=== instruction_fetch ===
==> config.mk <==
export PLATFORM = sky130hd
export DESIGN_NAME = instruction_fetch
export DESIGN_NICKNAME = d
export VERILOG_FILES = /design/src/rtl/instruction_fetch_pkg.sv /design/src/rtl/instruction_fetch_fifo.sv /design/src/rtl/instruction_fetch.sv
export SDC_FILE = /design/constraint.sdc
export NUM_CORES = 1
export LEC_CHECK = 0
export ABC_AREA = 0
export CAP_MARGIN = 20
export CORE_MARGIN = 1.5
export CORE_UTILIZATION = 51
export DETAILED_ROUTE_END_ITERATION = 8
export HOLD_SLACK_MARGIN = 0.12
export PLACE_DENSITY = 0.8
export SETUP_SLACK_MARGIN = 0.2
export SLEW_MARGIN = 20
export SYNTH_ARGS = -nofsm -noshare
export SYNTH_HDL_FRONTEND = slang
export SYNTH_SLANG_ARGS = --single-unit
==> constraint.sdc <==
create_clock -name clk -period 3.3 [get_ports clk]
set_clock_uncertainty 0.15 [all_clocks]
set_input_delay 0.825 -clock clk [delete_from_list [all_inputs] [get_ports clk]]
set_output_delay 0.825 -clock clk [all_outputs]
set_load 0.03 [all_outputs]
==> src/rtl/instruction_fetch_pkg.sv <==
// rtl/instruction_fetch_pkg.sv - shared fetch-stage widths, state encoding and pc helpers
package instruction_fetch_pkg;
  localparam int ADDR_W  = 64;
  localparam int INSTR_W = 32;
  localparam int ENTRY_W = ADDR_W + INSTR_W;
  localparam logic [ADDR_W-1:0] PC_INCR = 64'd4;

  typedef enum logic [1:0] {
    ST_REQ  = 2'd0,
    ST_WAIT = 2'd1,
    ST_DROP = 2'd2,
    ST_HOLD = 2'd3
  } fetch_state_e;

  function automatic logic [ADDR_W-1:0] word_align(input logic [ADDR_W-1:0] addr);
    return {addr[ADDR_W-1:2], 2'b00};
  endfunction
endpackage

==> src/rtl/instruction_fetch_fifo.sv <==
// rtl/instruction_fetch_fifo.sv - synchronous {pc, instr} buffer with push/pop/flush and count
module instruction_fetch_fifo
  import instruction_fetch_pkg::*;
#(
  parameter int DEPTH = 2,
  localparam int PTR_W = $clog2(DEPTH),
  localparam int CNT_W = PTR_W + 1
) (
  input  logic               clk,
  input  logic               rst_n,
  input  logic               i_push,
  input  logic [ENTRY_W-1:0] i_data,
  input  logic               i_pop,
  input  logic               i_flush,
  output logic [ENTRY_W-1:0] o_head,
  output logic [CNT_W-1:0]   o_count
);
  logic [ENTRY_W-1:0] r_mem [DEPTH];
  logic [PTR_W-1:0]   r_wr_ptr;
  logic [PTR_W-1:0]   r_rd_ptr;
  logic [CNT_W-1:0]   r_count;
  logic               w_pop;
  logic               w_push;

  // A push into a full buffer is only accepted when the head leaves in the same cycle.
  assign w_pop  = i_pop && (r_count != '0);
  assign w_push = i_push && ((r_count != CNT_W'(DEPTH)) || w_pop);

  always_ff @(posedge clk or negedge rst_n) begin
    if (!rst_n) begin
      for (int i = 0; i < DEPTH; i++) begin
        r_mem[i] <= '0;
      end
      r_wr_ptr <= '0;
      r_rd_ptr <= '0;
      r_count  <= '0;
    end else if (i_flush) begin
      r_wr_ptr <= '0;
      r_rd_ptr <= '0;
      r_count  <= '0;
    end else begin
      if (w_push) begin
        r_mem[r_wr_ptr] <= i_data;
        r_wr_ptr        <= r_wr_ptr + PTR_W'(1);
      end
      if (w_pop) begin
        r_rd_ptr <= r_rd_ptr + PTR_W'(1);
      end
      r_count <= r_count + CNT_W'(w_push) - CNT_W'(w_pop);
    end
  end

  assign o_head  = r_mem[r_rd_ptr];
  assign o_count = r_count;
endmodule

==> src/rtl/instruction_fetch.sv <==
// rtl/instruction_fetch.sv - fetch stage: pc, single-outstanding imem reads, redirect and flush
module instruction_fetch
  import instruction_fetch_pkg::*;
#(
  parameter logic [63:0] RESET_PC   = 64'h0,
  parameter int          FIFO_DEPTH = 2
) (
  input  logic        clk,
  input  logic        rst_n,
  input  logic        PCSrc,
  input  logic [63:0] BranchAddress,
  output logic        imem_req,
  output logic [63:0] imem_addr,
  input  logic        imem_gnt,
  input  logic        imem_rvalid,
  input  logic [31:0] imem_rdata,
  output logic        out_valid,
  input  logic        out_ready,
  output logic [63:0] out_pc,
  output logic [31:0] out_instr,
  output logic        fetch_misalign
);
  localparam int CNT_W = $clog2(FIFO_DEPTH) + 1;

  fetch_state_e       r_state;
  fetch_state_e       w_next_state;
  logic [ADDR_W-1:0]  r_pc;
  logic               r_started;
  logic               r_misalign;
  logic               w_granted;
  logic               w_push;
  logic               w_pop;
  logic               w_space_after;
  logic [CNT_W-1:0]   w_count;
  logic [CNT_W-1:0]   w_count_after;
  logic [ENTRY_W-1:0] w_head;

  // r_started keeps the request low until the first edge after reset release.
  assign imem_req       = r_started && (r_state == ST_REQ);
  assign imem_addr      = r_pc;
  assign w_granted      = imem_req && imem_gnt;
  assign out_valid      = (w_count != '0);
  assign w_pop          = out_valid && out_ready;
  assign w_push         = (r_state == ST_WAIT) && imem_rvalid && !PCSrc;
  assign w_count_after  = w_count + CNT_W'(w_push) - CNT_W'(w_pop);
  assign w_space_after  = (w_count_after < CNT_W'(FIFO_DEPTH));
  assign out_pc         = w_head[ENTRY_W-1 -: ADDR_W];
  assign out_instr      = w_head[INSTR_W-1:0];
  assign fetch_misalign = r_misalign;

  instruction_fetch_fifo #(
    .DEPTH (FIFO_DEPTH)
  ) u_fifo (
    .clk     (clk),
    .rst_n   (rst_n),
    .i_push  (w_push),
    .i_data  ({r_pc, imem_rdata}),
    .i_pop   (w_pop),
    .i_flush (PCSrc),
    .o_head  (w_head),
    .o_count (w_count)
  );

  always_comb begin
    w_next_state = r_state;
    case (r_state)
      ST_REQ: begin
        if (w_granted) begin
          w_next_state = PCSrc ? ST_DROP : ST_WAIT;
        end
      end
      ST_WAIT: begin
        if (imem_rvalid) begin
          w_next_state = (PCSrc || w_space_after) ? ST_REQ : ST_HOLD;
        end else if (PCSrc) begin
          w_next_state = ST_DROP;
        end
      end
      ST_DROP: begin
        // The wrong-path response retires the outstanding read even if another redirect lands now.
        if (imem_rvalid) begin
          w_next_state = ST_REQ;
        end
      end
      ST_HOLD: begin
        if (PCSrc || w_pop) begin
          w_next_state = ST_REQ;
        end
      end
      default: w_next_state = ST_REQ;
    endcase
  end

  always_ff @(posedge clk or negedge rst_n) begin
    if (!rst_n) begin
      r_state <= ST_REQ;
    end else begin
      r_state <= w_next_state;
    end
  end

  always_ff @(posedge clk or negedge rst_n) begin
    if (!rst_n) begin
      r_pc       <= RESET_PC;
      r_started  <= 1'b0;
      r_misalign <= 1'b0;
    end else begin
      r_started  <= 1'b1;
      r_misalign <= PCSrc && (BranchAddress[1:0] != 2'b00);
      if (PCSrc) begin
        r_pc <= word_align(BranchAddress);
      end else if (w_push) begin
        r_pc <= r_pc + PC_INCR;
      end
    end
  end
endmodule

=== trng_sample_ctrl ===
### src/rtl/trng_sample_ctrl.sv
// Entropy sampler controller: synchronises and decimates the raw ring bit, discards a warm-up run,
// applies a repetition-count health test and packs samples into WIDTH-bit words.
module trng_sample_ctrl #(
  parameter int WIDTH     = 32,
  parameter int DIV_W     = 8,
  parameter int WARMUP    = 256,
  parameter int REP_LIMIT = 32
) (
  input  logic             clk,
  input  logic             rst_n,
  input  logic             en,
  input  logic             raw_bit,
  input  logic [DIV_W-1:0] div,
  input  logic             rnd_ready,
  input  logic             clr_fault,
  output logic [WIDTH-1:0] rnd_data,
  output logic             rnd_valid,
  output logic             health_fail,
  output logic             busy,
  output logic [2:0]       dbg_state
);

  localparam int WARM_W = $clog2(WARMUP + 1);
  localparam int BIT_W  = $clog2(WIDTH + 1);
  localparam int RUN_W  = $clog2(REP_LIMIT + 1);

  localparam logic [WARM_W-1:0] WARM_LAST = WARM_W'(WARMUP - 1);
  localparam logic [BIT_W-1:0]  BIT_LAST  = BIT_W'(WIDTH - 1);
  localparam logic [RUN_W-1:0]  RUN_MAX   = RUN_W'(REP_LIMIT);
  localparam logic [RUN_W-1:0]  RUN_ONE   = RUN_W'(1);

  typedef enum logic [2:0] {
    S_IDLE    = 3'd0,
    S_WARMUP  = 3'd1,
    S_COLLECT = 3'd2,
    S_HOLD    = 3'd3,
    S_FAULT   = 3'd4
  } state_t;

  state_t            r_state;
  logic              r_sync1;
  logic              r_sbit;
  logic [DIV_W-1:0]  r_tick_cnt;
  logic [WARM_W-1:0] r_warm_cnt;
  logic [BIT_W-1:0]  r_bit_cnt;
  logic [WIDTH-1:0]  r_shift;
  logic              r_last;
  logic [RUN_W-1:0]  r_run;
  logic              r_first;
  logic [WIDTH-1:0]  r_data;
  logic              r_valid;
  logic              r_fail;
  logic              r_busy;

  logic              w_sampling;
  logic              w_tick;
  logic [RUN_W-1:0]  w_run_inc;
  logic [RUN_W-1:0]  w_run_next;
  logic              w_rep_fail;
  logic [WIDTH-1:0]  w_shift_next;

  // Handshake: a word transfers on any cycle where rnd_valid && rnd_ready; rnd_data is held
  // stable while rnd_valid is high, and rnd_valid never drops without a transfer except on FAULT.
  assign w_sampling   = (r_state == S_WARMUP) || (r_state == S_COLLECT);
  assign w_tick       = w_sampling && (r_tick_cnt == div);
  assign w_run_inc    = (r_run == RUN_MAX) ? r_run : r_run + RUN_ONE;
  assign w_run_next   = r_first ? RUN_ONE : ((r_sbit == r_last) ? w_run_inc : RUN_ONE);
  assign w_rep_fail   = w_tick && (w_run_next == RUN_MAX);
  assign w_shift_next = {r_shift[WIDTH-2:0], r_sbit};

  always_ff @(posedge clk or negedge rst_n) begin
    if (!rst_n) begin
      r_sync1 <= 1'b0;
      r_sbit  <= 1'b0;
    end else begin
      r_sync1 <= raw_bit;
      r_sbit  <= r_sync1;
    end
  end

  always_ff @(posedge clk or negedge rst_n) begin
    if (!rst_n) begin
      r_state    <= S_IDLE;
      r_tick_cnt <= '0;
      r_warm_cnt <= '0;
      r_bit_cnt  <= '0;
      r_shift    <= '0;
      r_last     <= 1'b0;
      r_run      <= '0;
      r_first    <= 1'b0;
      r_data     <= '0;
      r_valid    <= 1'b0;
      r_fail     <= 1'b0;
      r_busy     <= 1'b0;
    end else begin
      // Run/last survive WARMUP->COLLECT and HOLD->COLLECT so a stuck source cannot hide across them.
      if (w_tick) begin
        r_last  <= r_sbit;
        r_run   <= w_run_next;
        r_first <= 1'b0;
      end
      case (r_state)
        S_IDLE: begin
          if (en) begin
            r_state    <= S_WARMUP;
            r_busy     <= 1'b1;
            r_tick_cnt <= '0;
            r_warm_cnt <= '0;
            r_first    <= 1'b1;
          end
        end
        S_WARMUP: begin
          if (!en) begin
            r_state <= S_IDLE;
            r_busy  <= 1'b0;
          end else if (w_rep_fail) begin
            r_state <= S_FAULT;
            r_fail  <= 1'b1;
          end else if (w_tick) begin
            r_tick_cnt <= '0;
            if (r_warm_cnt == WARM_LAST) begin
              r_state   <= S_COLLECT;
              r_bit_cnt <= '0;
              r_shift   <= '0;
            end else begin
              r_warm_cnt <= r_warm_cnt + WARM_W'(1);
            end
          end else begin
            r_tick_cnt <= r_tick_cnt + DIV_W'(1);
          end
        end
        S_COLLECT: begin
          if (!en) begin
            r_state <= S_IDLE;
            r_busy  <= 1'b0;
          end else if (w_rep_fail) begin
            r_state <= S_FAULT;
            r_fail  <= 1'b1;
            r_valid <= 1'b0;
          end else if (w_tick) begin
            r_tick_cnt <= '0;
            if (r_bit_cnt == BIT_LAST) begin
              r_state <= S_HOLD;
              r_data  <= w_shift_next;
              r_valid <= 1'b1;
            end else begin
              r_shift   <= w_shift_next;
              r_bit_cnt <= r_bit_cnt + BIT_W'(1);
            end
          end else begin
            r_tick_cnt <= r_tick_cnt + DIV_W'(1);
          end
        end
        S_HOLD: begin
          if (r_valid && rnd_ready) begin
            r_valid <= 1'b0;
            if (en) begin
              r_state    <= S_COLLECT;
              r_tick_cnt <= '0;
              r_bit_cnt  <= '0;
              r_shift    <= '0;
            end else begin
              r_state <= S_IDLE;
              r_busy  <= 1'b0;
            end
          end
        end
        S_FAULT: begin
          if (clr_fault) begin
            r_state <= S_IDLE;
            r_fail  <= 1'b0;
            r_busy  <= 1'b0;
          end
        end
        default: begin
          r_state <= S_IDLE;
          r_busy  <= 1'b0;
          r_valid <= 1'b0;
        end
      endcase
    end
  end

  assign rnd_data    = r_data;
  assign rnd_valid   = r_valid;
  assign health_fail = r_fail;
  assign busy        = r_busy;
  assign dbg_state   = r_state;

endmodule

### config.mk
export PLATFORM = sky130hd
export DESIGN_NAME = trng_sample_ctrl
export DESIGN_NICKNAME = d
export VERILOG_FILES = /design/src/rtl/trng_sample_ctrl.sv
export SDC_FILE = /design/constraint.sdc
export NUM_CORES = 1
export LEC_CHECK = 0
export CAP_MARGIN = 20
export CORE_UTILIZATION = 40
export DETAILED_ROUTE_END_ITERATION = 12
export PLACE_DENSITY = 0.59
export SYNTH_ARGS = -nofsm -noshare
export SYNTH_HDL_FRONTEND = slang
export SYNTH_SLANG_ARGS = --single-unit
export TNS_END_PERCENT = 30
### constraint.sdc
create_clock -name clk -period 3.6 [get_ports clk]
set_clock_uncertainty 0.05 [all_clocks]
set_input_delay 0.72 -clock clk [delete_from_list [all_inputs] [get_ports clk]]
set_output_delay 0.72 -clock clk [all_outputs]
set_load 0.005 [all_outputs]

==> notes/layouts.md <==
Pictures saved along the way, in no particular order.

Where the registers sit.
Other sequential cells in the stronger gray, the rest of the logic in the fainter gray.
shot_01.png
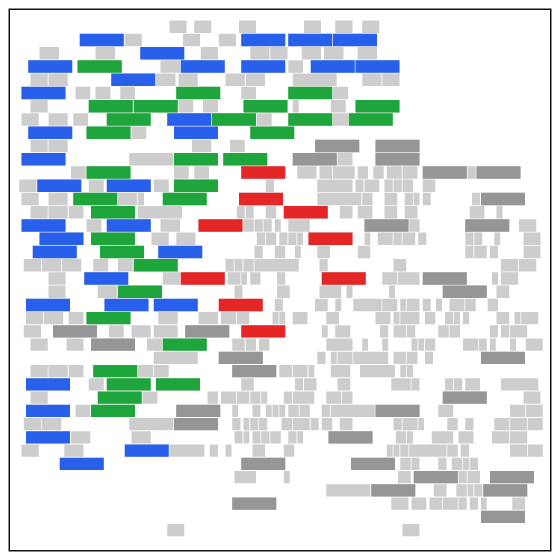
shot_02.png
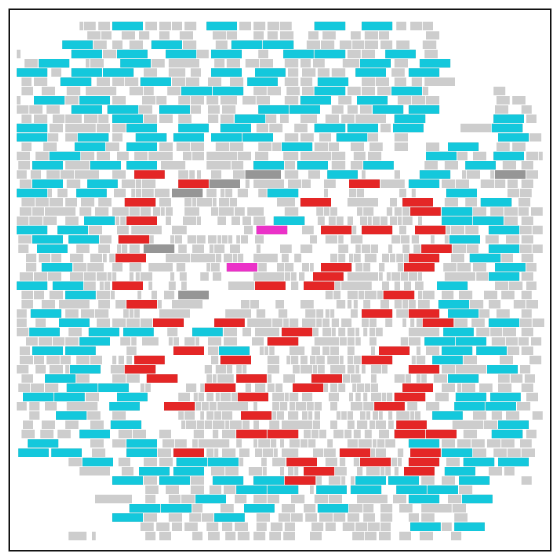
shot_02.png is instruction_fetch.
shot_01.png is trng_sample_ctrl.
- most cells: shot_02.png
- most sequential cells: shot_02.png

Key to shot_02.png:
legend:
  red:
    name_in_the_netlist: imem_addr
    placed_flops: 62
  cyan:
    name_in_the_netlist: u_fifo.r_mem
    placed_flops: 188
    where: spread over the die
  magenta:
    name_in_the_netlist: r_state
    placed_flops: 2
not colored: 6

trng_sample_ctrl/final_placement.png
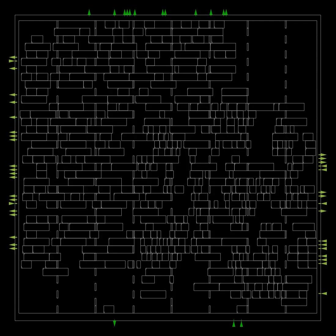
Seq area share: 45.1%
area of the placeable core: 11500 um2

==> design notes, trng_sample_ctrl <==
In the global route stage, overall resource usage came out at 16.2%. Per the CTS log, the buffer count on the longest clock path is 2. With the clock network latency to the later pin of the worst-skew pair at 0.34 ns, the delay of the slowest cell on the worst path is 0.44 ns.

Prevailing logic family in the synthesized netlist: AND-OR/OR-AND gates. The sink of the worst hold path was r_sbit$_DFF_PN0_. In this run the count of I/O pins placed on the die edge is 52. The inverter tally of the final layout excluding the clock network came out at 6.

The area taken by multi-input combinational cells is reported as 2020 um2. The tools report the number of unique standard cell types used by synthesis as 54. Looking at the clock tree report, the root buffer type is sky130_fd_sc_hd__clkbuf_16.

0 antenna diodes ended up in the layout. In the final routed layout, each cell accounts on average for 15.4 um. The flow ran to the end, and the final reports show no timing, DRC or antenna violations. The maximum number of pins on one net before global-route repair is 62, and the total negative setup slack is 0 ns. The floorplan step records an initial core utilization of 41.3%.

The startpoint identified for the worst register-to-register timing path is r_warm_cnt[0]$_DFFE_PN0P_. The area fraction in compound gates came out at 17.2%. Cell type contributing the most total cell area after synthesis: sky130_fd_sc_hd__dfrtp_1.

The total standard cell area after synthesis is 4740 um2, and the number of global-route vias before repair is 3370. The stat command in Yosys gives a chip area of 4740 um2. The cell depth of the worst setup path works out to 9. The setup slack of the worst register-to-register path is 0.79 ns, and the sequential-to-total area share from yosys stat is 53.8%. The commonest register cell is sky130_fd_sc_hd__dfrtp_1. Per the post-synthesis report, the nets total 425. The tools report the critical register-to-register path endpoint as r_shift[2]$_DFFE_PN0P_. Across the placement rows, the number of tap cells is 143.

Post-route period utilization is reported as 85.4%. Of the post-synthesis cell area, the part taken by muxes is 8.08%. The OpenROAD report gives the critical path a required time of 3.83 ns.

Counting every instance in the synthesized netlist gives 405. In this run the cell area measured after placement is 5370 um2. In this run the most critical hold path is launched from r_sync1$_DFF_PN0_. Measured along the x axis, the die boundary spans 111 um. The vertical die size was 111 um.
-- trng_sample_ctrl: metrics by stage --
stage               hold WS (ns)  instances
finish                     0.301        602
floorplan                  0.281        405
detailed placement         0.286        586
global placement           0.287        586
CTS                        0.302        602
global route               0.306        602
-- trng_sample_ctrl: where the power goes --
part	switching, mW	internal, mW	leakage (nW)
Combinational	0.325	0.213	0.990
Sequential	0.0949	1.21	1.41
Clock	0.427	0.498	0.136
Total	0.846	1.92	2.53
-- trng_sample_ctrl: sequential cells by signal (all words and copies together) (netlist names) --
signal and cells:
r_tick_cnt 8, r_warm_cnt 9, r_sync1 1, rnd_data 32
r_last 1, r_shift 31, busy 1, rnd_valid 1
health_fail 1, r_sbit 1, r_bit_cnt 6, r_run 6
r_first 1, dbg_state 3
-- trng_sample_ctrl: layer usage --
| metal | vias up | GRT usage (%) | share of wire (%) |
|---|---|---|---|
| met2 | 68 | 25.0 | 45 |
| met5 | - | 0 | 0 |
| met1 | 1662 | 21.8 | 49 |
| met4 | 0 | 6.93 | 1.6 |
| li1 | 1593 | - | - |
| met3 | 11 | 3.66 | 4.4 |
instruction_fetch/final_placement.png
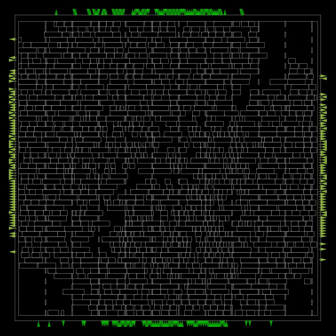
Finished Layout Cells: 1617
tap cells: 319
flip-flop and latch count: 258
area of the placeable core: 23600 um2

instruction_fetch/metal_stack.png
Two of the layers only.
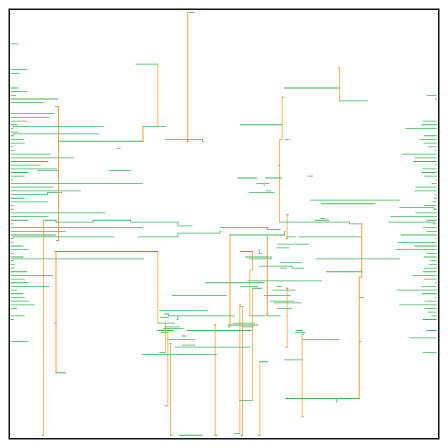
legend:
  orange:
    layer: met4
    wire_length: 827 um
  green:
    layer: met3
    wire_length: 2050 um
routed via count: 9080
global router's overall resource usage: 25.8%
Detailed Route WL: 32100 um
Avg WL per Cell: 19.9 um

==> design notes, instruction_fetch <==
The run finished with clean final reports. The initial antenna violation count was 2; the area fraction in full adders, half adders and majority gates was 0.406%. With the diode insertion count for antenna repair at 2, the buffer count from post-CTS setup fixing is 3. Per the run summary, max-cap violations total 0. The worst-margin pin slew is 0.698 ns, and the clock sink count is 258. Per the layout report, the design carries 1756 filler cells.

Multi-input combinational cells in the finished layout were counted as 677. The cell type contributing the most total cell area after synthesis is sky130_fd_sc_hd__dfrtp_1. Clock cells make up 5.79% of the layout cell area. The tools report the total cell area reported by yosys after synthesis as 12300 um2. The type recorded for the worst min-delay path is input pin to async pin. In the post-synthesis netlist, the cell with the most instances is sky130_fd_sc_hd__mux2_2. The total standard cell area after synthesis is 12300 um2. Per STA, the worst path is made up of buf_12 > mux2_2 > dlygate4sd2_1. The most common logic cell in the final layout is sky130_fd_sc_hd__mux2_2.

The number of flip-flops and latches in the synthesized netlist is 258, and the wire length on met1 is 13900 um. The via density per instance is 5.62, and the post-route standard cell area excluding fillers is 16400 um2. The gate count after technology mapping is 1007, and the placed wire-length estimate after detailed placement is 22400 um.

The cell-mix breakdown from Yosys lists the compound-gate area share as 4.16%. The destination of the critical timing path was out_pc[44]. Signal nets in the final route climb as high as met4. With the share of the clock period used by the worst path after layout at 91.9%, the number of buffers inserted for hold repair after clock tree synthesis is 0. The endpoint type of the worst setup path was a primary output.

The inverter tally of the final layout excluding the clock network was 11. After its last routability iteration, the placer logged a weighted congestion of 0.928. Full die area: 25100 um2.
==> instruction_fetch: sequential cells by signal, summed over array words and instances (netlist names) <==
name / flops
r_state: 2
r_started: 1
fetch_misalign: 1
imem_addr: 62
u_fifo.r_wr_ptr: 1
u_fifo.r_mem: 188
u_fifo.r_rd_ptr: 1
u_fifo.o_count: 2
==> instruction_fetch: per-stage QoR <==
stage                     util (%)  hold slack (ns)  instances  TNS (ns)  worst slack [ns]
after floorplan                  -            0.324       1010         0             0.597
after global placement        65.7            0.330       1561         0            0.0322
after detailed placement      65.7            0.337       1561   -0.0117           -0.0117
after CTS                     69.3            0.158       1615         0            0.0146
after global routing          69.4            0.186       1617         0             0.215
final                         69.4           0.0868       1617         0             0.268
==> instruction_fetch: routing by layer <==
metal  global-route usage (%)  up-vias
li1                         -     4160
met1                     35.5     4558
met2                     41.5      305
met3                     4.71       57
met4                     8.28        0
met5                        0        -
==> instruction_fetch: power breakdown <==
part	switching (mW)	leakage [nW]	internal (mW)
clock network	1.24	0.471	1.92
logic	2.88	3.66	2.41
registers	0.621	3.31	4.08
total	4.74	7.45	8.42

=== reg_file_param ===
reg_file_param/port_nets.png
Bar = 20 um.
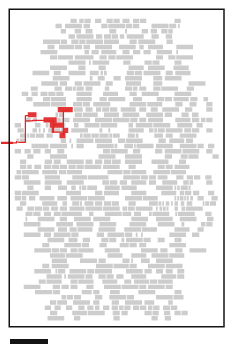

==> src/rtl/reg_file_param.sv <==
// Parameterised register file whose entry 0 is the PC, with a per-register
// pending scoreboard. Reads are combinational and see in-flight general writes.
module reg_file_param #(
    parameter int                DATA_W = 16,
    parameter int                ADDR_W = 3,
    parameter logic [DATA_W-1:0] PC_RST = '0
) (
    input  logic              clk,
    input  logic              reset,
    input  logic [ADDR_W-1:0] rd_addr1,
    input  logic [ADDR_W-1:0] rd_addr2,
    output logic [DATA_W-1:0] rd_data1,
    output logic [DATA_W-1:0] rd_data2,
    output logic              busy1,
    output logic              busy2,
    input  logic              wr_en,
    input  logic [ADDR_W-1:0] wr_addr,
    input  logic [DATA_W-1:0] wr_data,
    input  logic              pc_we,
    input  logic [DATA_W-1:0] pc_in,
    output logic [DATA_W-1:0] pc_out,
    input  logic              sb_set,
    input  logic [ADDR_W-1:0] sb_addr,
    output logic              any_busy
);

    localparam int NREG = 2 ** ADDR_W;

    logic [DATA_W-1:0] regs_q [NREG];
    logic [DATA_W-1:0] regs_d [NREG];
    logic [NREG-1:0]   sb_q;
    logic [NREG-1:0]   sb_d;

    logic wr_valid;
    logic sb_valid;
    logic hit1;
    logic hit2;

    // Register 0 is reserved for the PC, so general writes and scoreboard
    // sets aimed at it are dropped here.
    assign wr_valid = wr_en && (wr_addr != '0);
    assign sb_valid = sb_set && (sb_addr != '0);
    assign hit1     = wr_valid && (wr_addr == rd_addr1);
    assign hit2     = wr_valid && (wr_addr == rd_addr2);

    // NOTE: every output of this block gets a full default first, so no latch
    // is inferred when none of the write strobes is active.
    always_comb begin
        regs_d = regs_q;
        sb_d   = sb_q;
        if (pc_we) begin
            regs_d[0] = pc_in;
        end
        if (wr_valid) begin
            regs_d[wr_addr] = wr_data;
            sb_d[wr_addr]   = 1'b0;
        end
        // Set is applied after the clear so a same-address set wins.
        if (sb_valid) begin
            sb_d[sb_addr] = 1'b1;
        end
        sb_d[0] = 1'b0;
    end

    // NOTE: non-blocking assignments for all state. The storage array is reset
    // explicitly because a cleared register file is architecturally visible.
    always_ff @(posedge clk or posedge reset) begin
        if (reset) begin
            regs_q[0] <= PC_RST;
            for (int i = 1; i < NREG; i++) begin
                regs_q[i] <= '0;
            end
            sb_q <= '0;
        end else begin
            regs_q <= regs_d;
            sb_q   <= sb_d;
        end
    end

    assign rd_data1 = hit1 ? wr_data : regs_q[rd_addr1];
    assign rd_data2 = hit2 ? wr_data : regs_q[rd_addr2];
    assign busy1    = sb_q[rd_addr1] && !hit1;
    assign busy2    = sb_q[rd_addr2] && !hit2;
    assign pc_out   = regs_q[0];
    assign any_busy = |sb_q;

endmodule
==> config.mk <==
export PLATFORM = sky130hd
export DESIGN_NAME = reg_file_param
export DESIGN_NICKNAME = d
export VERILOG_FILES = /design/src/rtl/reg_file_param.sv
export SDC_FILE = /design/constraint.sdc
export NUM_CORES = 1
export LEC_CHECK = 0
export CORE_ASPECT_RATIO = 1.5
export CORE_MARGIN = 2
export CORE_UTILIZATION = 45
export CTS_BUF_LIST = sky130_fd_sc_hd__clkbuf_8
export DETAILED_ROUTE_END_ITERATION = 12
export GPL_TIMING_DRIVEN = 0
export PLACE_DENSITY = 0.71
export SETUP_SLACK_MARGIN = 0.1
export SKIP_LAST_GASP = 1
export SYNTH_ARGS = -nofsm -noshare
export SYNTH_HDL_FRONTEND = slang
export SYNTH_SLANG_ARGS = --single-unit
==> constraint.sdc <==
create_clock -name clk -period 11.7 [get_ports clk]
set_clock_uncertainty 0.2 [all_clocks]
set_input_delay 2.34 -clock clk [delete_from_list [all_inputs] [get_ports clk]]
set_output_delay 2.34 -clock clk [all_outputs]
set_load 0.02 [all_outputs]
=== seg_scan_ctrl ===
--- config.mk ---
export PLATFORM = sky130hd
export DESIGN_NAME = seg_scan_ctrl
export DESIGN_NICKNAME = d
export VERILOG_FILES = /design/src/rtl/seg_pkg.sv /design/src/rtl/seg_decoder.sv /design/src/rtl/seg_scan_ctrl.sv
export SDC_FILE = /design/constraint.sdc
export NUM_CORES = 1
export LEC_CHECK = 0
export CORE_UTILIZATION = 45
export DETAILED_ROUTE_END_ITERATION = 6
export PLACE_DENSITY_LB_ADDON = 0.25
export SLEW_MARGIN = 20
export SYNTH_ARGS = -nofsm -noshare
export SYNTH_HDL_FRONTEND = slang
export SYNTH_HIERARCHICAL = 1
export SYNTH_SLANG_ARGS = --single-unit
--- constraint.sdc ---
create_clock -name clk -period 2.9 [get_ports clk]
set_input_delay 0.435 -clock clk [delete_from_list [all_inputs] [get_ports clk]]
set_output_delay 0.435 -clock clk [all_outputs]
set_load 0.02 [all_outputs]
--- src/rtl/seg_pkg.sv ---
// Shared constants and types for the multiplexed 7-segment scanner.
// Segment bit order is a,b,c,d,e,f,g,dp from bit 7 down to bit 0.
package seg_pkg;

   localparam logic [7:0] SEG_0 = 8'hFC;
   localparam logic [7:0] SEG_1 = 8'h60;
   localparam logic [7:0] SEG_2 = 8'hDA;
   localparam logic [7:0] SEG_3 = 8'hF2;
   localparam logic [7:0] SEG_4 = 8'h66;
   localparam logic [7:0] SEG_5 = 8'hB6;
   localparam logic [7:0] SEG_6 = 8'hBE;
   localparam logic [7:0] SEG_7 = 8'hE0;
   localparam logic [7:0] SEG_8 = 8'hFE;
   localparam logic [7:0] SEG_9 = 8'hF6;

   localparam logic [7:0] SEG_OFF  = 8'h00;
   localparam logic [3:0] SEL_NONE = 4'b1111;
   localparam logic [4:0] VAL_BLANK = 5'b10000;

   typedef enum logic {
      ST_BLANK,
      ST_SHOW
   } state_e;

endpackage

--- src/rtl/seg_decoder.sv ---
// Combinational digit decoder: bit 4 blanks, nibbles 10..15 are dark.
module seg_decoder
   import seg_pkg::*;
(
   input  logic [4:0] val,
   output logic [7:0] seg
);

   always_comb begin
      seg = SEG_OFF;
      if (!val[4]) begin
         unique case (val[3:0])
            4'd0:    seg = SEG_0;
            4'd1:    seg = SEG_1;
            4'd2:    seg = SEG_2;
            4'd3:    seg = SEG_3;
            4'd4:    seg = SEG_4;
            4'd5:    seg = SEG_5;
            4'd6:    seg = SEG_6;
            4'd7:    seg = SEG_7;
            4'd8:    seg = SEG_8;
            4'd9:    seg = SEG_9;
            default: seg = SEG_OFF;
         endcase
      end
   end

endmodule

--- src/rtl/seg_scan_ctrl.sv ---
// Four-digit 7-segment scan controller with blanking gaps between digits.
// Outputs are registered from next-state values so they track the FSM edge.
module seg_scan_ctrl
   import seg_pkg::*;
#(
   parameter int DIGITS    = 4,
   parameter int DWELL_CYC = 25000,
   parameter int BLANK_CYC = 250
) (
   input  logic       clk,
   input  logic       nRst,
   input  logic       en,
   input  logic       wr_en,
   input  logic [1:0] wr_idx,
   input  logic [4:0] wr_val,
   output logic [7:0] seg_dat,
   output logic [3:0] seg_sel,
   output logic       frame_tick
);

   localparam logic [19:0] DWELL_LAST = 20'(DWELL_CYC - 1);
   localparam logic [19:0] BLANK_LAST = 20'(BLANK_CYC - 1);

   state_e      state_q, state_d;
   logic [1:0]  idx_q, idx_d;
   logic [19:0] cnt_q, cnt_d;
   logic [4:0]  dig_q [DIGITS];
   logic [4:0]  dig_d [DIGITS];
   logic [4:0]  act_q, act_d;
   logic [7:0]  seg_dat_q, seg_dat_d;
   logic [3:0]  seg_sel_q, seg_sel_d;
   logic        tick_q, tick_d;
   logic [7:0]  dec_seg;

   // Decoding the next active value lets seg_dat land on the SHOW edge.
   seg_decoder u_dec (
      .val (act_d),
      .seg (dec_seg)
   );

   always_comb begin
      state_d = state_q;
      idx_d   = idx_q;
      cnt_d   = cnt_q + 20'd1;
      act_d   = act_q;
      tick_d  = 1'b0;
      dig_d   = dig_q;
      if (wr_en) dig_d[wr_idx] = wr_val;

      if (!en) begin
         state_d = ST_BLANK;
         idx_d   = 2'd0;
         cnt_d   = 20'd0;
      end else begin
         unique case (state_q)
            ST_BLANK: begin
               if (cnt_q == BLANK_LAST) begin
                  state_d = ST_SHOW;
                  cnt_d   = 20'd0;
                  act_d   = dig_q[idx_q];
               end
            end
            ST_SHOW: begin
               if (cnt_q == DWELL_LAST) begin
                  state_d = ST_BLANK;
                  cnt_d   = 20'd0;
                  idx_d   = idx_q + 2'd1;
                  tick_d  = (idx_q == 2'd3);
               end
            end
            default: ;
         endcase
      end

      seg_sel_d = SEL_NONE;
      seg_dat_d = SEG_OFF;
      if (state_d == ST_SHOW) begin
         seg_sel_d = ~(4'b0001 << idx_d);
         seg_dat_d = dec_seg;
      end
   end

   always_ff @(posedge clk) begin
      if (nRst) begin
         state_q   <= ST_BLANK;
         idx_q     <= 2'd0;
         cnt_q     <= 20'd0;
         act_q     <= VAL_BLANK;
         seg_dat_q <= SEG_OFF;
         seg_sel_q <= SEL_NONE;
         tick_q    <= 1'b0;
         for (int i = 0; i < DIGITS; i++) dig_q[i] <= VAL_BLANK;
      end else begin
         state_q   <= state_d;
         idx_q     <= idx_d;
         cnt_q     <= cnt_d;
         act_q     <= act_d;
         seg_dat_q <= seg_dat_d;
         seg_sel_q <= seg_sel_d;
         tick_q    <= tick_d;
         for (int i = 0; i < DIGITS; i++) dig_q[i] <= dig_d[i];
      end
   end

   assign seg_dat    = seg_dat_q;
   assign seg_sel    = seg_sel_q;
   assign frame_tick = tick_q;

endmodule

=== axi_wr_arbiter_flat ===
File: config.mk
export PLATFORM = sky130hd
export DESIGN_NAME = axi_wr_arbiter_flat
export DESIGN_NICKNAME = d
export VERILOG_FILES = /design/src/rtl/axi_wr_if.sv /design/src/rtl/axi_wr_arbiter.sv /design/src/flat_wrapper.sv
export SDC_FILE = /design/constraint.sdc
export NUM_CORES = 1
export LEC_CHECK = 0
export CORE_AREA = 2 2 149 151
export CTS_CLUSTER_DIAMETER = 200
export CTS_CLUSTER_SIZE = 16
export DETAILED_ROUTE_END_ITERATION = 16
export DIE_AREA = 0 0 151 153
export GPL_TIMING_DRIVEN = 1
export PLACE_DENSITY = 0.51
export SLEW_MARGIN = 15
export SYNTH_ARGS = -nofsm -noshare
export SYNTH_HDL_FRONTEND = slang
export SYNTH_SLANG_ARGS = --single-unit
File: constraint.sdc
create_clock -name axi_aclk -period 1.7 [get_ports axi_aclk]
set_input_delay 0.425 -clock axi_aclk [delete_from_list [all_inputs] [get_ports axi_aclk]]
set_output_delay 0.425 -clock axi_aclk [all_outputs]
set_load 0.02 [all_outputs]
File: src/rtl/axi_wr_if.sv
// AXI write-path bundle (AW, W, B) shared by the arbiter's requester and master sides.
// "master" drives requests and data; "slave" accepts them and returns the response.
interface axi_wr_if #(
  parameter int AW = 32,
  parameter int DW = 64,
  parameter int SW = 8
);
  logic [AW-1:0] awaddr;
  logic [7:0]    awlen;
  logic [2:0]    awsize;
  logic [1:0]    awburst;
  logic          awvalid;
  logic          awready;
  logic [DW-1:0] wdata;
  logic [SW-1:0] wstrb;
  logic          wlast;
  logic          wvalid;
  logic          wready;
  logic [1:0]    bresp;
  logic          bvalid;
  logic          bready;

  modport master (
    output awaddr, awlen, awsize, awburst, awvalid,
    input  awready,
    output wdata, wstrb, wlast, wvalid,
    input  wready,
    input  bresp, bvalid,
    output bready
  );

  modport slave (
    input  awaddr, awlen, awsize, awburst, awvalid,
    output awready,
    input  wdata, wstrb, wlast, wvalid,
    output wready,
    output bresp, bvalid,
    input  bready
  );
endinterface

File: src/rtl/axi_wr_arbiter.sv
// Round-robin arbiter sharing one AXI write master between two requesters.
// One whole transaction (AW, all W beats, B) is owned at a time; wlast is regenerated from awlen.
module axi_wr_arbiter (
  input  logic        axi_aclk,
  input  logic        rst,
  axi_wr_if.slave     s0,
  axi_wr_if.slave     s1,
  axi_wr_if.master    m,
  output logic [1:0]  grant,
  output logic        wlast_err
);

  typedef enum logic [1:0] {IDLE, ADDR, DATA, RESP} state_e;

  state_e     state_q;
  logic       gnt_q;
  logic       last_gnt_q;
  logic [7:0] beat_cnt_q;
  logic       wlast_err_q;
  logic [1:0] grant_q;
  logic       gnt_d;

  logic       own_awvalid;
  logic [7:0] own_awlen;
  logic       own_wvalid;
  logic       own_wlast;
  logic       own_bready;
  logic       last_beat;

  // On contention the requester that did not own the previous transaction wins
  assign gnt_d = (s0.awvalid && s1.awvalid) ? ~last_gnt_q : s1.awvalid;

  assign own_awvalid = gnt_q ? s1.awvalid : s0.awvalid;
  assign own_awlen   = gnt_q ? s1.awlen   : s0.awlen;
  assign own_wvalid  = gnt_q ? s1.wvalid  : s0.wvalid;
  assign own_wlast   = gnt_q ? s1.wlast   : s0.wlast;
  assign own_bready  = gnt_q ? s1.bready  : s0.bready;
  assign last_beat   = (beat_cnt_q == 8'd0);

  assign grant     = grant_q;
  assign wlast_err = wlast_err_q;

  always_ff @(posedge axi_aclk) begin
    if (rst) begin
      state_q     <= IDLE;
      gnt_q       <= 1'b0;
      last_gnt_q  <= 1'b1;
      beat_cnt_q  <= 8'd0;
      wlast_err_q <= 1'b0;
      grant_q     <= 2'b00;
    end else begin
      unique case (state_q)
        IDLE: begin
          if (s0.awvalid || s1.awvalid) begin
            gnt_q   <= gnt_d;
            grant_q <= gnt_d ? 2'b10 : 2'b01;
            state_q <= ADDR;
          end
        end
        ADDR: begin
          if (own_awvalid && m.awready) begin
            beat_cnt_q <= own_awlen;
            state_q    <= DATA;
          end
        end
        DATA: begin
          if (own_wvalid && m.wready) begin
            if (own_wlast != last_beat) wlast_err_q <= 1'b1;
            // Counter parks at zero on the final beat, so awlen=255 never wraps
            if (last_beat) state_q <= RESP;
            else           beat_cnt_q <= beat_cnt_q - 8'd1;
          end
        end
        RESP: begin
          if (m.bvalid && own_bready) begin
            last_gnt_q <= gnt_q;
            grant_q    <= 2'b00;
            state_q    <= IDLE;
          end
        end
        default: state_q <= IDLE;
      endcase
    end
  end

  always_comb begin
    m.awaddr   = '0;
    m.awlen    = '0;
    m.awsize   = '0;
    m.awburst  = '0;
    m.awvalid  = 1'b0;
    m.wdata    = '0;
    m.wstrb    = '0;
    m.wlast    = 1'b0;
    m.wvalid   = 1'b0;
    m.bready   = 1'b0;
    s0.awready = 1'b0;
    s0.wready  = 1'b0;
    s0.bvalid  = 1'b0;
    s0.bresp   = 2'b00;
    s1.awready = 1'b0;
    s1.wready  = 1'b0;
    s1.bvalid  = 1'b0;
    s1.bresp   = 2'b00;
    unique case (state_q)
      ADDR: begin
        m.awaddr  = gnt_q ? s1.awaddr  : s0.awaddr;
        m.awlen   = own_awlen;
        m.awsize  = gnt_q ? s1.awsize  : s0.awsize;
        m.awburst = gnt_q ? s1.awburst : s0.awburst;
        m.awvalid = own_awvalid;
        if (gnt_q) s1.awready = m.awready;
        else       s0.awready = m.awready;
      end
      DATA: begin
        m.wdata  = gnt_q ? s1.wdata : s0.wdata;
        m.wstrb  = gnt_q ? s1.wstrb : s0.wstrb;
        m.wlast  = last_beat;
        m.wvalid = own_wvalid;
        if (gnt_q) s1.wready = m.wready;
        else       s0.wready = m.wready;
      end
      RESP: begin
        m.bready = own_bready;
        if (gnt_q) begin
          s1.bvalid = m.bvalid;
          s1.bresp  = m.bresp;
        end else begin
          s0.bvalid = m.bvalid;
          s0.bresp  = m.bresp;
        end
      end
      default: ;
    endcase
  end

endmodule

File: src/flat_wrapper.sv
// flat-port wrapper written by rule: the top's interface ports become plain ports
module axi_wr_arbiter_flat 
  (axi_aclk, rst, grant, wlast_err, s0_awaddr, s0_awlen, s0_awsize, s0_awburst, s0_awvalid, s0_awready, s0_wdata, s0_wstrb, s0_wlast, s0_wvalid, s0_wready, s0_bresp, s0_bvalid, s0_bready, s1_awaddr, s1_awlen, s1_awsize, s1_awburst, s1_awvalid, s1_awready, s1_wdata, s1_wstrb, s1_wlast, s1_wvalid, s1_wready, s1_bresp, s1_bvalid, s1_bready, m_awaddr, m_awlen, m_awsize, m_awburst, m_awvalid, m_awready, m_wdata, m_wstrb, m_wlast, m_wvalid, m_wready, m_bresp, m_bvalid, m_bready);
  axi_wr_if #(.AW(32), .DW(64), .SW(8)) s0_i ();
  axi_wr_if #(.AW(32), .DW(64), .SW(8)) s1_i ();
  axi_wr_if #(.AW(32), .DW(64), .SW(8)) m_i ();
  input  logic axi_aclk;
  input  logic rst;
  output logic [1:0] grant;
  output logic wlast_err;
  input wire logic [$bits(s0_i.awaddr)-1:0] s0_awaddr;
  input wire logic [$bits(s0_i.awlen)-1:0] s0_awlen;
  input wire logic [$bits(s0_i.awsize)-1:0] s0_awsize;
  input wire logic [$bits(s0_i.awburst)-1:0] s0_awburst;
  input wire logic [$bits(s0_i.awvalid)-1:0] s0_awvalid;
  output wire logic [$bits(s0_i.awready)-1:0] s0_awready;
  input wire logic [$bits(s0_i.wdata)-1:0] s0_wdata;
  input wire logic [$bits(s0_i.wstrb)-1:0] s0_wstrb;
  input wire logic [$bits(s0_i.wlast)-1:0] s0_wlast;
  input wire logic [$bits(s0_i.wvalid)-1:0] s0_wvalid;
  output wire logic [$bits(s0_i.wready)-1:0] s0_wready;
  output wire logic [$bits(s0_i.bresp)-1:0] s0_bresp;
  output wire logic [$bits(s0_i.bvalid)-1:0] s0_bvalid;
  input wire logic [$bits(s0_i.bready)-1:0] s0_bready;
  input wire logic [$bits(s1_i.awaddr)-1:0] s1_awaddr;
  input wire logic [$bits(s1_i.awlen)-1:0] s1_awlen;
  input wire logic [$bits(s1_i.awsize)-1:0] s1_awsize;
  input wire logic [$bits(s1_i.awburst)-1:0] s1_awburst;
  input wire logic [$bits(s1_i.awvalid)-1:0] s1_awvalid;
  output wire logic [$bits(s1_i.awready)-1:0] s1_awready;
  input wire logic [$bits(s1_i.wdata)-1:0] s1_wdata;
  input wire logic [$bits(s1_i.wstrb)-1:0] s1_wstrb;
  input wire logic [$bits(s1_i.wlast)-1:0] s1_wlast;
  input wire logic [$bits(s1_i.wvalid)-1:0] s1_wvalid;
  output wire logic [$bits(s1_i.wready)-1:0] s1_wready;
  output wire logic [$bits(s1_i.bresp)-1:0] s1_bresp;
  output wire logic [$bits(s1_i.bvalid)-1:0] s1_bvalid;
  input wire logic [$bits(s1_i.bready)-1:0] s1_bready;
  output wire logic [$bits(m_i.awaddr)-1:0] m_awaddr;
  output wire logic [$bits(m_i.awlen)-1:0] m_awlen;
  output wire logic [$bits(m_i.awsize)-1:0] m_awsize;
  output wire logic [$bits(m_i.awburst)-1:0] m_awburst;
  output wire logic [$bits(m_i.awvalid)-1:0] m_awvalid;
  input wire logic [$bits(m_i.awready)-1:0] m_awready;
  output wire logic [$bits(m_i.wdata)-1:0] m_wdata;
  output wire logic [$bits(m_i.wstrb)-1:0] m_wstrb;
  output wire logic [$bits(m_i.wlast)-1:0] m_wlast;
  output wire logic [$bits(m_i.wvalid)-1:0] m_wvalid;
  input wire logic [$bits(m_i.wready)-1:0] m_wready;
  input wire logic [$bits(m_i.bresp)-1:0] m_bresp;
  input wire logic [$bits(m_i.bvalid)-1:0] m_bvalid;
  output wire logic [$bits(m_i.bready)-1:0] m_bready;
  assign s0_i.awaddr = s0_awaddr;
  assign s0_i.awlen = s0_awlen;
  assign s0_i.awsize = s0_awsize;
  assign s0_i.awburst = s0_awburst;
  assign s0_i.awvalid = s0_awvalid;
  assign s0_awready = s0_i.awready;
  assign s0_i.wdata = s0_wdata;
  assign s0_i.wstrb = s0_wstrb;
  assign s0_i.wlast = s0_wlast;
  assign s0_i.wvalid = s0_wvalid;
  assign s0_wready = s0_i.wready;
  assign s0_bresp = s0_i.bresp;
  assign s0_bvalid = s0_i.bvalid;
  assign s0_i.bready = s0_bready;
  assign s1_i.awaddr = s1_awaddr;
  assign s1_i.awlen = s1_awlen;
  assign s1_i.awsize = s1_awsize;
  assign s1_i.awburst = s1_awburst;
  assign s1_i.awvalid = s1_awvalid;
  assign s1_awready = s1_i.awready;
  assign s1_i.wdata = s1_wdata;
  assign s1_i.wstrb = s1_wstrb;
  assign s1_i.wlast = s1_wlast;
  assign s1_i.wvalid = s1_wvalid;
  assign s1_wready = s1_i.wready;
  assign s1_bresp = s1_i.bresp;
  assign s1_bvalid = s1_i.bvalid;
  assign s1_i.bready = s1_bready;
  assign m_awaddr = m_i.awaddr;
  assign m_awlen = m_i.awlen;
  assign m_awsize = m_i.awsize;
  assign m_awburst = m_i.awburst;
  assign m_awvalid = m_i.awvalid;
  assign m_i.awready = m_awready;
  assign m_wdata = m_i.wdata;
  assign m_wstrb = m_i.wstrb;
  assign m_wlast = m_i.wlast;
  assign m_wvalid = m_i.wvalid;
  assign m_i.wready = m_wready;
  assign m_i.bresp = m_bresp;
  assign m_i.bvalid = m_bvalid;
  assign m_bready = m_i.bready;
  axi_wr_arbiter u_core (.axi_aclk(axi_aclk), .rst(rst), .s0(s0_i), .s1(s1_i), .m(m_i), .grant(grant), .wlast_err(wlast_err));
endmodule
axi_wr_arbiter_flat/port_nets.png
Bar = 50 um.
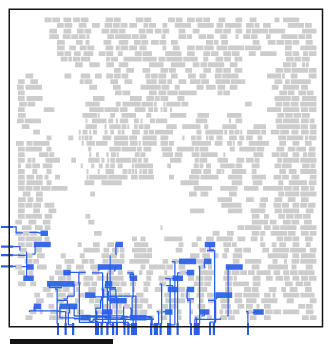
legend:
  blue:
    port: s0_awaddr
    direction: input
    edge: 28 bottom, 4 left
    end_cells: 32
    buffers: 32
    wire: 906 um
# port buffers: 382
IO Count: 383

==> design notes, axi_wr_arbiter_flat <==
The run finished, with violations left. The checks that failed: setup timing. The register cell area after layout is 314 um2, and the cell row count is 54. The relative slew slack was 67.9%; the number of DRC markers in iteration 0 was 185. Post-synthesis async set-or-reset flop share: 0%. With the fraction of area in registers at 2.76%, the buffer depth of the longest clock path is 2. The minimum setup slack in the final design was -0.356 ns; the area of the placeable core was 21500 um2.

The critical path endpoint has a required time of 1.27 ns. For reference, compound AND-OR and OR-AND cells occupy 10.0% of the area reported after synthesis. The tool warning count for the run is 33.

The switching portion of total power works out to 41.9%. Per the TritonCTS log, the buffer count is 3. The most critical setup path has its startpoint at u_core.gnt_q$_SDFFE_PP0P_. Setup repair after global routing could not meet its margin everywhere.

Summed over all nets, the half-perimeter wirelength after detailed placement is 14900 um. From synthesis to final layout, the design area changed by 282%. On the critical path the largest part of the delay comes from buffers and inverters. From the final report, the count of setup violators was given as 143. The total clock network power came out at 0.471 mW. The weighted congestion at the end of routability-driven global placement came out at 0.798.

Endpoint type of the worst setup path: a primary output. In the per-layer summary, the met1 wirelength comes to 8000 um. The design has 15 sequential cells. The core utilization before placement was 13.9%.

Most frequently used cell type in the post-synthesis netlist: sky130_fd_sc_hd__mux2i_1.
-- axi_wr_arbiter_flat: registers in the layout (all words and copies together) (netlist names) --
register,flops
u_core.grant,2
u_core.last_gnt_q,1
u_core.wlast_err,1
u_core.beat_cnt_q,8
u_core.gnt_q,1
u_core.state_q,2
-- axi_wr_arbiter_flat: metrics by stage --
step | hold WS (ns) | cells | TNS (ns) | setup WS (ns) | total power [mW]
floorplan | 0.440 | 410 | -1.10 | -0.0342 | 4.39
detailed placement | 0.461 | 1117 | -59.31 | -0.539 | 7.66
global route | 0.501 | 1229 | -39.18 | -0.396 | 12.5
CTS | 0.466 | 1175 | -33.73 | -0.382 | 9.88
global placement | 0.461 | 1117 | -59.26 | -0.523 | 7.69
finish | 0.469 | 1229 | -31.02 | -0.356 | 11.9
-- axi_wr_arbiter_flat: layer usage --
metal,GRT usage (%),up-vias
met5,0,-
met4,1.07,0
met3,3.52,12
met2,31.9,201
met1,17.8,2435
li1,-,2537
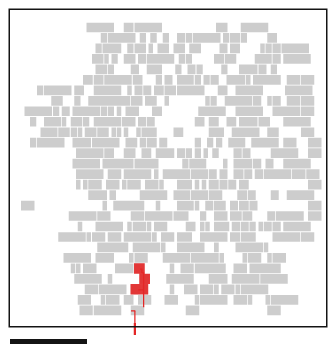
seg_scan_ctrl/port_nets.png
Bar = 20 um.
legend:
  red:
    port: wr_en
    direction: input
    edge: bottom
    end_cells: 4
    buffers: 1
    wire: 16.6 um
# port buffers: 23
IO Count: 24

==> design notes, seg_scan_ctrl <==
The fraction of power consumed by combinational cells was 4.2%; the power of the combinational group was 0.0709 mW. The top cell types in the final layout, fill and taps aside, are sky130_fd_sc_hd__dfxtp_1, sky130_fd_sc_hd__nor2_1, sky130_fd_sc_hd__mux2i_1. Cell internal power was estimated by the tool at 1.32 mW.

The run gives 5.46 for the via density per instance. The required time at the worst endpoint is listed as 3.18 ns. The analysis reports a worst IR drop on VDD of 276 uV. The tree is rooted in a sky130_fd_sc_hd__clkbuf_8. Yosys instantiated no cell more often than sky130_fd_sc_hd__dfxtp_1.

Per the OpenROAD floorplan log, the width of the die is 82.1 um. In this run, the number of DRC markers left after iteration 0 of detailed routing was 92. TritonCTS built the clock tree.

The tools report the nature of the critical path startpoint as a register. The worst-margin pin slew came out at 0.639 ns. The run gives 0.855 mW for the power of the sequential group. The number of different library cells used by synthesis comes to 47.

On the worst path, the slowest cell contributes a delay of 0.46 ns. Max fanout on the critical path was recorded as 7. The run gives 370 MHz for the fmax.

For this design, Yosys synthesis ends with a cell count of 300. For reference, the most critical setup path is categorized as register to register. In this run, the synthesized area fraction spent on xor and xnor cells is recorded as 4.86%.

Most used flip-flop cell: sky130_fd_sc_hd__dfxtp_1. After synthesis, the largest family of logic cells by area is simple AND/OR/NAND/NOR gates. The post-synthesis async set-or-reset flop share is 0%. In the global route stage, met2 resource usage came out at 31.5%. For the minimum setup slack in the final design, the log shows 0.199 ns. The area of the placeable core was 6060 um2; the total grt overflow was 0. The flow ran to the end, and the final reports show no timing, DRC or antenna violations. For reference, the final report shows the max-slew violation count at 0.

For this run, global-route usage on met1 was measured as 26.7%. Summed over all layers, the routed wires come to 6080 um. The class of the tightest hold or removal check is register to register. The total cell area reported by yosys after synthesis was 2880 um2.
seg_scan_ctrl: path summary, 6_finish.rpt:
path,cells past startpoint,from,slack (ns),to
min,2,act_q[0]$_SDFF_PP0_,0.46,act_q[0]$_SDFF_PP0_
max,9,cnt_q[4]$_SDFF_PP0_,0.20,seg_dat[7]$_SDFF_PP0_
min reg2reg,2,act_q[0]$_SDFF_PP0_,0.46,act_q[0]$_SDFF_PP0_
max reg2reg,9,cnt_q[4]$_SDFF_PP0_,0.20,seg_dat[7]$_SDFF_PP0_
seg_scan_ctrl: kinds of logic after synthesis:
group / Yosys count
other cells: 1
compound gates: 23
simple gates: 134
fa+ha+maj: 8
mux: 36
buf+inv: 21
xor+xnor: 16
flops: 61
seg_scan_ctrl: area by class of cell:
| cell class | instances | area share [%] |
|---|---|---|
| multi-input combinational | 218 | 45.6 |
| sequential | 61 | 35.5 |
| clock buffer | 11 | 4.40 |
| tap | 75 | 2.72 |
| clock inverter | 4 | 1.38 |
| inverter | 5 | 0.545 |
| timing repair buffer | 38 | 9.95 |
seg_scan_ctrl: timing repair:
item / CTS / global route
resized: 0 / 1
hold buffers: 0 / 0
endpoints found under the setup margin: 0 / 1
buffers inserted: 0 / 0
reg_file_param/wire_density.png
The die is cut into 22 by 33 equal tiles; white is low, dark blue is high, scaled to the fullest tile. Values are wire area over tile area, all layers added.
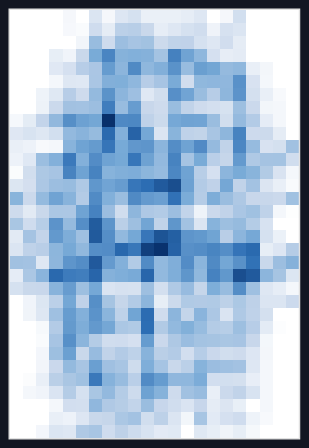
fullest tile: 0.56
nearly empty tiles: 14%
densest ninth of the die: middle
tiles over half the peak: 19%
mean over tiles: 0.17
Detailed Route WL: 20200 um
routed via count: 4949
Avg WL per Cell: 24.1 um
global router's overall resource usage: 23.0%

About reg_file_param/port_nets.png:
legend:
  red:
    port: wr_en
    direction: input
    edge: left
    end_cells: 9
    buffers: 1
    wire: 67.9 um
# port buffers: 94
IO Count: 100

==> design notes, reg_file_param <==
The worst reg2reg path startpoint is pc_out[5]$_DFF_PP0_. The worst hold slack came out at 0.327 ns. The post-route total power is 1.49 mW.

Leaving out buffers and inverters, the combinational logic in the layout accounts for 4050 um2. Among cell families on the critical path, the largest total delay comes from buffers and inverters. Using the TritonRoute via totals, the vias-per-cell ratio works out to 5.91.

Cells with a size suffix above 1 make up 53.0% of the layout. The logs give 0 for the diode insertion count for antenna repair and 135 for the clock sink count. The pre-CTS setup check shows a worst slack of 3.70 ns. STA reports the tightest min-delay check as being of type register to register. The slowest cell on the critical path is sky130_fd_sc_hd__clkbuf_1.

After synthesis, the design contains 501 cells according to Yosys. The number of nets in the synthesized netlist is 550. The logs give 7750 um2 for the total standard cell area after synthesis and 0 for the post-cts repair resize count. Data on the critical path is required at its endpoint by 9.16 ns.

The tools report the total of fill cells in the finished design as 1417. After synthesis, the cell types taking the most area are sky130_fd_sc_hd__dfrtp_1, sky130_fd_sc_hd__mux2_2, sky130_fd_sc_hd__mux4_2. The run finished with clean final reports. The most used cell along the critical path was sky130_fd_sc_hd__clkdlybuf4s50_1. Along the worst path, the maximum fanout reaches 10. The run gives 13800 um as the placed wire-length estimate after detailed placement. The tools report the TritonCTS buffer count as 17. The tools report the fmax as 124 MHz. The leakage power summed over all cells came out at 3.79 nW. Horizontal die dimension: 111 um. After layout, the worst path uses 68.9% of the clock period. The most frequently used cell type in the post-synthesis netlist is sky130_fd_sc_hd__mux2_2.
reg_file_param: cell type report:
cell class / instances / area share (%)
clock buffers: 18 / 2.64
plain buffers: 53 / 3.32
flip-flops and latches: 135 / 36.0
repair buffers: 95 / 10.3
multi-input cells: 309 / 43.2
well taps: 210 / 2.80
inverters: 4 / 0.214
clock inverters: 14 / 1.44
reg_file_param: how the worst min path moves through the flow:
stage,start,to,slack (ns),cells past startpoint
5_1_grt,register,register,0.34,1
3_3_place_gp,register,register,0.30,1
6_report,register,register,0.33,1
4_1_cts,register,register,0.33,1
3_5_place_dp,register,register,0.31,1
2_1_floorplan,sb_q[3]$_DFF_PP0_,sb_q[3]$_DFF_PP0_,0.28,2
reg_file_param: power by group:
| part | internal, mW | switching (mW) | total, mW | leakage, nW |
|---|---|---|---|---|
| sequential | 0.563 | 0.0709 | 0.634 | 1.61 |
| combinational | 0.296 | 0.182 | 0.478 | 1.99 |
| clock | 0.192 | 0.187 | 0.379 | 0.187 |
reg_file_param: metal layers:
metal	up-vias	routed length (um)	track usage, %
met5	-	0	0
met4	0	403	8.59
met3	28	911	3.56
met2	139	10800	41.2
met1	2633	8000	28.4
li1	2149	-	-

==> screenshots <==
Routed metal, one color a layer.
Two of the layers only.
Plate I
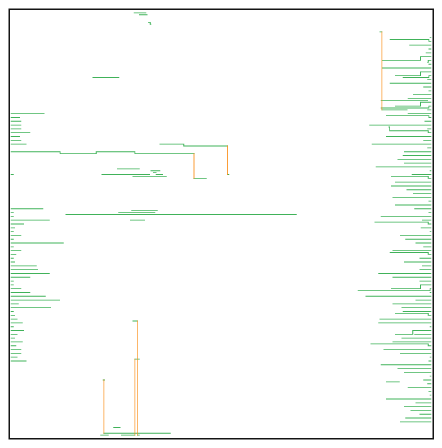
Plate II
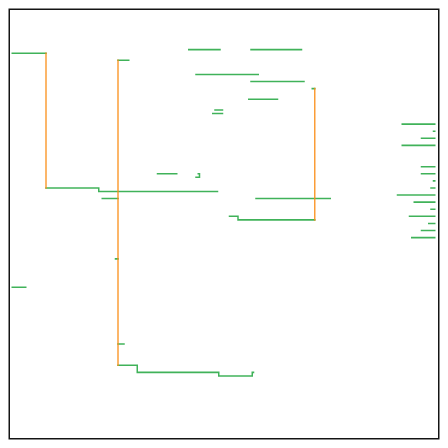
Plate III
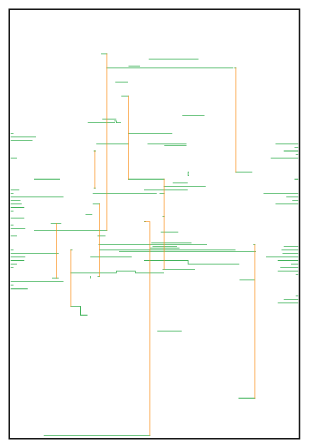
axi_wr_arbiter_flat is Plate I.
seg_scan_ctrl is Plate II.
reg_file_param is Plate III.

Key to Plate I:
legend:
  orange:
    layer: met4
    wire_length: 134 um
  green:
    layer: met3
    wire_length: 1510 um


=== tlul_slave_monitor ===
tlul_slave_monitor/met2.png
Bar = 50 um.
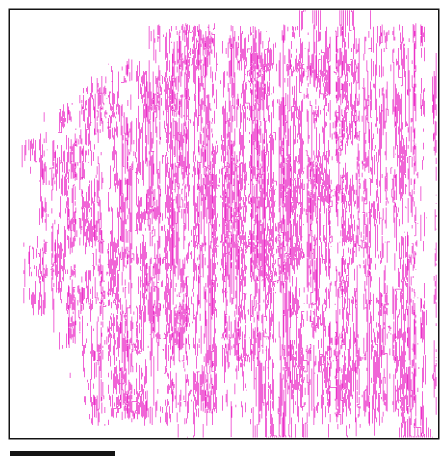

### config.mk
export PLATFORM = sky130hd
export DESIGN_NAME = tlul_slave_monitor
export DESIGN_NICKNAME = d
export VERILOG_FILES = /design/src/rtl/tlul_mon_pkg.sv /design/src/rtl/tlul_mon_src_entry.sv /design/src/rtl/tlul_slave_monitor.sv
export SDC_FILE = /design/constraint.sdc
export NUM_CORES = 1
export LEC_CHECK = 0
export CORE_MARGIN = 5
export CORE_UTILIZATION = 62
export DETAILED_ROUTE_END_ITERATION = 10
export PLACE_DENSITY = 0.81
export REMOVE_ABC_BUFFERS = 1
export SYNTH_ARGS = -nofsm -noshare
export SYNTH_HDL_FRONTEND = slang
export SYNTH_HIERARCHICAL = 1
export SYNTH_SLANG_ARGS = --single-unit
### constraint.sdc
create_clock -name slave_clock_i -period 7.6 [get_ports slave_clock_i]
set_input_delay 1.14 -clock slave_clock_i [delete_from_list [all_inputs] [get_ports slave_clock_i]]
set_output_delay 1.14 -clock slave_clock_i [all_outputs]
set_load 0.005 [all_outputs]
### src/rtl/tlul_mon_pkg.sv
// TL-UL slave monitor shared definitions.
// Error indices, opcode constants and the byte-lane helper.
package tlul_mon_pkg;

  typedef enum logic [3:0] {
    ERR_A_OPCODE = 4'd0,
    ERR_A_PARAM  = 4'd1,
    ERR_A_SIZE   = 4'd2,
    ERR_A_ALIGN  = 4'd3,
    ERR_A_MASK   = 4'd4,
    ERR_A_DUP    = 4'd5,
    ERR_A_STABLE = 4'd6,
    ERR_D_STABLE = 4'd7,
    ERR_D_UNEXP  = 4'd8,
    ERR_D_OPCODE = 4'd9,
    ERR_D_SIZE   = 4'd10,
    ERR_D_PARAM  = 4'd11,
    ERR_OVERFLOW = 4'd12,
    ERR_TIMEOUT  = 4'd13
  } err_e;

  localparam int NERR = 14;

  // errors blamed on the A source vs the D source
  localparam logic [NERR-1:0] A_CLASS = 14'b01_0000_0111_1111;
  localparam logic [NERR-1:0] D_CLASS = 14'b00_1111_1000_0000;

  localparam logic [2:0] OP_PUT_FULL = 3'd0;
  localparam logic [2:0] OP_PUT_PART = 3'd1;
  localparam logic [2:0] OP_GET      = 3'd4;
  localparam logic [2:0] OP_ACK      = 3'd0;
  localparam logic [2:0] OP_ACK_DATA = 3'd1;

  function automatic logic [7:0] lane_mask(
    input logic [3:0]  size,
    input logic [2:0]  addr,
    input int unsigned dw
  );
    int unsigned lanes;
    int unsigned nb;
    int unsigned off;
    int unsigned m;
    lanes = dw / 8;
    nb = (size > 4'd3) ? 8 : (32'd1 << size);
    if (nb > lanes) nb = lanes;
    off = 32'(addr) & (lanes - 1) & ~(nb - 1);
    m = ((32'd1 << nb) - 1) << off;
    return m[7:0];
  endfunction

endpackage

### src/rtl/tlul_mon_src_entry.sv
// One in-flight table slot for a single source id.
// Holds expected response shape and a saturating age counter.
module tlul_mon_src_entry
  import tlul_mon_pkg::*;
#(
  parameter int TIMEOUT = 256
) (
  input  logic       clk,
  input  logic       rst_n,
  input  logic       alloc,
  input  logic       retire,
  input  logic [2:0] op_in,
  input  logic [3:0] size_in,
  output logic       valid,
  output logic [2:0] exp_op,
  output logic [3:0] size,
  output logic       tmo_hit
);

  localparam int AGW = (TIMEOUT < 1) ? 1 : $clog2(TIMEOUT + 1);
  localparam logic [AGW-1:0] AMAX = AGW'(TIMEOUT);
  localparam logic [AGW-1:0] ALAST = AGW'((TIMEOUT > 0) ? TIMEOUT - 1 : 0);
  localparam bit EN = (TIMEOUT > 0);

  logic [AGW-1:0] age;
  logic           tmo;

  // a beat retiring on the deadline cycle still counts as answered
  assign tmo_hit = EN && valid && !tmo && !alloc && !retire
                && (age == ALAST);

  always_ff @(posedge clk or negedge rst_n) begin
    if (!rst_n) begin
      valid  <= 1'b0;
      exp_op <= '0;
      size   <= '0;
      age    <= '0;
      tmo    <= 1'b0;
    end else if (alloc) begin
      valid  <= 1'b1;
      exp_op <= op_in;
      size   <= size_in;
      age    <= '0;
      tmo    <= 1'b0;
    end else if (retire) begin
      valid  <= 1'b0;
      age    <= '0;
      tmo    <= 1'b0;
    end else if (valid) begin
      if (age != AMAX) age <= age + 1'b1;
      if (tmo_hit) tmo <= 1'b1;
    end
  end

endmodule

### src/rtl/tlul_slave_monitor.sv
// Passive TL-UL slave-port protocol monitor.
// Tracks in-flight sources, checks legality, logs sticky errors.
module tlul_slave_monitor
  import tlul_mon_pkg::*;
#(
  parameter int AW      = 32,
  parameter int DW      = 32,
  parameter int RS      = 4,
  parameter int MAX     = 2,
  parameter int TIMEOUT = 256
) (
  input  logic              slave_clock_i,
  input  logic              slave_reset_ni,
  input  logic [2:0]        slave_a_opcode,
  input  logic [2:0]        slave_a_param,
  input  logic [3:0]        slave_a_size,
  input  logic [RS-1:0]     slave_a_source,
  input  logic [AW-1:0]     slave_a_address,
  input  logic [DW/8-1:0]   slave_a_mask,
  input  logic [DW-1:0]     slave_a_data,
  input  logic              slave_a_corrupt,
  input  logic              slave_a_valid,
  input  logic              slave_a_ready,
  input  logic [2:0]        slave_d_opcode,
  input  logic [1:0]        slave_d_param,
  input  logic [3:0]        slave_d_size,
  input  logic [RS-1:0]     slave_d_source,
  input  logic              slave_d_denied,
  input  logic [DW-1:0]     slave_d_data,
  input  logic              slave_d_corrupt,
  input  logic              slave_d_valid,
  input  logic              slave_d_ready,
  input  logic              err_clr_i,
  output logic [NERR-1:0]   err_o,
  output logic              err_pulse_o,
  output logic [NERR-1:0]   first_err_o,
  output logic [RS-1:0]     first_src_o,
  output logic [RS:0]       outstanding_o
);

  localparam int MASK  = DW / 8;
  localparam int MAXSZ = $clog2(DW / 8);
  localparam int NS    = 2 ** RS;
  localparam int AFW   = 3 + 3 + 4 + RS + AW + MASK + DW + 1;
  localparam int DFW   = 3 + 2 + 4 + RS + 1 + DW + 1;

  logic a_fire, d_fire;
  assign a_fire = slave_a_valid & slave_a_ready;
  assign d_fire = slave_d_valid & slave_d_ready;

  logic [NS-1:0] ent_valid, alloc, retire, tmo_hit;
  logic [2:0]    ent_op   [NS];
  logic [3:0]    ent_size [NS];
  logic [2:0]    op_in;

  assign op_in = (slave_a_opcode == OP_GET) ? OP_ACK_DATA : OP_ACK;

  for (genvar i = 0; i < NS; i++) begin : g_ent
    assign alloc[i]  = a_fire && (slave_a_source == RS'(i));
    assign retire[i] = d_fire && ent_valid[i]
                    && (slave_d_source == RS'(i));
    tlul_mon_src_entry #(.TIMEOUT(TIMEOUT)) u_ent (
      .clk     (slave_clock_i),
      .rst_n   (slave_reset_ni),
      .alloc   (alloc[i]),
      .retire  (retire[i]),
      .op_in   (op_in),
      .size_in (slave_a_size),
      .valid   (ent_valid[i]),
      .exp_op  (ent_op[i]),
      .size    (ent_size[i]),
      .tmo_hit (tmo_hit[i])
    );
  end

  logic [AFW-1:0] a_cur, a_q;
  logic [DFW-1:0] d_cur, d_q;
  logic           a_hold_q, d_hold_q;

  assign a_cur = {slave_a_opcode, slave_a_param, slave_a_size,
                  slave_a_source, slave_a_address, slave_a_mask,
                  slave_a_data, slave_a_corrupt};
  assign d_cur = {slave_d_opcode, slave_d_param, slave_d_size,
                  slave_d_source, slave_d_denied, slave_d_data,
                  slave_d_corrupt};

  logic [NERR-1:0] new_err;
  logic [RS-1:0]   src_sel, tmo_src;
  logic [7:0]      lm8;
  logic [MASK-1:0] lm;
  logic [2:0]      am;
  logic            size_ok, op_ok, dup, inc, dec;

  always_comb begin
    new_err = '0;
    lm8     = lane_mask(slave_a_size, slave_a_address[2:0], DW);
    lm      = lm8[MASK-1:0];
    am      = 3'((4'd1 << slave_a_size) - 4'd1);
    size_ok = slave_a_size <= 4'(MAXSZ);
    op_ok   = (slave_a_opcode == OP_GET)
           || (slave_a_opcode == OP_PUT_FULL)
           || (slave_a_opcode == OP_PUT_PART);
    dup     = ent_valid[slave_a_source] && !retire[slave_a_source];
    inc     = a_fire && !dup;
    dec     = d_fire && ent_valid[slave_d_source];
    if (a_fire) begin
      new_err[ERR_A_OPCODE] = !op_ok;
      new_err[ERR_A_PARAM]  = slave_a_param != 3'd0;
      new_err[ERR_A_SIZE]   = !size_ok;
      new_err[ERR_A_ALIGN]  = size_ok && |(slave_a_address[2:0] & am);
      if (op_ok && size_ok) begin
        if (slave_a_opcode == OP_PUT_PART)
          new_err[ERR_A_MASK] = |(slave_a_mask & ~lm);
        else
          new_err[ERR_A_MASK] = slave_a_mask != lm;
      end
      new_err[ERR_A_DUP]    = dup;
      new_err[ERR_OVERFLOW] = inc && !dec
                           && (outstanding_o >= (RS+1)'(MAX));
    end
    new_err[ERR_A_STABLE] = a_hold_q && (!slave_a_valid || a_cur != a_q);
    new_err[ERR_D_STABLE] = d_hold_q && (!slave_d_valid || d_cur != d_q);
    if (d_fire) begin
      if (!ent_valid[slave_d_source]) begin
        new_err[ERR_D_UNEXP] = 1'b1;
      end else begin
        new_err[ERR_D_OPCODE] = slave_d_opcode != ent_op[slave_d_source];
        new_err[ERR_D_SIZE]   = slave_d_size != ent_size[slave_d_source];
        new_err[ERR_D_PARAM]  = slave_d_param != 2'd0;
      end
    end
    new_err[ERR_TIMEOUT] = |tmo_hit;
    tmo_src = '0;
    for (int i = NS - 1; i >= 0; i--)
      if (tmo_hit[i]) tmo_src = RS'(i);
    if (|(new_err & A_CLASS))      src_sel = slave_a_source;
    else if (|(new_err & D_CLASS)) src_sel = slave_d_source;
    else                           src_sel = tmo_src;
  end

  always_ff @(posedge slave_clock_i or negedge slave_reset_ni) begin
    if (!slave_reset_ni) begin
      a_hold_q      <= 1'b0;
      d_hold_q      <= 1'b0;
      a_q           <= '0;
      d_q           <= '0;
      outstanding_o <= '0;
      err_o         <= '0;
      err_pulse_o   <= 1'b0;
      first_err_o   <= '0;
      first_src_o   <= '0;
    end else begin
      a_hold_q <= slave_a_valid & !slave_a_ready;
      d_hold_q <= slave_d_valid & !slave_d_ready;
      a_q      <= a_cur;
      d_q      <= d_cur;
      if (inc && !dec && outstanding_o != (RS+1)'(NS))
        outstanding_o <= outstanding_o + 1'b1;
      else if (dec && !inc && outstanding_o != '0)
        outstanding_o <= outstanding_o - 1'b1;
      err_pulse_o <= |new_err;
      err_o       <= (err_clr_i ? '0 : err_o) | new_err;
      // a clear in the same cycle as a new error still recaptures it
      if (|new_err && (err_clr_i || first_err_o == '0)) begin
        first_err_o <= new_err & (~new_err + NERR'(1));
        first_src_o <= src_sel;
      end else if (err_clr_i) begin
        first_err_o <= '0;
        first_src_o <= '0;
      end
    end
  end

endmodule

=== mem_port_arbiter_flat ===
==> src/rtl/mem_port_arbiter_if.sv <==
// rtl/mem_port_arbiter_if.sv - requester, grant/completion and memory-side signal bundle for mem_port_arbiter
interface mem_port_arbiter_if #(
  parameter int AWIDTH     = 16,
  parameter int BLOCKWIDTH = 32
);
  logic                  req0;
  logic                  req1;
  logic                  we0;
  logic                  we1;
  logic [AWIDTH-1:0]     addr0;
  logic [AWIDTH-1:0]     addr1;
  logic [BLOCKWIDTH-1:0] wdata0;
  logic [BLOCKWIDTH-1:0] wdata1;
  logic                  gnt0;
  logic                  gnt1;
  logic                  done0;
  logic                  done1;
  logic [BLOCKWIDTH-1:0] rdata;
  logic [AWIDTH-1:0]     mem_addr;
  logic                  mem_rd;
  logic                  mem_wr;
  logic [BLOCKWIDTH-1:0] mem_wdata;
  logic                  mem_ready;
  logic [BLOCKWIDTH-1:0] mem_rdata;
  logic                  mem_done;

  // Arbiter side
  modport slave (
    input  req0, req1, we0, we1, addr0, addr1, wdata0, wdata1,
    input  mem_ready, mem_rdata, mem_done,
    output gnt0, gnt1, done0, done1, rdata,
    output mem_addr, mem_rd, mem_wr, mem_wdata
  );

  // Requester/memory environment side
  modport master (
    output req0, req1, we0, we1, addr0, addr1, wdata0, wdata1,
    output mem_ready, mem_rdata, mem_done,
    input  gnt0, gnt1, done0, done1, rdata,
    input  mem_addr, mem_rd, mem_wr, mem_wdata
  );
endinterface

==> src/rtl/mem_port_arbiter.sv <==
// rtl/mem_port_arbiter.sv - two-requester block-port arbiter/sequencer; MEM_ARB_RR_EN selects round-robin over fixed priority
module mem_port_arbiter #(
  parameter int AWIDTH     = 16,
  parameter int BLOCKWIDTH = 32
) (
  input logic                clock,
  input logic                reset,
  mem_port_arbiter_if.slave  bus
);

  typedef enum logic [1:0] {
    IDLE  = 2'd0,
    ISSUE = 2'd1,
    WAIT  = 2'd2,
    RESP  = 2'd3
  } state_t;

  state_t                state, state_next;
  logic                  owner, owner_next;
  logic                  we_q, we_next;
  logic [AWIDTH-1:0]     addr_q, addr_next;
  logic [BLOCKWIDTH-1:0] wdata_q, wdata_next;
  logic [BLOCKWIDTH-1:0] rdata_q, rdata_next;
  logic                  gnt0_q, gnt0_next;
  logic                  gnt1_q, gnt1_next;
  logic                  done0_q, done0_next;
  logic                  done1_q, done1_next;
  logic                  rd_q, rd_next;
  logic                  wr_q, wr_next;
  logic                  win;
  logic [AWIDTH-1:0]     addr_sel;

`ifdef MEM_ARB_RR_EN
  logic                  last_q, last_next;

  // Winner on contention is whichever requester was not granted last
  always_comb begin
    win = (bus.req0 && bus.req1) ? ~last_q : bus.req1;
  end
`else
  // Requester 0 always wins; requester 1 only when alone
  always_comb begin
    win = ~bus.req0;
  end
`endif

  // Next-state and next-output decode
  always_comb begin
    state_next = state;
    owner_next = owner;
    we_next    = we_q;
    addr_next  = addr_q;
    wdata_next = wdata_q;
    rdata_next = rdata_q;
    gnt0_next  = 1'b0;
    gnt1_next  = 1'b0;
    done0_next = 1'b0;
    done1_next = 1'b0;
    rd_next    = 1'b0;
    wr_next    = 1'b0;
    addr_sel   = win ? bus.addr1 : bus.addr0;
`ifdef MEM_ARB_RR_EN
    last_next  = last_q;
`endif
    case (state)
      IDLE: begin
        if (bus.req0 || bus.req1) begin
          owner_next = win;
          we_next    = win ? bus.we1 : bus.we0;
          addr_next  = addr_sel & {{(AWIDTH-2){1'b1}}, 2'b00};
          wdata_next = win ? bus.wdata1 : bus.wdata0;
          gnt0_next  = ~win;
          gnt1_next  = win;
`ifdef MEM_ARB_RR_EN
          last_next  = win;
`endif
          state_next = ISSUE;
        end
      end
      ISSUE: begin
        if (bus.mem_ready) begin
          rd_next    = ~we_q;
          wr_next    = we_q;
          state_next = WAIT;
        end
      end
      WAIT: begin
        if (bus.mem_done) begin
          if (!we_q) begin
            rdata_next = bus.mem_rdata;
          end
          done0_next = ~owner;
          done1_next = owner;
          state_next = RESP;
        end
      end
      RESP: begin
        state_next = IDLE;
      end
      default: begin
        state_next = IDLE;
      end
    endcase
  end

  // State, latched transaction and registered outputs; reset clears everything at once
  always_ff @(posedge clock or negedge reset) begin
    if (!reset) begin
      state   <= IDLE;
      owner   <= 1'b0;
      we_q    <= 1'b0;
      addr_q  <= '0;
      wdata_q <= '0;
      rdata_q <= '0;
      gnt0_q  <= 1'b0;
      gnt1_q  <= 1'b0;
      done0_q <= 1'b0;
      done1_q <= 1'b0;
      rd_q    <= 1'b0;
      wr_q    <= 1'b0;
`ifdef MEM_ARB_RR_EN
      last_q  <= 1'b1;
`endif
    end else begin
      state   <= state_next;
      owner   <= owner_next;
      we_q    <= we_next;
      addr_q  <= addr_next;
      wdata_q <= wdata_next;
      rdata_q <= rdata_next;
      gnt0_q  <= gnt0_next;
      gnt1_q  <= gnt1_next;
      done0_q <= done0_next;
      done1_q <= done1_next;
      rd_q    <= rd_next;
      wr_q    <= wr_next;
`ifdef MEM_ARB_RR_EN
      last_q  <= last_next;
`endif
    end
  end

  assign bus.gnt0      = gnt0_q;
  assign bus.gnt1      = gnt1_q;
  assign bus.done0     = done0_q;
  assign bus.done1     = done1_q;
  assign bus.rdata     = rdata_q;
  assign bus.mem_addr  = addr_q;
  assign bus.mem_rd    = rd_q;
  assign bus.mem_wr    = wr_q;
  assign bus.mem_wdata = wdata_q;

endmodule

==> src/flat_wrapper.sv <==
// flat-port wrapper written by rule: the top's interface ports become plain ports
module mem_port_arbiter_flat 
#(
  parameter int AWIDTH     = 16,
  parameter int BLOCKWIDTH = 32
)
  (clock, reset, bus_req0, bus_req1, bus_we0, bus_we1, bus_addr0, bus_addr1, bus_wdata0, bus_wdata1, bus_mem_ready, bus_mem_rdata, bus_mem_done, bus_gnt0, bus_gnt1, bus_done0, bus_done1, bus_rdata, bus_mem_addr, bus_mem_rd, bus_mem_wr, bus_mem_wdata);
  mem_port_arbiter_if #(.AWIDTH(AWIDTH), .BLOCKWIDTH(BLOCKWIDTH)) bus_i ();
  input logic clock;
  input logic reset;
  input wire logic [$bits(bus_i.req0)-1:0] bus_req0;
  input wire logic [$bits(bus_i.req1)-1:0] bus_req1;
  input wire logic [$bits(bus_i.we0)-1:0] bus_we0;
  input wire logic [$bits(bus_i.we1)-1:0] bus_we1;
  input wire logic [$bits(bus_i.addr0)-1:0] bus_addr0;
  input wire logic [$bits(bus_i.addr1)-1:0] bus_addr1;
  input wire logic [$bits(bus_i.wdata0)-1:0] bus_wdata0;
  input wire logic [$bits(bus_i.wdata1)-1:0] bus_wdata1;
  input wire logic [$bits(bus_i.mem_ready)-1:0] bus_mem_ready;
  input wire logic [$bits(bus_i.mem_rdata)-1:0] bus_mem_rdata;
  input wire logic [$bits(bus_i.mem_done)-1:0] bus_mem_done;
  output wire logic [$bits(bus_i.gnt0)-1:0] bus_gnt0;
  output wire logic [$bits(bus_i.gnt1)-1:0] bus_gnt1;
  output wire logic [$bits(bus_i.done0)-1:0] bus_done0;
  output wire logic [$bits(bus_i.done1)-1:0] bus_done1;
  output wire logic [$bits(bus_i.rdata)-1:0] bus_rdata;
  output wire logic [$bits(bus_i.mem_addr)-1:0] bus_mem_addr;
  output wire logic [$bits(bus_i.mem_rd)-1:0] bus_mem_rd;
  output wire logic [$bits(bus_i.mem_wr)-1:0] bus_mem_wr;
  output wire logic [$bits(bus_i.mem_wdata)-1:0] bus_mem_wdata;
  assign bus_i.req0 = bus_req0;
  assign bus_i.req1 = bus_req1;
  assign bus_i.we0 = bus_we0;
  assign bus_i.we1 = bus_we1;
  assign bus_i.addr0 = bus_addr0;
  assign bus_i.addr1 = bus_addr1;
  assign bus_i.wdata0 = bus_wdata0;
  assign bus_i.wdata1 = bus_wdata1;
  assign bus_i.mem_ready = bus_mem_ready;
  assign bus_i.mem_rdata = bus_mem_rdata;
  assign bus_i.mem_done = bus_mem_done;
  assign bus_gnt0 = bus_i.gnt0;
  assign bus_gnt1 = bus_i.gnt1;
  assign bus_done0 = bus_i.done0;
  assign bus_done1 = bus_i.done1;
  assign bus_rdata = bus_i.rdata;
  assign bus_mem_addr = bus_i.mem_addr;
  assign bus_mem_rd = bus_i.mem_rd;
  assign bus_mem_wr = bus_i.mem_wr;
  assign bus_mem_wdata = bus_i.mem_wdata;
  mem_port_arbiter #(.AWIDTH(AWIDTH), .BLOCKWIDTH(BLOCKWIDTH)) u_core (.clock(clock), .reset(reset), .bus(bus_i));
endmodule
==> config.mk <==
export PLATFORM = sky130hd
export DESIGN_NAME = mem_port_arbiter_flat
export DESIGN_NICKNAME = d
export VERILOG_FILES = /design/src/rtl/mem_port_arbiter_if.sv /design/src/rtl/mem_port_arbiter.sv /design/src/flat_wrapper.sv
export SDC_FILE = /design/constraint.sdc
export NUM_CORES = 1
export LEC_CHECK = 0
export ABC_AREA = 1
export CORE_AREA = 2 2 105 107
export DETAILED_ROUTE_END_ITERATION = 7
export DIE_AREA = 0 0 107 109
export PLACE_DENSITY = 0.79
export SLEW_MARGIN = 20
export SYNTH_ARGS = -nofsm -noshare
export SYNTH_HDL_FRONTEND = slang
export SYNTH_SLANG_ARGS = --single-unit
==> constraint.sdc <==
create_clock -name clock -period 1.5 [get_ports clock]
set_input_delay 0.3 -clock clock [delete_from_list [all_inputs] [get_ports clock]]
set_output_delay 0.3 -clock clock [all_outputs]
set_load 0.02 [all_outputs]
mem_port_arbiter_flat/final_placement.png
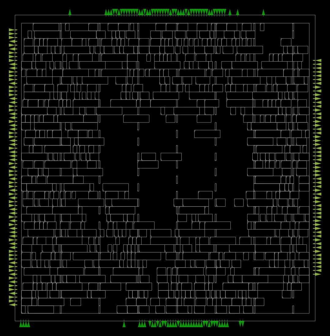
standard-cell rows: 38
area of the placeable core: 10600 um2
Seq area share: 34.0%
Finished Layout Cells: 845
tap cells: 140

mem_port_arbiter_flat/met2.png
Bar = 20 um.
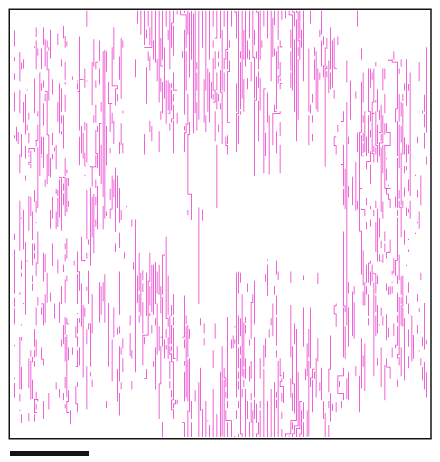
wire length on this layer: 5500 um
main direction: vertical
nets with wire on the layer: 690
global-route track usage on met2: 34.3%
routed via count: 3845
Detailed Route WL: 11100 um

==> design notes, mem_port_arbiter_flat <==
The run gives 2.86% for the clock network area share. The run finished with clean final reports. In the final design, more cell area goes to buffers than to any other class. The cell-mix breakdown from Yosys lists the compound-gate area share as 16.9%. Looking at the cell usage after synthesis, the top flip-flop cell is sky130_fd_sc_hd__dfrtp_1.

The tree is rooted in a sky130_fd_sc_hd__clkbuf_8. The share of the synthesized netlist area taken by xor and xnor gates came out at 0%. Combinational cells account for 50.7% of the total power.

Setup total negative slack on the finished layout was measured at 0 ns. The run gives 281 for the number of multi-input combinational cells. TritonCTS built the clock tree.

The layout summary lists the proportion of cells stronger than drive strength 1 as 6.81%. The maximum vdd ir drop was 901 uV. Pins over their slew limit in the final report were tallied at 0. The area share of and/or/nand/nor cells after synthesis came out at 14.5%.

The prevailing logic family in the synthesized netlist is AND-OR/OR-AND gates. Global routing used 20.6% of the available met1 tracks. By count the netlist is led by sky130_fd_sc_hd__nand2_1, sky130_fd_sc_hd__inv_1, sky130_fd_sc_hd__dfrtp_1. The wire length on met1 came out at 4310 um.

Power of the combinational group: 5.65 mW. The run gives 3871 as the number of global-route vias before repair. The multi-input combinational area share is 20.6%, and the post-route standard cell area excluding fillers is 6480 um2.

The horizontal die dimension is 107 um. Looking at the clock tree report, the maximum root-to-sink buffer count equals 2. Global routing used 19.1% of the available tracks across all layers.

By area the synthesized netlist is led by sky130_fd_sc_hd__dfrtp_1, sky130_fd_sc_hd__o21ai_0, sky130_fd_sc_hd__nand2_1. Setup repair after global routing left no endpoint under its margin.
[mem_port_arbiter_flat: flip-flops by register name, indices dropped and copies added (netlist names)]
signal and count:
u_core.bus.mem_wdata 32, u_core.bus.rdata 32, u_core.bus.done1 1, u_core.we_q 1, u_core.bus.gnt0 1, u_core.bus.done0 1
u_core.state 2, u_core.bus.mem_rd 1, u_core.bus.gnt1 1, u_core.bus.mem_wr 1, u_core.bus.mem_addr 14, u_core.owner 1
[mem_port_arbiter_flat: final timing paths]
check | startpoint | to | slack (ns) | cells after the start
min in group asynchronous | reset | u_core.we_q$_DFFE_PN0P_ | 0.41 | 2
worst max register to register | u_core.state[0]$_DFFE_PN0P_ | u_core.bus.mem_wdata[3]$_DFFE_PN0P_ | 0.09 | 7
worst min-delay path | bus_req0 | u_core.bus.gnt0$_DFF_PN0_ | 0.40 | 3
worst max-delay path | u_core.state[0]$_DFFE_PN0P_ | u_core.bus.mem_wdata[3]$_DFFE_PN0P_ | 0.09 | 7
max in group asynchronous | reset | u_core.bus.mem_wdata[25]$_DFFE_PN0P_ | 0.51 | 3
worst min register to register | u_core.owner$_DFFE_PN0P_ | u_core.bus.done0$_DFF_PN0_ | 0.44 | 1
tlul_slave_monitor/metal_stack.png
Two of the layers only.
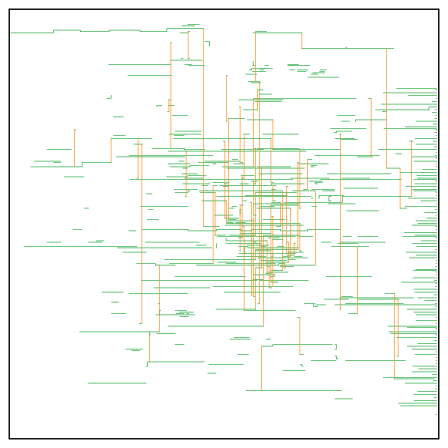
legend:
  orange:
    layer: met4
    wire_length: 1850 um
  green:
    layer: met3
    wire_length: 4910 um
Detailed Route WL: 60000 um
global router's overall resource usage: 28.5%
routed via count: 17800

## Picture notes: tlul_slave_monitor/met2.png
main direction: vertical
longest straight run: 68.0 um
nets with wire on the layer: 2227
wire length on this layer: 28.6 mm
share of all routed wire: 48%
global-route track usage on met2: 46.9%

==> design notes, tlul_slave_monitor <==
The run finished with clean final reports. With the average wire length per cell after detail routing at 21.2 um, the sequential-to-total area share from yosys stat is 48.9%. In this run the maximum-capacitance check reported violations numbering 0. The fraction of final cell area spent on non-clock buffers in this run is 7.14%. Looking at hold timing, the worst path starts from err_o[12]$_DFF_PN0_. By count the netlist is led by sky130_fd_sc_hd__dfrtp_1, sky130_fd_sc_hd__nand2_1, sky130_fd_sc_hd__inv_1.

Per the run report, area growth between synthesis and finish was 16.9%. The clock sink count is 458. The clock network area share works out to 6.17%.

In the final layout, the share of cells above drive strength 1 is 14.8%. Cell type contributing the most total cell area after synthesis: sky130_fd_sc_hd__dfrtp_1. In this run the worst path has a maximum fanout of 14.

Power spread over the standard cell area amounts to 304 nW/um2. Leaving out fill and tap cells, the most frequent cell in the layout is sky130_fd_sc_hd__dfrtp_1. Overall power consumption after layout is estimated at 8.34 mW. Counting every instance in the synthesized netlist gives 2083.

Destination of the critical timing path: outstanding_o[4]$_DFFE_PN0P_. The slowest cell on the critical path was sky130_fd_sc_hd__clkdlybuf4s50_1. Detailed placement finished with a half-perimeter wire length of 43000 um.

Register cell area after layout: 11500 um2. A synthesized cell averages 11.3 um2. Per the skew report, the later register of the worst-skew pair sees a clock latency of 0.58 ns.

Sink of the worst hold path: err_o[12]$_DFF_PN0_. The depth of the worst register-to-register path is 13, and the total cell area at the placement stage is 25700 um2. The kind of cell with the highest combined delay on the critical path was AND-OR/OR-AND gates. The final design was reported to hold multi-input combinational gates totalling 1446.
tlul_slave_monitor: power by group:
group / total (mW) / internal, mW / switching (mW)
clock network: 2.50 / 1.54 / 0.965
logic: 2.11 / 1.07 / 1.04
registers: 3.73 / 2.99 / 0.735
total: 8.34 / 5.60 / 2.74
tlul_slave_monitor: through the flow:
stage | hold slack [ns] | instances
final | 0.497 | 2834
after global routing | 0.510 | 2834
after CTS | 0.499 | 2834
after detailed placement | 0.486 | 2747
after global placement | 0.467 | 2747
after floorplan | 0.464 | 2036
tlul_slave_monitor: logic make-up after synthesis:
logic type	Yosys count	synth area share, %
AOI/OAI and AO/OA	363	10.9
other	1	0.0160
muxes	200	10.9
DFF	458	48.9
buffers and inverters	210	4.09
xor gates and xnor gates	128	4.78
and+or+nand+nor	666	17.2
adders and majority gates	57	3.08
tlul_slave_monitor: registers in the layout, summed over array words and instances (netlist names), 14 cells and up:
signal / cells
g_ent.u_ent/exp_op: 48
a_q: 83
g_ent.u_ent/age: 144
g_ent.u_ent/tmo: 16
g_ent.u_ent/size: 64
first_err_o: 14
d_q: 47
g_ent.u_ent/valid: 16
err_o: 14

=== load_store_unit ===
load_store_unit/metal_stack.png
Two of the layers only.
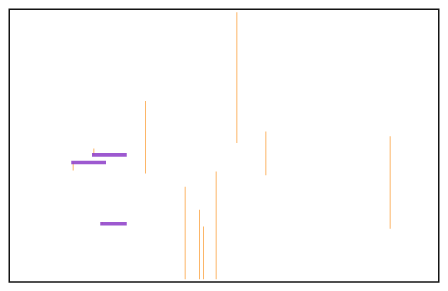

### config.mk
export PLATFORM = sky130hd
export DESIGN_NAME = load_store_unit
export DESIGN_NICKNAME = d
export VERILOG_FILES = /design/src/rtl/load_store_unit.sv
export SDC_FILE = /design/constraint.sdc
export NUM_CORES = 1
export LEC_CHECK = 0
export ABC_CLOCK_PERIOD_IN_PS = 4690
export CAP_MARGIN = 20
export CELL_PAD_IN_SITES_DETAIL_PLACEMENT = 0
export CELL_PAD_IN_SITES_GLOBAL_PLACEMENT = 2
export CORE_ASPECT_RATIO = 0.6
export CORE_MARGIN = 8
export CORE_UTILIZATION = 28
export DETAILED_ROUTE_END_ITERATION = 10
export GPL_ROUTABILITY_DRIVEN = 1
export GPL_TIMING_DRIVEN = 0
export PLACE_DENSITY = 0.95
export SLEW_MARGIN = 15
export SYNTH_ARGS = -nofsm -noshare
export SYNTH_HDL_FRONTEND = slang
export SYNTH_SLANG_ARGS = --single-unit
### constraint.sdc
create_clock -name clk_i -period 4.69 [get_ports clk_i]
set_clock_uncertainty 0.2 [all_clocks]
set_input_delay 0.469 -clock clk_i [delete_from_list [all_inputs] [get_ports clk_i]]
set_output_delay 0.469 -clock clk_i [all_outputs]
set_load 0.03 [all_outputs]
### src/rtl/load_store_unit.sv
// Load/store unit: splits core B/H/W accesses into word requests with byte enables.
// It extracts and extends load data, and stalls the core while an access is in flight.
// Optional macro LSU_MISALIGN_TRAP_EN traps misaligned H/W accesses instead of forcing alignment.
module load_store_unit #(
    parameter int TIMEOUT_CYCLES = 0
) (
    input  logic        clk_i,
    input  logic        rst_ni,
    input  logic        core_req_i,
    input  logic        core_we_i,
    input  logic [2:0]  core_size_i,
    input  logic [31:0] core_addr_i,
    input  logic [31:0] core_wd_i,
    output logic [31:0] core_rd_o,
    output logic        core_stall_o,
    output logic        core_err_o,
    output logic        mem_req_o,
    output logic        mem_we_o,
    output logic [3:0]  mem_be_o,
    output logic [31:0] mem_addr_o,
    output logic [31:0] mem_wd_o,
    input  logic [31:0] mem_rd_i,
    input  logic        mem_ready_i
);

    typedef enum logic [1:0] {IDLE, BUSY, RESP} state_e;

    localparam bit          WdogEn      = (TIMEOUT_CYCLES > 0);
    localparam logic [31:0] TimeoutLast = WdogEn ? 32'(TIMEOUT_CYCLES - 1) : 32'd0;

    state_e      state_q, state_d;
    logic        we_q, we_d;
    logic [2:0]  size_q, size_d;
    logic [31:0] addr_q, addr_d;
    logic [31:0] wd_q, wd_d;
    logic [31:0] rd_q, rd_d;
    logic        err_q, err_d;
    logic [31:0] cnt_q, cnt_d;

    logic        isByte, isHalf, busy, misaligned;
    logic [1:0]  lane;
    logic [3:0]  storeBe;
    logic [31:0] storeWd, loadData;
    logic [7:0]  byteSel;
    logic [15:0] halfSel;

    // Sizes 0/4 are bytes and 1/5 halves; every other encoding behaves as a word.
    assign isByte = (size_q[1:0] == 2'b00);
    assign isHalf = (size_q[1:0] == 2'b01);
    assign lane   = addr_q[1:0];
    assign busy   = (state_q == BUSY);

`ifdef LSU_MISALIGN_TRAP_EN
    assign misaligned = ((core_size_i[1:0] == 2'b01) && core_addr_i[0]) ||
                        (core_size_i[1] && (core_addr_i[1:0] != 2'b00));
`else
    assign misaligned = 1'b0;
`endif

    assign byteSel = mem_rd_i[{lane, 3'b000} +: 8];
    assign halfSel = mem_rd_i[{addr_q[1], 4'b0000} +: 16];

    always_comb begin
        storeBe  = 4'b1111;
        storeWd  = wd_q;
        loadData = mem_rd_i;
        if (isByte) begin
            storeBe  = 4'b0001 << lane;
            storeWd  = {4{wd_q[7:0]}};
            loadData = {{24{~size_q[2] & byteSel[7]}}, byteSel};
        end else if (isHalf) begin
            storeBe  = addr_q[1] ? 4'b1100 : 4'b0011;
            storeWd  = {2{wd_q[15:0]}};
            loadData = {{16{~size_q[2] & halfSel[15]}}, halfSel};
        end
    end

    // Memory outputs are gated so they only reflect the captured access while BUSY.
    assign mem_req_o    = busy;
    assign mem_we_o     = busy & we_q;
    assign mem_be_o     = busy ? (we_q ? storeBe : 4'b1111) : 4'b0000;
    assign mem_addr_o   = busy ? {addr_q[31:2], 2'b00} : 32'd0;
    assign mem_wd_o     = busy ? storeWd : 32'd0;
    assign core_rd_o    = rd_q;
    assign core_err_o   = err_q;
    assign core_stall_o = core_req_i && (state_q != RESP);

    always_comb begin
        state_d = state_q;
        we_d    = we_q;
        size_d  = size_q;
        addr_d  = addr_q;
        wd_d    = wd_q;
        rd_d    = rd_q;
        err_d   = 1'b0;
        cnt_d   = cnt_q;
        case (state_q)
            IDLE: begin
                if (core_req_i) begin
                    we_d   = core_we_i;
                    size_d = core_size_i;
                    addr_d = core_addr_i;
                    wd_d   = core_wd_i;
                    cnt_d  = 32'd0;
                    if (misaligned) begin
                        state_d = RESP;
                        err_d   = 1'b1;
                        rd_d    = 32'd0;
                    end else begin
                        state_d = BUSY;
                    end
                end
            end
            BUSY: begin
                if (mem_ready_i) begin
                    rd_d    = we_q ? 32'd0 : loadData;
                    state_d = RESP;
                end else if (WdogEn && (cnt_q == TimeoutLast)) begin
                    rd_d    = 32'd0;
                    err_d   = 1'b1;
                    state_d = RESP;
                end else begin
                    cnt_d = cnt_q + 32'd1;
                end
            end
            RESP:    state_d = IDLE;
            default: state_d = IDLE;
        endcase
    end

    always_ff @(posedge clk_i or negedge rst_ni) begin
        if (!rst_ni) begin
            state_q <= IDLE;
            we_q    <= 1'b0;
            size_q  <= 3'd0;
            addr_q  <= 32'd0;
            wd_q    <= 32'd0;
            rd_q    <= 32'd0;
            err_q   <= 1'b0;
            cnt_q   <= 32'd0;
        end else begin
            state_q <= state_d;
            we_q    <= we_d;
            size_q  <= size_d;
            addr_q  <= addr_d;
            wd_q    <= wd_d;
            rd_q    <= rd_d;
            err_q   <= err_d;
            cnt_q   <= cnt_d;
        end
    end

endmodule

=== hypot_rr_sched ===
File: config.mk
export PLATFORM = sky130hd
export DESIGN_NAME = hypot_rr_sched
export DESIGN_NICKNAME = d
export VERILOG_FILES = /design/src/rtl/hypot_rr_sched.sv
export SDC_FILE = /design/constraint.sdc
export NUM_CORES = 1
export LEC_CHECK = 0
export CAP_MARGIN = 20
export CORE_MARGIN = 10
export CORE_UTILIZATION = 60
export CTS_BUF_LIST = sky130_fd_sc_hd__clkbuf_8
export DETAILED_ROUTE_END_ITERATION = 16
export PLACE_DENSITY_LB_ADDON = 0.12
export REMOVE_ABC_BUFFERS = 1
export SLEW_MARGIN = 20
export SYNTH_ARGS = -nofsm -noshare
export SYNTH_HDL_FRONTEND = slang
export SYNTH_SLANG_ARGS = --single-unit
export TNS_END_PERCENT = 5
File: constraint.sdc
create_clock -name clk -period 8.7 [get_ports clk]
set_input_delay 2.175 -clock clk [delete_from_list [all_inputs] [get_ports clk]]
set_output_delay 2.175 -clock clk [all_outputs]
set_load 0.01 [all_outputs]
File: src/rtl/hypot_rr_sched.sv
// Round-robin scheduler sharing one iterative floor(sqrt(x*x + y*y)) engine among NREQ requesters.
// A grant latches operands, one cycle squares, W+1 cycles resolve the root bit-serially, the result is held until consumed.
module hypot_rr_sched #(
    parameter int unsigned NREQ = 4,
    parameter int unsigned W    = 8,
    localparam int unsigned IDW = $clog2(NREQ)
) (
    input  logic                clk,
    input  logic                rst_n,
    input  logic                ena,
    input  logic [NREQ-1:0]     req_valid,
    input  logic [NREQ*W-1:0]   req_x,
    input  logic [NREQ*W-1:0]   req_y,
    output logic [NREQ-1:0]     req_ready,
    output logic                rsp_valid,
    input  logic                rsp_ready,
    output logic [W:0]          rsp_mag,
    output logic [IDW-1:0]      rsp_id,
    output logic                busy
);

    localparam int unsigned SW = 2 * W + 1;
    localparam int unsigned PW = 2 * W + 2;
    localparam int unsigned BW = $clog2(W + 1);

    typedef enum logic [1:0] {
        S_IDLE,
        S_SQUARE,
        S_ROOT,
        S_RESP
    } state_t;

    state_t         state_q, state_d;
    logic [W-1:0]   x_q, y_q;
    logic [IDW-1:0] id_q, last_q;
    logic [SW-1:0]  sum_q;
    logic [W:0]     root_q;
    logic [BW-1:0]  bit_q;

    logic [W-1:0]   xs [NREQ];
    logic [W-1:0]   ys [NREQ];
    logic [IDW-1:0] grant_id;
    logic [IDW-1:0] idx;
    logic           found;
    logic           grant_ok;

    logic [SW-1:0]  xe, ye, sq_sum;
    logic [W:0]     trial, root_nxt;
    logic [PW-1:0]  trial_sq;

    for (genvar g = 0; g < NREQ; g++) begin : g_unpack
        assign xs[g] = req_x[g*W +: W];
        assign ys[g] = req_y[g*W +: W];
    end

    // Round-robin search: nearest valid requester after the last winner.
    always_comb begin
        found    = 1'b0;
        grant_id = '0;
        idx      = '0;
        for (int unsigned k = 1; k <= NREQ; k++) begin
            idx = IDW'((32'(last_q) + k) % NREQ);
            if (!found && req_valid[idx]) begin
                found    = 1'b1;
                grant_id = idx;
            end
        end
    end

    assign grant_ok  = (state_q == S_IDLE) && ena && found;
    assign req_ready = grant_ok ? (NREQ'(1) << grant_id) : '0;

    // Full-width square sum and trial square so nothing wraps at the top of the range.
    assign xe       = SW'(x_q);
    assign ye       = SW'(y_q);
    assign sq_sum   = xe * xe + ye * ye;
    assign trial    = root_q | ((W + 1)'(1) << bit_q);
    assign trial_sq = PW'(trial) * PW'(trial);
    assign root_nxt = (trial_sq <= PW'(sum_q)) ? trial : root_q;

    always_ff @(posedge clk or negedge rst_n) begin
        if (!rst_n) begin
            state_q <= S_IDLE;
        end else begin
            state_q <= state_d;
        end
    end

    always_comb begin
        state_d = state_q;
        if (ena) begin
            case (state_q)
                S_IDLE:   if (found) state_d = S_SQUARE;
                S_SQUARE: state_d = S_ROOT;
                S_ROOT:   if (bit_q == '0) state_d = S_RESP;
                S_RESP:   if (rsp_ready) state_d = S_IDLE;
                default:  state_d = S_IDLE;
            endcase
        end
    end

    // Datapath and registered outputs; ena low freezes everything.
    always_ff @(posedge clk or negedge rst_n) begin
        if (!rst_n) begin
            x_q       <= '0;
            y_q       <= '0;
            id_q      <= '0;
            last_q    <= IDW'(NREQ - 1);
            sum_q     <= '0;
            root_q    <= '0;
            bit_q     <= '0;
            rsp_valid <= 1'b0;
            rsp_mag   <= '0;
            rsp_id    <= '0;
            busy      <= 1'b0;
        end else if (ena) begin
            busy <= (state_d != S_IDLE);
            case (state_q)
                S_IDLE: begin
                    if (found) begin
                        x_q    <= xs[grant_id];
                        y_q    <= ys[grant_id];
                        id_q   <= grant_id;
                        last_q <= grant_id;
                    end
                end
                S_SQUARE: begin
                    sum_q  <= sq_sum;
                    root_q <= '0;
                    bit_q  <= BW'(W);
                end
                S_ROOT: begin
                    root_q <= root_nxt;
                    if (bit_q != '0) begin
                        bit_q <= bit_q - BW'(1);
                    end else begin
                        rsp_mag   <= root_nxt;
                        rsp_id    <= id_q;
                        rsp_valid <= 1'b1;
                    end
                end
                S_RESP: begin
                    if (rsp_ready) rsp_valid <= 1'b0;
                end
                default: ;
            endcase
        end
    end

endmodule

=== ibex_trace_arbiter ===
File: config.mk
export PLATFORM = sky130hd
export DESIGN_NAME = ibex_trace_arbiter
export DESIGN_NICKNAME = d
export VERILOG_FILES = /design/src/rtl/ibex_trace_arbiter.sv
export SDC_FILE = /design/constraint.sdc
export NUM_CORES = 1
export LEC_CHECK = 0
export ABC_AREA = 1
export CORE_MARGIN = 10
export CORE_UTILIZATION = 48
export CTS_BUF_LIST = sky130_fd_sc_hd__clkbuf_16
export CTS_CLUSTER_DIAMETER = 100
export DETAILED_ROUTE_END_ITERATION = 7
export PLACE_DENSITY = 0.69
export SLEW_MARGIN = 0
export SYNTH_ARGS = -nofsm -noshare
export SYNTH_HDL_FRONTEND = slang
export SYNTH_HIERARCHICAL = 1
export SYNTH_SLANG_ARGS = --single-unit
File: constraint.sdc
create_clock -name clk -period 9.75 [get_ports clk]
set_input_delay 1.4625 -clock clk [delete_from_list [all_inputs] [get_ports clk]]
set_output_delay 1.4625 -clock clk [all_outputs]
set_load 0.005 [all_outputs]
File: src/rtl/ibex_trace_arbiter.sv
// Merges IF and IDEX trace events into one valid/ready stream via per-source FIFOs and round-robin.
// Latency: 2 cycles from strobe to out_valid; 1 event/cycle throughput.
// Backpressure: out_* held while out_valid & !out_ready; full-FIFO pushes are dropped and counted.
module ibex_trace_fifo #(
    parameter int DEPTH = 4,
    parameter int W     = 8
) (
    input  logic         clk,
    input  logic         rst_n,
    input  logic         push,
    input  logic [W-1:0] push_dat,
    input  logic         pop,
    output logic [W-1:0] pop_dat,
    output logic         empty,
    output logic         full
);
    localparam int AW = $clog2(DEPTH);

    logic [W-1:0] mem [DEPTH];
    logic [AW:0]  wptr;
    logic [AW:0]  rptr;

    // Extra pointer bit tells full (bits differ) from empty (bits equal)
    assign empty   = (wptr == rptr);
    assign full    = (wptr[AW] != rptr[AW]) && (wptr[AW-1:0] == rptr[AW-1:0]);
    assign pop_dat = mem[rptr[AW-1:0]];

    always_ff @(posedge clk) begin
        if (push) mem[wptr[AW-1:0]] <= push_dat;
    end

    always_ff @(posedge clk or negedge rst_n) begin
        if (!rst_n) begin
            wptr <= '0;
            rptr <= '0;
        end else begin
            if (push) wptr <= wptr + 1'b1;
            if (pop)  rptr <= rptr + 1'b1;
        end
    end
endmodule

module ibex_trace_arbiter #(
    parameter int DEPTH  = 4,
    parameter int DROP_W = 8
) (
    input  logic              clk,
    input  logic              rst_n,
    input  logic              trace_en,
    input  logic              if_evt_valid,
    input  logic [1:0]        if_evt_type,
    input  logic [31:0]       if_evt_pc,
    input  logic [31:0]       if_evt_insn,
    input  logic              ex_evt_valid,
    input  logic [1:0]        ex_evt_type,
    input  logic [31:0]       ex_evt_pc,
    output logic              out_valid,
    input  logic              out_ready,
    output logic              out_src,
    output logic [1:0]        out_type,
    output logic [31:0]       out_pc,
    output logic [31:0]       out_insn,
    output logic [DROP_W-1:0] out_drops,
    input  logic              drop_clr,
    output logic              if_full,
    output logic              ex_full
);
    logic        if_push, ex_push, if_pop, ex_pop, if_empty, ex_empty;
    logic        if_drop, ex_drop, load_en, fav_ex;
    logic [65:0] if_rd_dat;
    logic [33:0] ex_rd_dat;
    logic [1:0]  n_drop;
    logic [DROP_W-1:0] drop_base;
    logic [DROP_W:0]   drop_sum;

    ibex_trace_fifo #(.DEPTH(DEPTH), .W(66)) u_if_fifo (
        .clk(clk), .rst_n(rst_n), .push(if_push),
        .push_dat({if_evt_type, if_evt_pc, if_evt_insn}),
        .pop(if_pop), .pop_dat(if_rd_dat), .empty(if_empty), .full(if_full)
    );

    ibex_trace_fifo #(.DEPTH(DEPTH), .W(34)) u_ex_fifo (
        .clk(clk), .rst_n(rst_n), .push(ex_push),
        .push_dat({ex_evt_type, ex_evt_pc}),
        .pop(ex_pop), .pop_dat(ex_rd_dat), .empty(ex_empty), .full(ex_full)
    );

    assign load_en = !out_valid || out_ready;

    always_comb begin
        if_pop = 1'b0;
        ex_pop = 1'b0;
        if (load_en) begin
            if (!if_empty && !ex_empty) begin
                if_pop = !fav_ex;
                ex_pop = fav_ex;
            end else begin
                if_pop = !if_empty;
                ex_pop = !ex_empty;
            end
        end
    end

    // A pop of the same FIFO frees a slot for this cycle's push
    assign if_push = trace_en && if_evt_valid && (!if_full || if_pop);
    assign ex_push = trace_en && ex_evt_valid && (!ex_full || ex_pop);
    assign if_drop = trace_en && if_evt_valid && if_full && !if_pop;
    assign ex_drop = trace_en && ex_evt_valid && ex_full && !ex_pop;

    assign n_drop    = {1'b0, if_drop} + {1'b0, ex_drop};
    assign drop_base = drop_clr ? '0 : out_drops;
    assign drop_sum  = {1'b0, drop_base} + (DROP_W+1)'(n_drop);

    always_ff @(posedge clk or negedge rst_n) begin
        if (!rst_n) begin
            out_valid <= 1'b0;
            out_src   <= 1'b0;
            out_type  <= 2'd0;
            out_pc    <= 32'd0;
            out_insn  <= 32'd0;
            out_drops <= '0;
            fav_ex    <= 1'b0;
        end else begin
            out_drops <= drop_sum[DROP_W] ? '1 : drop_sum[DROP_W-1:0];
            if (load_en) begin
                out_valid <= if_pop || ex_pop;
                if (if_pop) begin
                    out_src  <= 1'b0;
                    out_type <= if_rd_dat[65:64];
                    out_pc   <= if_rd_dat[63:32];
                    out_insn <= if_rd_dat[31:0];
                end else if (ex_pop) begin
                    out_src  <= 1'b1;
                    out_type <= ex_rd_dat[33:32];
                    out_pc   <= ex_rd_dat[31:0];
                    out_insn <= 32'd0;
                end
            end
            // Turn passes only on contended loads so a lone source never costs the other its turn
            if (if_pop && !ex_empty)      fav_ex <= 1'b1;
            else if (ex_pop && !if_empty) fav_ex <= 1'b0;
        end
    end
endmodule

hypot_rr_sched/registers.png
Other sequential cells in the stronger gray, the rest of the logic in the fainter gray.
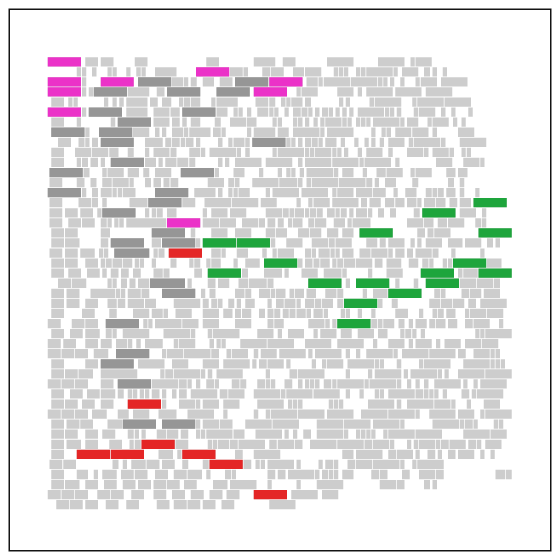
legend:
  red:
    name_in_the_netlist: y_q
    placed_flops: 8
  green:
    name_in_the_netlist: sum_q
    placed_flops: 17
  magenta:
    name_in_the_netlist: rsp_mag
    placed_flops: 9
    where: top left
not colored: 31
Util after Layout: 69.8%
sequential cell area: 1630 um2

hypot_rr_sched/port_nets.png
Bar = 50 um.
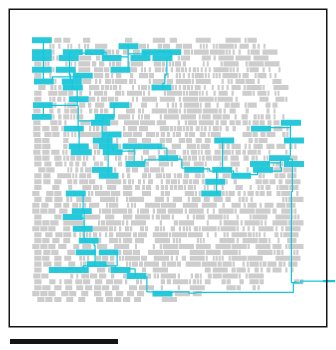
legend:
  cyan:
    port: rst_n
    direction: input
    edge: right
    end_cells: 65
    buffers: 2
    wire: 609 um
IO Count: 89
# port buffers: 88

==> design notes, hypot_rr_sched <==
The flow ran to the end, and the final reports show no timing, DRC or antenna violations. The tools report the launch point of the critical path as bit_q[0]$_DFFE_PN0P_. The post-route netlist has 5.62% of its cells at a drive strength greater than 1. The first TritonRoute pass finished after 4 iterations.

The largest total area in the synthesized netlist belongs to sky130_fd_sc_hd__fa_1. Endpoint type of the worst setup path: a register. Once placement finished, the instance area stood at 10500 um2. According to the tapcell log, the count of inserted taps is 211. Timing analysis after detailed placement gives a worst setup slack of 1.36 ns. The slowest cell on the critical path was sky130_fd_sc_hd__o31a_1.

Of the total standard cell area in the layout, the sequential portion is 15.2%.

Counting endpoints that fail hold in the final report gives 0. For the total negative setup slack, the log shows 0 ns. For this run, global-route usage on met1 was measured as 26.3%. In the synthesized netlist, the number of instances is 1064. The routed wirelength on the met1 layer is recorded as 9160 um.

The top fanout value on the critical path is 13. The fraction of final cell area spent on non-clock buffers in this run is 8.56%. 749 cells are multi-input combinational gates. The layout report gives the multi-input gate share of total cell area as 64.3%. The count of plain and timing-repair buffers works out to 91. After filler insertion, the fill cell instance count of the layout stands at 1321. The wire length recorded after detailed routing is 19800 um.
==> hypot_rr_sched: worst paths after layout <==
path / end / slack [ns] / depth (start not counted)
setup / recovery: rsp_mag[3]$_DFFE_PN0P_ / 1.14 / 25
hold / removal: rsp_mag[4]$_DFFE_PN0P_ / 0.49 / 2
setup reg to reg: rsp_mag[3]$_DFFE_PN0P_ / 1.14 / 25
hold reg to reg: rsp_mag[4]$_DFFE_PN0P_ / 0.49 / 2
max in group asynchronous: x_q[1]$_DFFE_PN0P_ / 6.11 / 2
min in group asynchronous: y_q[1]$_DFFE_PN0P_ / 2.00 / 2
==> hypot_rr_sched: Yosys cell counts, types with 16 or more instances <==
master,number
sky130_fd_sc_hd__inv_1,215
sky130_fd_sc_hd__mux2i_1,38
sky130_fd_sc_hd__dfrtp_1,63
sky130_fd_sc_hd__nor2_1,65
sky130_fd_sc_hd__ha_1,112
sky130_fd_sc_hd__xnor2_1,16
sky130_fd_sc_hd__mux2_2,21
sky130_fd_sc_hd__and2_1,36
sky130_fd_sc_hd__clkbuf_1,24
sky130_fd_sc_hd__fa_1,110
sky130_fd_sc_hd__nand2_1,116
sky130_fd_sc_hd__o21ai_0,31
sky130_fd_sc_hd__a21oi_1,35
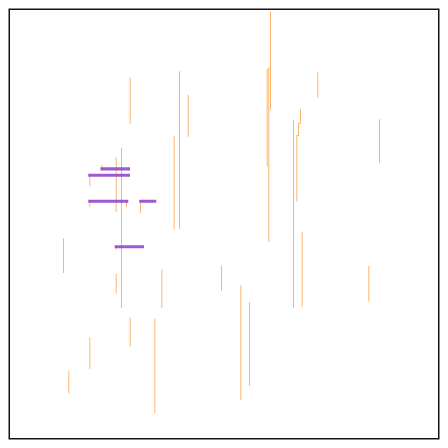
ibex_trace_arbiter/metal_stack.png
Two of the layers only.
legend:
  purple:
    layer: met5
    wire_length: 74.5 um
  orange:
    layer: met4
    wire_length: 998 um
routed via count: 12100
Avg WL per Cell: 18.2 um
Detailed Route WL: 43500 um

==> design notes, ibex_trace_arbiter <==
In this run, post-CTS repair resized a total of 0 instances. Global routing consumed, over all layers together, 17.2% of the routing resources. The vertical die size works out to 224 um.

From left edge to right edge, the die measures 224 um. For the synthesized net count, the log shows 1771. The weighted congestion is the end of routability-driven global placement at 0.774. The run gives 0 ns as the total negative setup slack. In the log, the iteration count for the first detailed-route pass is 5. Most used cell along the critical path: sky130_fd_sc_hd__nand2_1.

The highest metal layer carrying signal wires in the routed design is met5. The nature of the critical path startpoint was a register. The routed design could run at a clock period as short as 4.69 ns. After detailed routing, the wire length on met1 is 18800 um. The number of buffers inserted for hold repair after clock tree synthesis is 0, and the number of cells traversed by the worst hold path is 2. For the remaining number of nets flagged by the antenna check after routing, the log shows 0. Gate count after technology mapping: 1653. The required time of the worst setup path is 8.29 ns. According to the timing report, the critical path is captured at if_full. The H-tree was split into 2 levels. The run finished with clean final reports.

The clock network latency to the later pin of the worst-skew pair was 0.59 ns.
[ibex_trace_arbiter: kinds of logic after synthesis]
group           after synthesis  synth area share, %
fa+ha+maj                    11                0.724
xor+xnor                     12                0.524
flops                       489                 71.0
buf+inv                     320                 7.78
compound gates              215                 8.29
simple gates                606                 11.7
[ibex_trace_arbiter: stage by stage]
step | hold WS (ns)
after global routing | 0.502
after floorplan | 0.465
final | 0.479
after global placement | 0.463
after detailed placement | 0.464
after CTS | 0.480
[ibex_trace_arbiter: cell type report]
type,count,area (um2)
flip-flops and latches,489,14200
fillers,3403,17600
repair buffers,199,1950
clock buffers,48,1200
diodes,2,5.00
clock inverters,42,328
inverters,233,882
well taps,532,666
multi-input cells,844,4270
load_store_unit/registers.png
Other sequential cells in the stronger gray, the rest of the logic in the fainter gray.
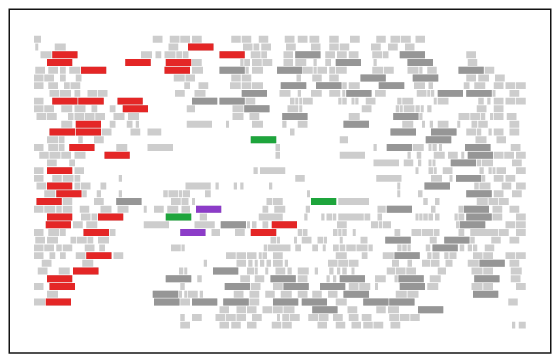
legend:
  purple:
    name_in_the_netlist: state_q
    placed_flops: 2
  green:
    name_in_the_netlist: size_q
    placed_flops: 3
  red:
    name_in_the_netlist: addr_q
    placed_flops: 32
not colored: 65
sequential cell area: 2550 um2

load_store_unit/met2.png
Bar = 50 um.
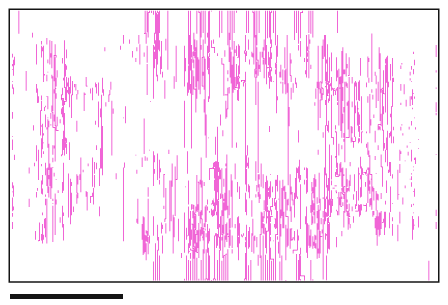
wire length on this layer: 7740 um
main direction: vertical
longest straight run: 45.2 um
routed via count: 4494
global-route track usage on met2: 23.3%
Detailed Route WL: 18600 um

## Picture notes: load_store_unit/metal_stack.png
legend:
  orange:
    layer: met4
    wire_length: 299 um
  purple:
    layer: met5
    wire_length: 37.7 um
Avg WL per Cell: 20.2 um
global router's overall resource usage: 15.9%

==> design notes, load_store_unit <==
The remaining number of nets flagged by the antenna check after routing is 0, and the area fraction in full adders, half adders and majority gates is 0%. The run gives 0% for the share of the synthesized netlist area taken by xor and xnor gates. Required time of the worst setup path: 4.02 ns. 208 I/O pins were placed. The run gives 9 as the TritonCTS buffer count.

Per the cell usage report, the commonest logic cell in the layout is sky130_fd_sc_hd__clkdlybuf4s50_1. The area growth from synthesis to layout is 52.9%. The post-synthesis async set-or-reset flop share was 100%; the post-cts repair resize count was 0. After clock tree synthesis, the setup repair step added 0 buffers.

Setup slack of the worst register-to-register path: 2.40 ns. The kind of cell with the highest combined delay on the critical path is buffers and inverters.

The run finished with clean final reports. After floorplanning, the die was sized to cover 22900 um2. The class of the tightest hold or removal check is register to register. In this run, the number of DRC markers left after iteration 0 of detailed routing was 201.
[load_store_unit: area by class of cell]
class / count / area [um2] / area share, %
diodes: 1 / 2.50 / 0.0321
plain buffers: 38 / 179 / 2.30
clock buffers: 12 / 246 / 3.17
clock inverters: 4 / 56.3 / 0.723
inverters: 6 / 22.5 / 0.289
multi-input cells: 311 / 2350 / 30.1
flip-flops and latches: 102 / 2550 / 32.8
well taps: 240 / 300 / 3.86
repair buffers: 206 / 2080 / 26.7
[load_store_unit: flip-flops by register name, indices dropped and copies added, names as in the netlist]
name,flops
we_q,1
state_q,2
addr_q,32
core_rd_o,32
wd_q,32
size_q,3

=== uart_tx_arbiter ===
### src/rtl/uart_tx_arbiter.sv
// Round-robin arbiter that shares one UART transmitter among NUM_REQ byte sources.
// Captures one byte per grant, holds txdata for a locally timed frame and strobes dataok.
//
// state   | meaning
// --------+-----------------------------------------------------------
// ST_IDLE | no frame in progress; arbitrate when enable is high
// ST_SEND | frame in progress; txdata frozen, cnt times the frame
module uart_tx_arbiter #(
  parameter int unsigned NUM_REQ       = 4,
  parameter int unsigned FRAME_CYCLES  = 4800,
  parameter int unsigned DATAOK_CYCLES = 32
) (
  input  logic                   clk50m,
  input  logic                   reset,
  input  logic                   enable,
  input  logic [NUM_REQ-1:0]     req,
  input  logic [8*NUM_REQ-1:0]   req_data,
  output logic [NUM_REQ-1:0]     ack,
  output logic [7:0]             txdata,
  output logic                   dataok,
  output logic                   busy,
  output logic [2:0]             cur_owner
);

  typedef enum logic {
    ST_IDLE = 1'b0,
    ST_SEND = 1'b1
  } state_t;

  localparam logic [15:0] FRAME_LAST = 16'(FRAME_CYCLES - 1);
  localparam logic [15:0] DATAOK_LEN = 16'(DATAOK_CYCLES);
  localparam logic [3:0]  NREQ4      = 4'(NUM_REQ);

  state_t               state_q, state_d;
  logic [15:0]          cnt_q, cnt_d;
  logic [2:0]           ptr_q, ptr_d;
  logic [NUM_REQ-1:0]   ack_q, ack_d;
  logic [7:0]           txdata_q, txdata_d;
  logic                 dataok_q, dataok_d;
  logic                 busy_q, busy_d;
  logic [2:0]           owner_q, owner_d;

  logic [7:0]           req_ext;
  logic [63:0]          data_ext;
  logic                 win_found;
  logic [2:0]           win_idx;
  logic [3:0]           cand;
  logic [3:0]           ptr_nxt;
  logic                 grant;

  always_ff @(posedge clk50m or posedge reset) begin
    if (reset) begin
      state_q  <= ST_IDLE;
      cnt_q    <= '0;
      ptr_q    <= '0;
      ack_q    <= '0;
      txdata_q <= '0;
      dataok_q <= 1'b0;
      busy_q   <= 1'b0;
      owner_q  <= '0;
    end else begin
      state_q  <= state_d;
      cnt_q    <= cnt_d;
      ptr_q    <= ptr_d;
      ack_q    <= ack_d;
      txdata_q <= txdata_d;
      dataok_q <= dataok_d;
      busy_q   <= busy_d;
      owner_q  <= owner_d;
    end
  end

  // Requests and bytes are zero-padded to 8 lanes so the search indexes uniformly.
  always_comb begin
    req_ext                   = '0;
    req_ext[NUM_REQ-1:0]      = req;
    data_ext                  = '0;
    data_ext[8*NUM_REQ-1:0]   = req_data;
    win_found                 = 1'b0;
    win_idx                   = '0;
    cand                      = '0;
    for (int i = 0; i < NUM_REQ; i++) begin
      cand = {1'b0, ptr_q} + 4'(i);
      if (cand >= NREQ4) begin
        cand = cand - NREQ4;
      end
      if (!win_found && req_ext[cand[2:0]]) begin
        win_found = 1'b1;
        win_idx   = cand[2:0];
      end
    end
  end

  assign grant   = (state_q == ST_IDLE) && enable && win_found;
  assign ptr_nxt = {1'b0, win_idx} + 4'd1;

  always_comb begin
    state_d = state_q;
    case (state_q)
      ST_IDLE: begin
        if (grant) begin
          state_d = ST_SEND;
        end
      end
      ST_SEND: begin
        if (cnt_q == FRAME_LAST) begin
          state_d = ST_IDLE;
        end
      end
      default: state_d = ST_IDLE;
    endcase
  end

  always_comb begin
    cnt_d    = cnt_q;
    ptr_d    = ptr_q;
    ack_d    = '0;
    txdata_d = txdata_q;
    dataok_d = 1'b0;
    busy_d   = 1'b0;
    owner_d  = owner_q;
    case (state_q)
      ST_IDLE: begin
        if (grant) begin
          for (int k = 0; k < NUM_REQ; k++) begin
            ack_d[k] = (win_idx == 3'(k));
          end
          txdata_d = data_ext[{win_idx, 3'b000} +: 8];
          owner_d  = win_idx;
          ptr_d    = (ptr_nxt >= NREQ4) ? 3'd0 : ptr_nxt[2:0];
          cnt_d    = '0;
          dataok_d = 1'b1;
          busy_d   = 1'b1;
        end
      end
      ST_SEND: begin
        if (cnt_q == FRAME_LAST) begin
          cnt_d = '0;
        end else begin
          cnt_d    = cnt_q + 16'd1;
          busy_d   = 1'b1;
          dataok_d = (cnt_q + 16'd1) < DATAOK_LEN;
        end
      end
      default: begin
        cnt_d = '0;
      end
    endcase
  end

  assign ack       = ack_q;
  assign txdata    = txdata_q;
  assign dataok    = dataok_q;
  assign busy      = busy_q;
  assign cur_owner = owner_q;

endmodule

### config.mk
export PLATFORM = sky130hd
export DESIGN_NAME = uart_tx_arbiter
export DESIGN_NICKNAME = d
export VERILOG_FILES = /design/src/rtl/uart_tx_arbiter.sv
export SDC_FILE = /design/constraint.sdc
export NUM_CORES = 1
export LEC_CHECK = 0
export CAP_MARGIN = 20
export CORE_MARGIN = 4
export CORE_UTILIZATION = 50
export DETAILED_ROUTE_END_ITERATION = 6
export GPL_TIMING_DRIVEN = 0
export PLACE_DENSITY = 0.77
export REMOVE_ABC_BUFFERS = 1
export SETUP_SLACK_MARGIN = 0.3
export SYNTH_ARGS = -nofsm -noshare
export SYNTH_HDL_FRONTEND = slang
export SYNTH_SLANG_ARGS = --single-unit
export TNS_END_PERCENT = 20
### constraint.sdc
create_clock -name clk50m -period 4.9 [get_ports clk50m]
set_clock_uncertainty 0.05 [all_clocks]
set_input_delay 0.98 -clock clk50m [delete_from_list [all_inputs] [get_ports clk50m]]
set_output_delay 0.98 -clock clk50m [all_outputs]
set_load 0.01 [all_outputs]
uart_tx_arbiter/metal_stack.png
Two of the layers only.
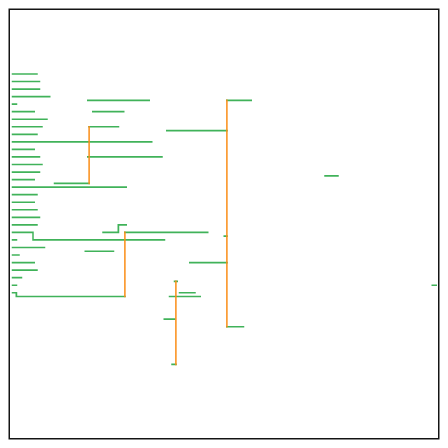
legend:
  orange:
    layer: met4
    wire_length: 77.5 um
  green:
    layer: met3
    wire_length: 305 um
Avg WL per Cell: 15.3 um
routed via count: 2122
Detailed Route WL: 5550 um
global router's overall resource usage: 19.6%

uart_tx_arbiter/port_nets.png
Bar = 20 um.
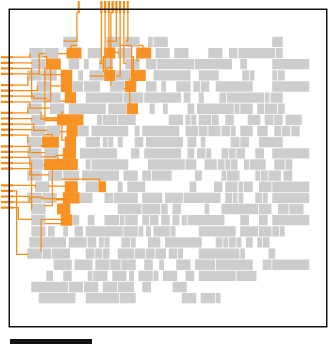
legend:
  orange:
    port: req_data
    direction: input
    edge: 23 left, 9 top
    end_cells: 25
    buffers: 32
    wire: 505 um
# port buffers: 55
IO Count: 56

==> design notes <==
The global route stage reports its total congestion overflow as 0. In this run the critical register-to-register path is launched from ptr_q[0]$_DFFE_PP0P_. The first detailed-routing pass took 4 iterations. The die is 77.2 um wide. The logs give 68.3% for the core utilization of the finished layout and 4.80% for the met3 usage in global routing.

The worst hold path was traced through 2 stages. The core utilization before placement was 53.1%; the total of fill cells in the finished design was 367. The library cells used most frequently in the layout, excluding fill and tap cells, are sky130_fd_sc_hd__clkdlybuf4s50_1, sky130_fd_sc_hd__dfrtp_1, sky130_fd_sc_hd__o21ai_0. With the worst-margin pin slew at 0.984 ns, the required time of the worst setup path is 5.02 ns. Register cell area after layout: 901 um2.

The tools report the cell total in the yosys stat output as 261. Global route summary, busiest routing layer listed as met2. After the last flow step, the layout net total stands at 358. The tools report the area of the placeable core as 4500 um2.

Cell internal power was estimated by the tool at 0.499 mW. Synthesis produced 261 cells. The timing report attributes the biggest portion of critical-path delay to AND-OR/OR-AND gates. Counting instances in the post-synthesis netlist gives the leading cell types as sky130_fd_sc_hd__dfrtp_1, sky130_fd_sc_hd__o21ai_0, sky130_fd_sc_hd__nor2_1.

Counting cells, the worst reg-to-reg path comes to 10. In this run the tools logged warnings totalling 29. The run gives 0 for the buffer count from post-CTS setup fixing. With the fmax at 251 MHz, the minimum setup slack in the final design is 0.920 ns. The switching portion of total power works out to 27.7%. TritonCTS built the clock tree. According to the tapcell log, the count of inserted taps is 52. The run finished with clean final reports. The finished cells cover 3080 um2. The final timing report lists a hold violation count of 0. The worst setup path is launched from a register.
uart_tx_arbiter/met2.png
Bar = 20 um.
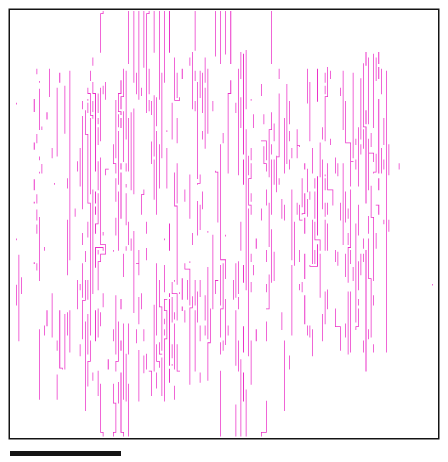
main direction: vertical
wire length on this layer: 2650 um
nets with wire on the layer: 292
global-route track usage on met2: 32.8%

[power groups by stage]
stage | Clock, mW | Sequential, mW | Combinational, mW
after floorplan | 0 | 0.319 | 0.0862
after global placement | 0 | 0.317 | 0.151
after detailed placement | 0 | 0.318 | 0.158
after CTS | 0.225 | 0.312 | 0.158
after global routing | 0.239 | 0.314 | 0.173
final | 0.221 | 0.312 | 0.157
[worst min-delay path: cells and delay by family (launching register included)]
family	cells	cell delay [ns]
flops	1	0.34
compound gates	1	0.06
simple gates	1	0.05
[logic make-up after synthesis]
logic type      Yosys count  synth area share, %
flops                    36                 37.7
buf+inv                  26                 5.49
compound gates           77                 23.0
simple gates             89                 18.7
other cells               1                0.157
mux                      17                 8.16
xor+xnor                  7                 2.56
fa+ha+maj                 8                 4.19
[flip-flops by register name, summed over array words and instances, names as in the netlist]
register / count
ack: 4
busy: 1
cnt_q: 16
cur_owner: 3
dataok: 1
ptr_q: 3
txdata: 8


==> layout pictures side by side <==
M2 wires.
image #1
Bar = 50 um.
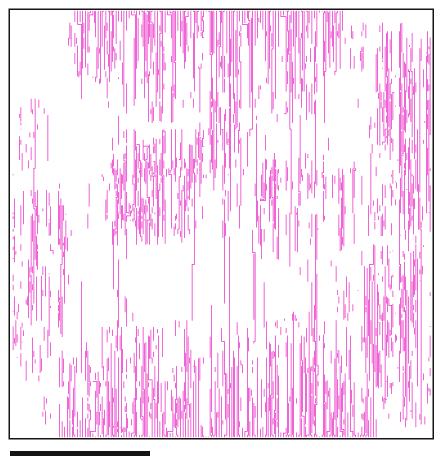
image #2
Bar = 50 um.
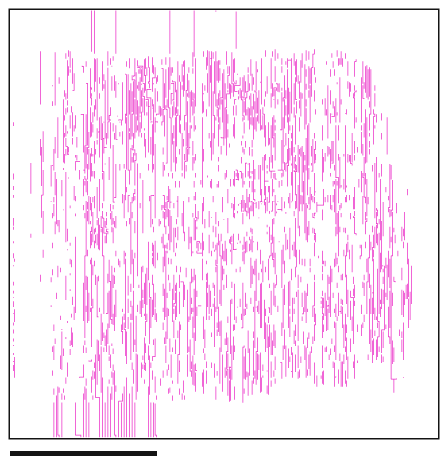
image #3
Bar = 20 um.
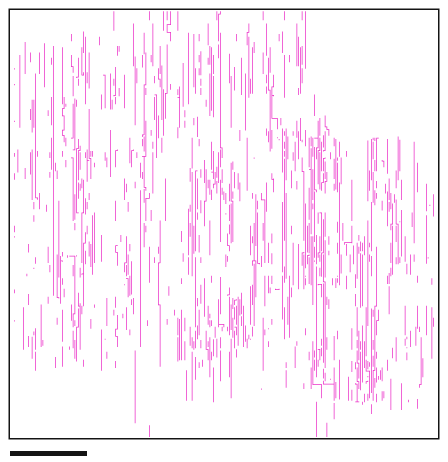
image #4
Bar = 50 um.
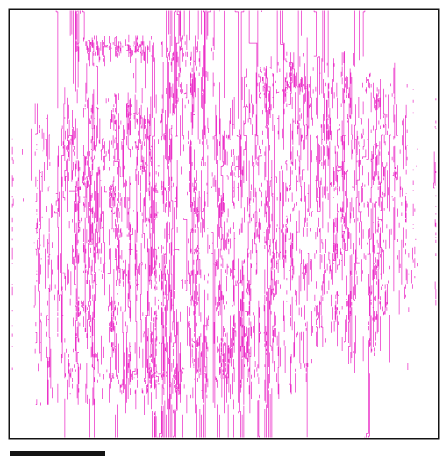
image #5
Bar = 50 um.
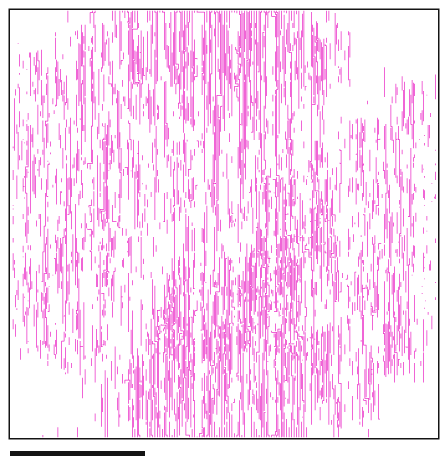
image #6
Bar = 20 um.
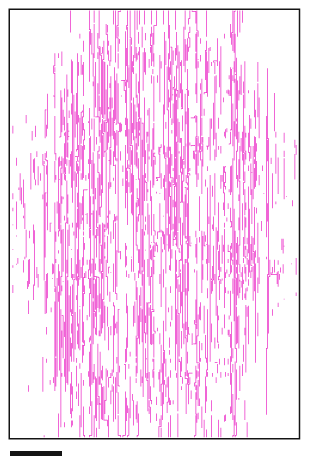
- trng_sample_ctrl = image #3
- hypot_rr_sched = image #2
- instruction_fetch = image #5
- axi_wr_arbiter_flat = image #1
- reg_file_param = image #6
- ibex_trace_arbiter = image #4
- largest die: image #4
- smallest die: image #3

Key to image #6:
main direction: vertical
share of all routed wire: 54%
nets with wire on the layer: 623
wire length on this layer: 10800 um
longest straight run: 71.7 um


==> notes/layouts.md <==
Pictures saved along the way, in no particular order.

Routed metal, one color a layer.
Two of the layers only.
panel A
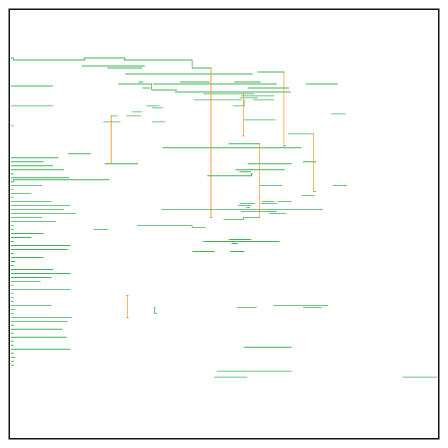
panel B
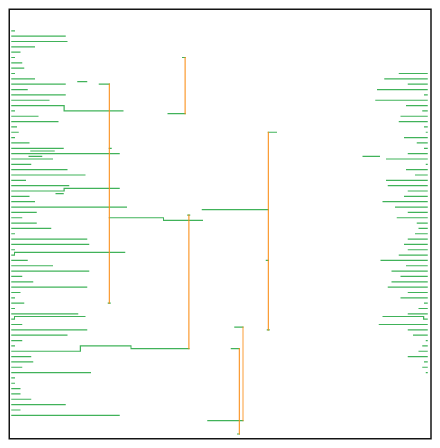
panel C
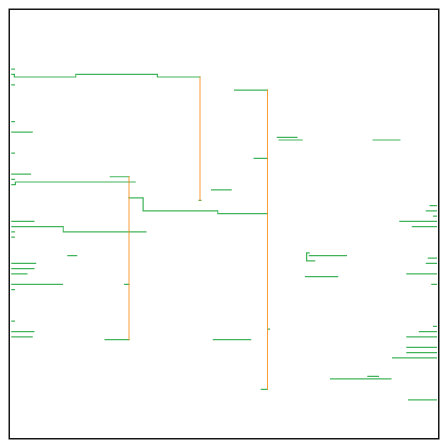
For mem_port_arbiter_flat, see panel B.
For trng_sample_ctrl, see panel C.
For hypot_rr_sched, see panel A.
- least wire: panel C
- most wire: panel A

Power and IR drop assume default switching activity.
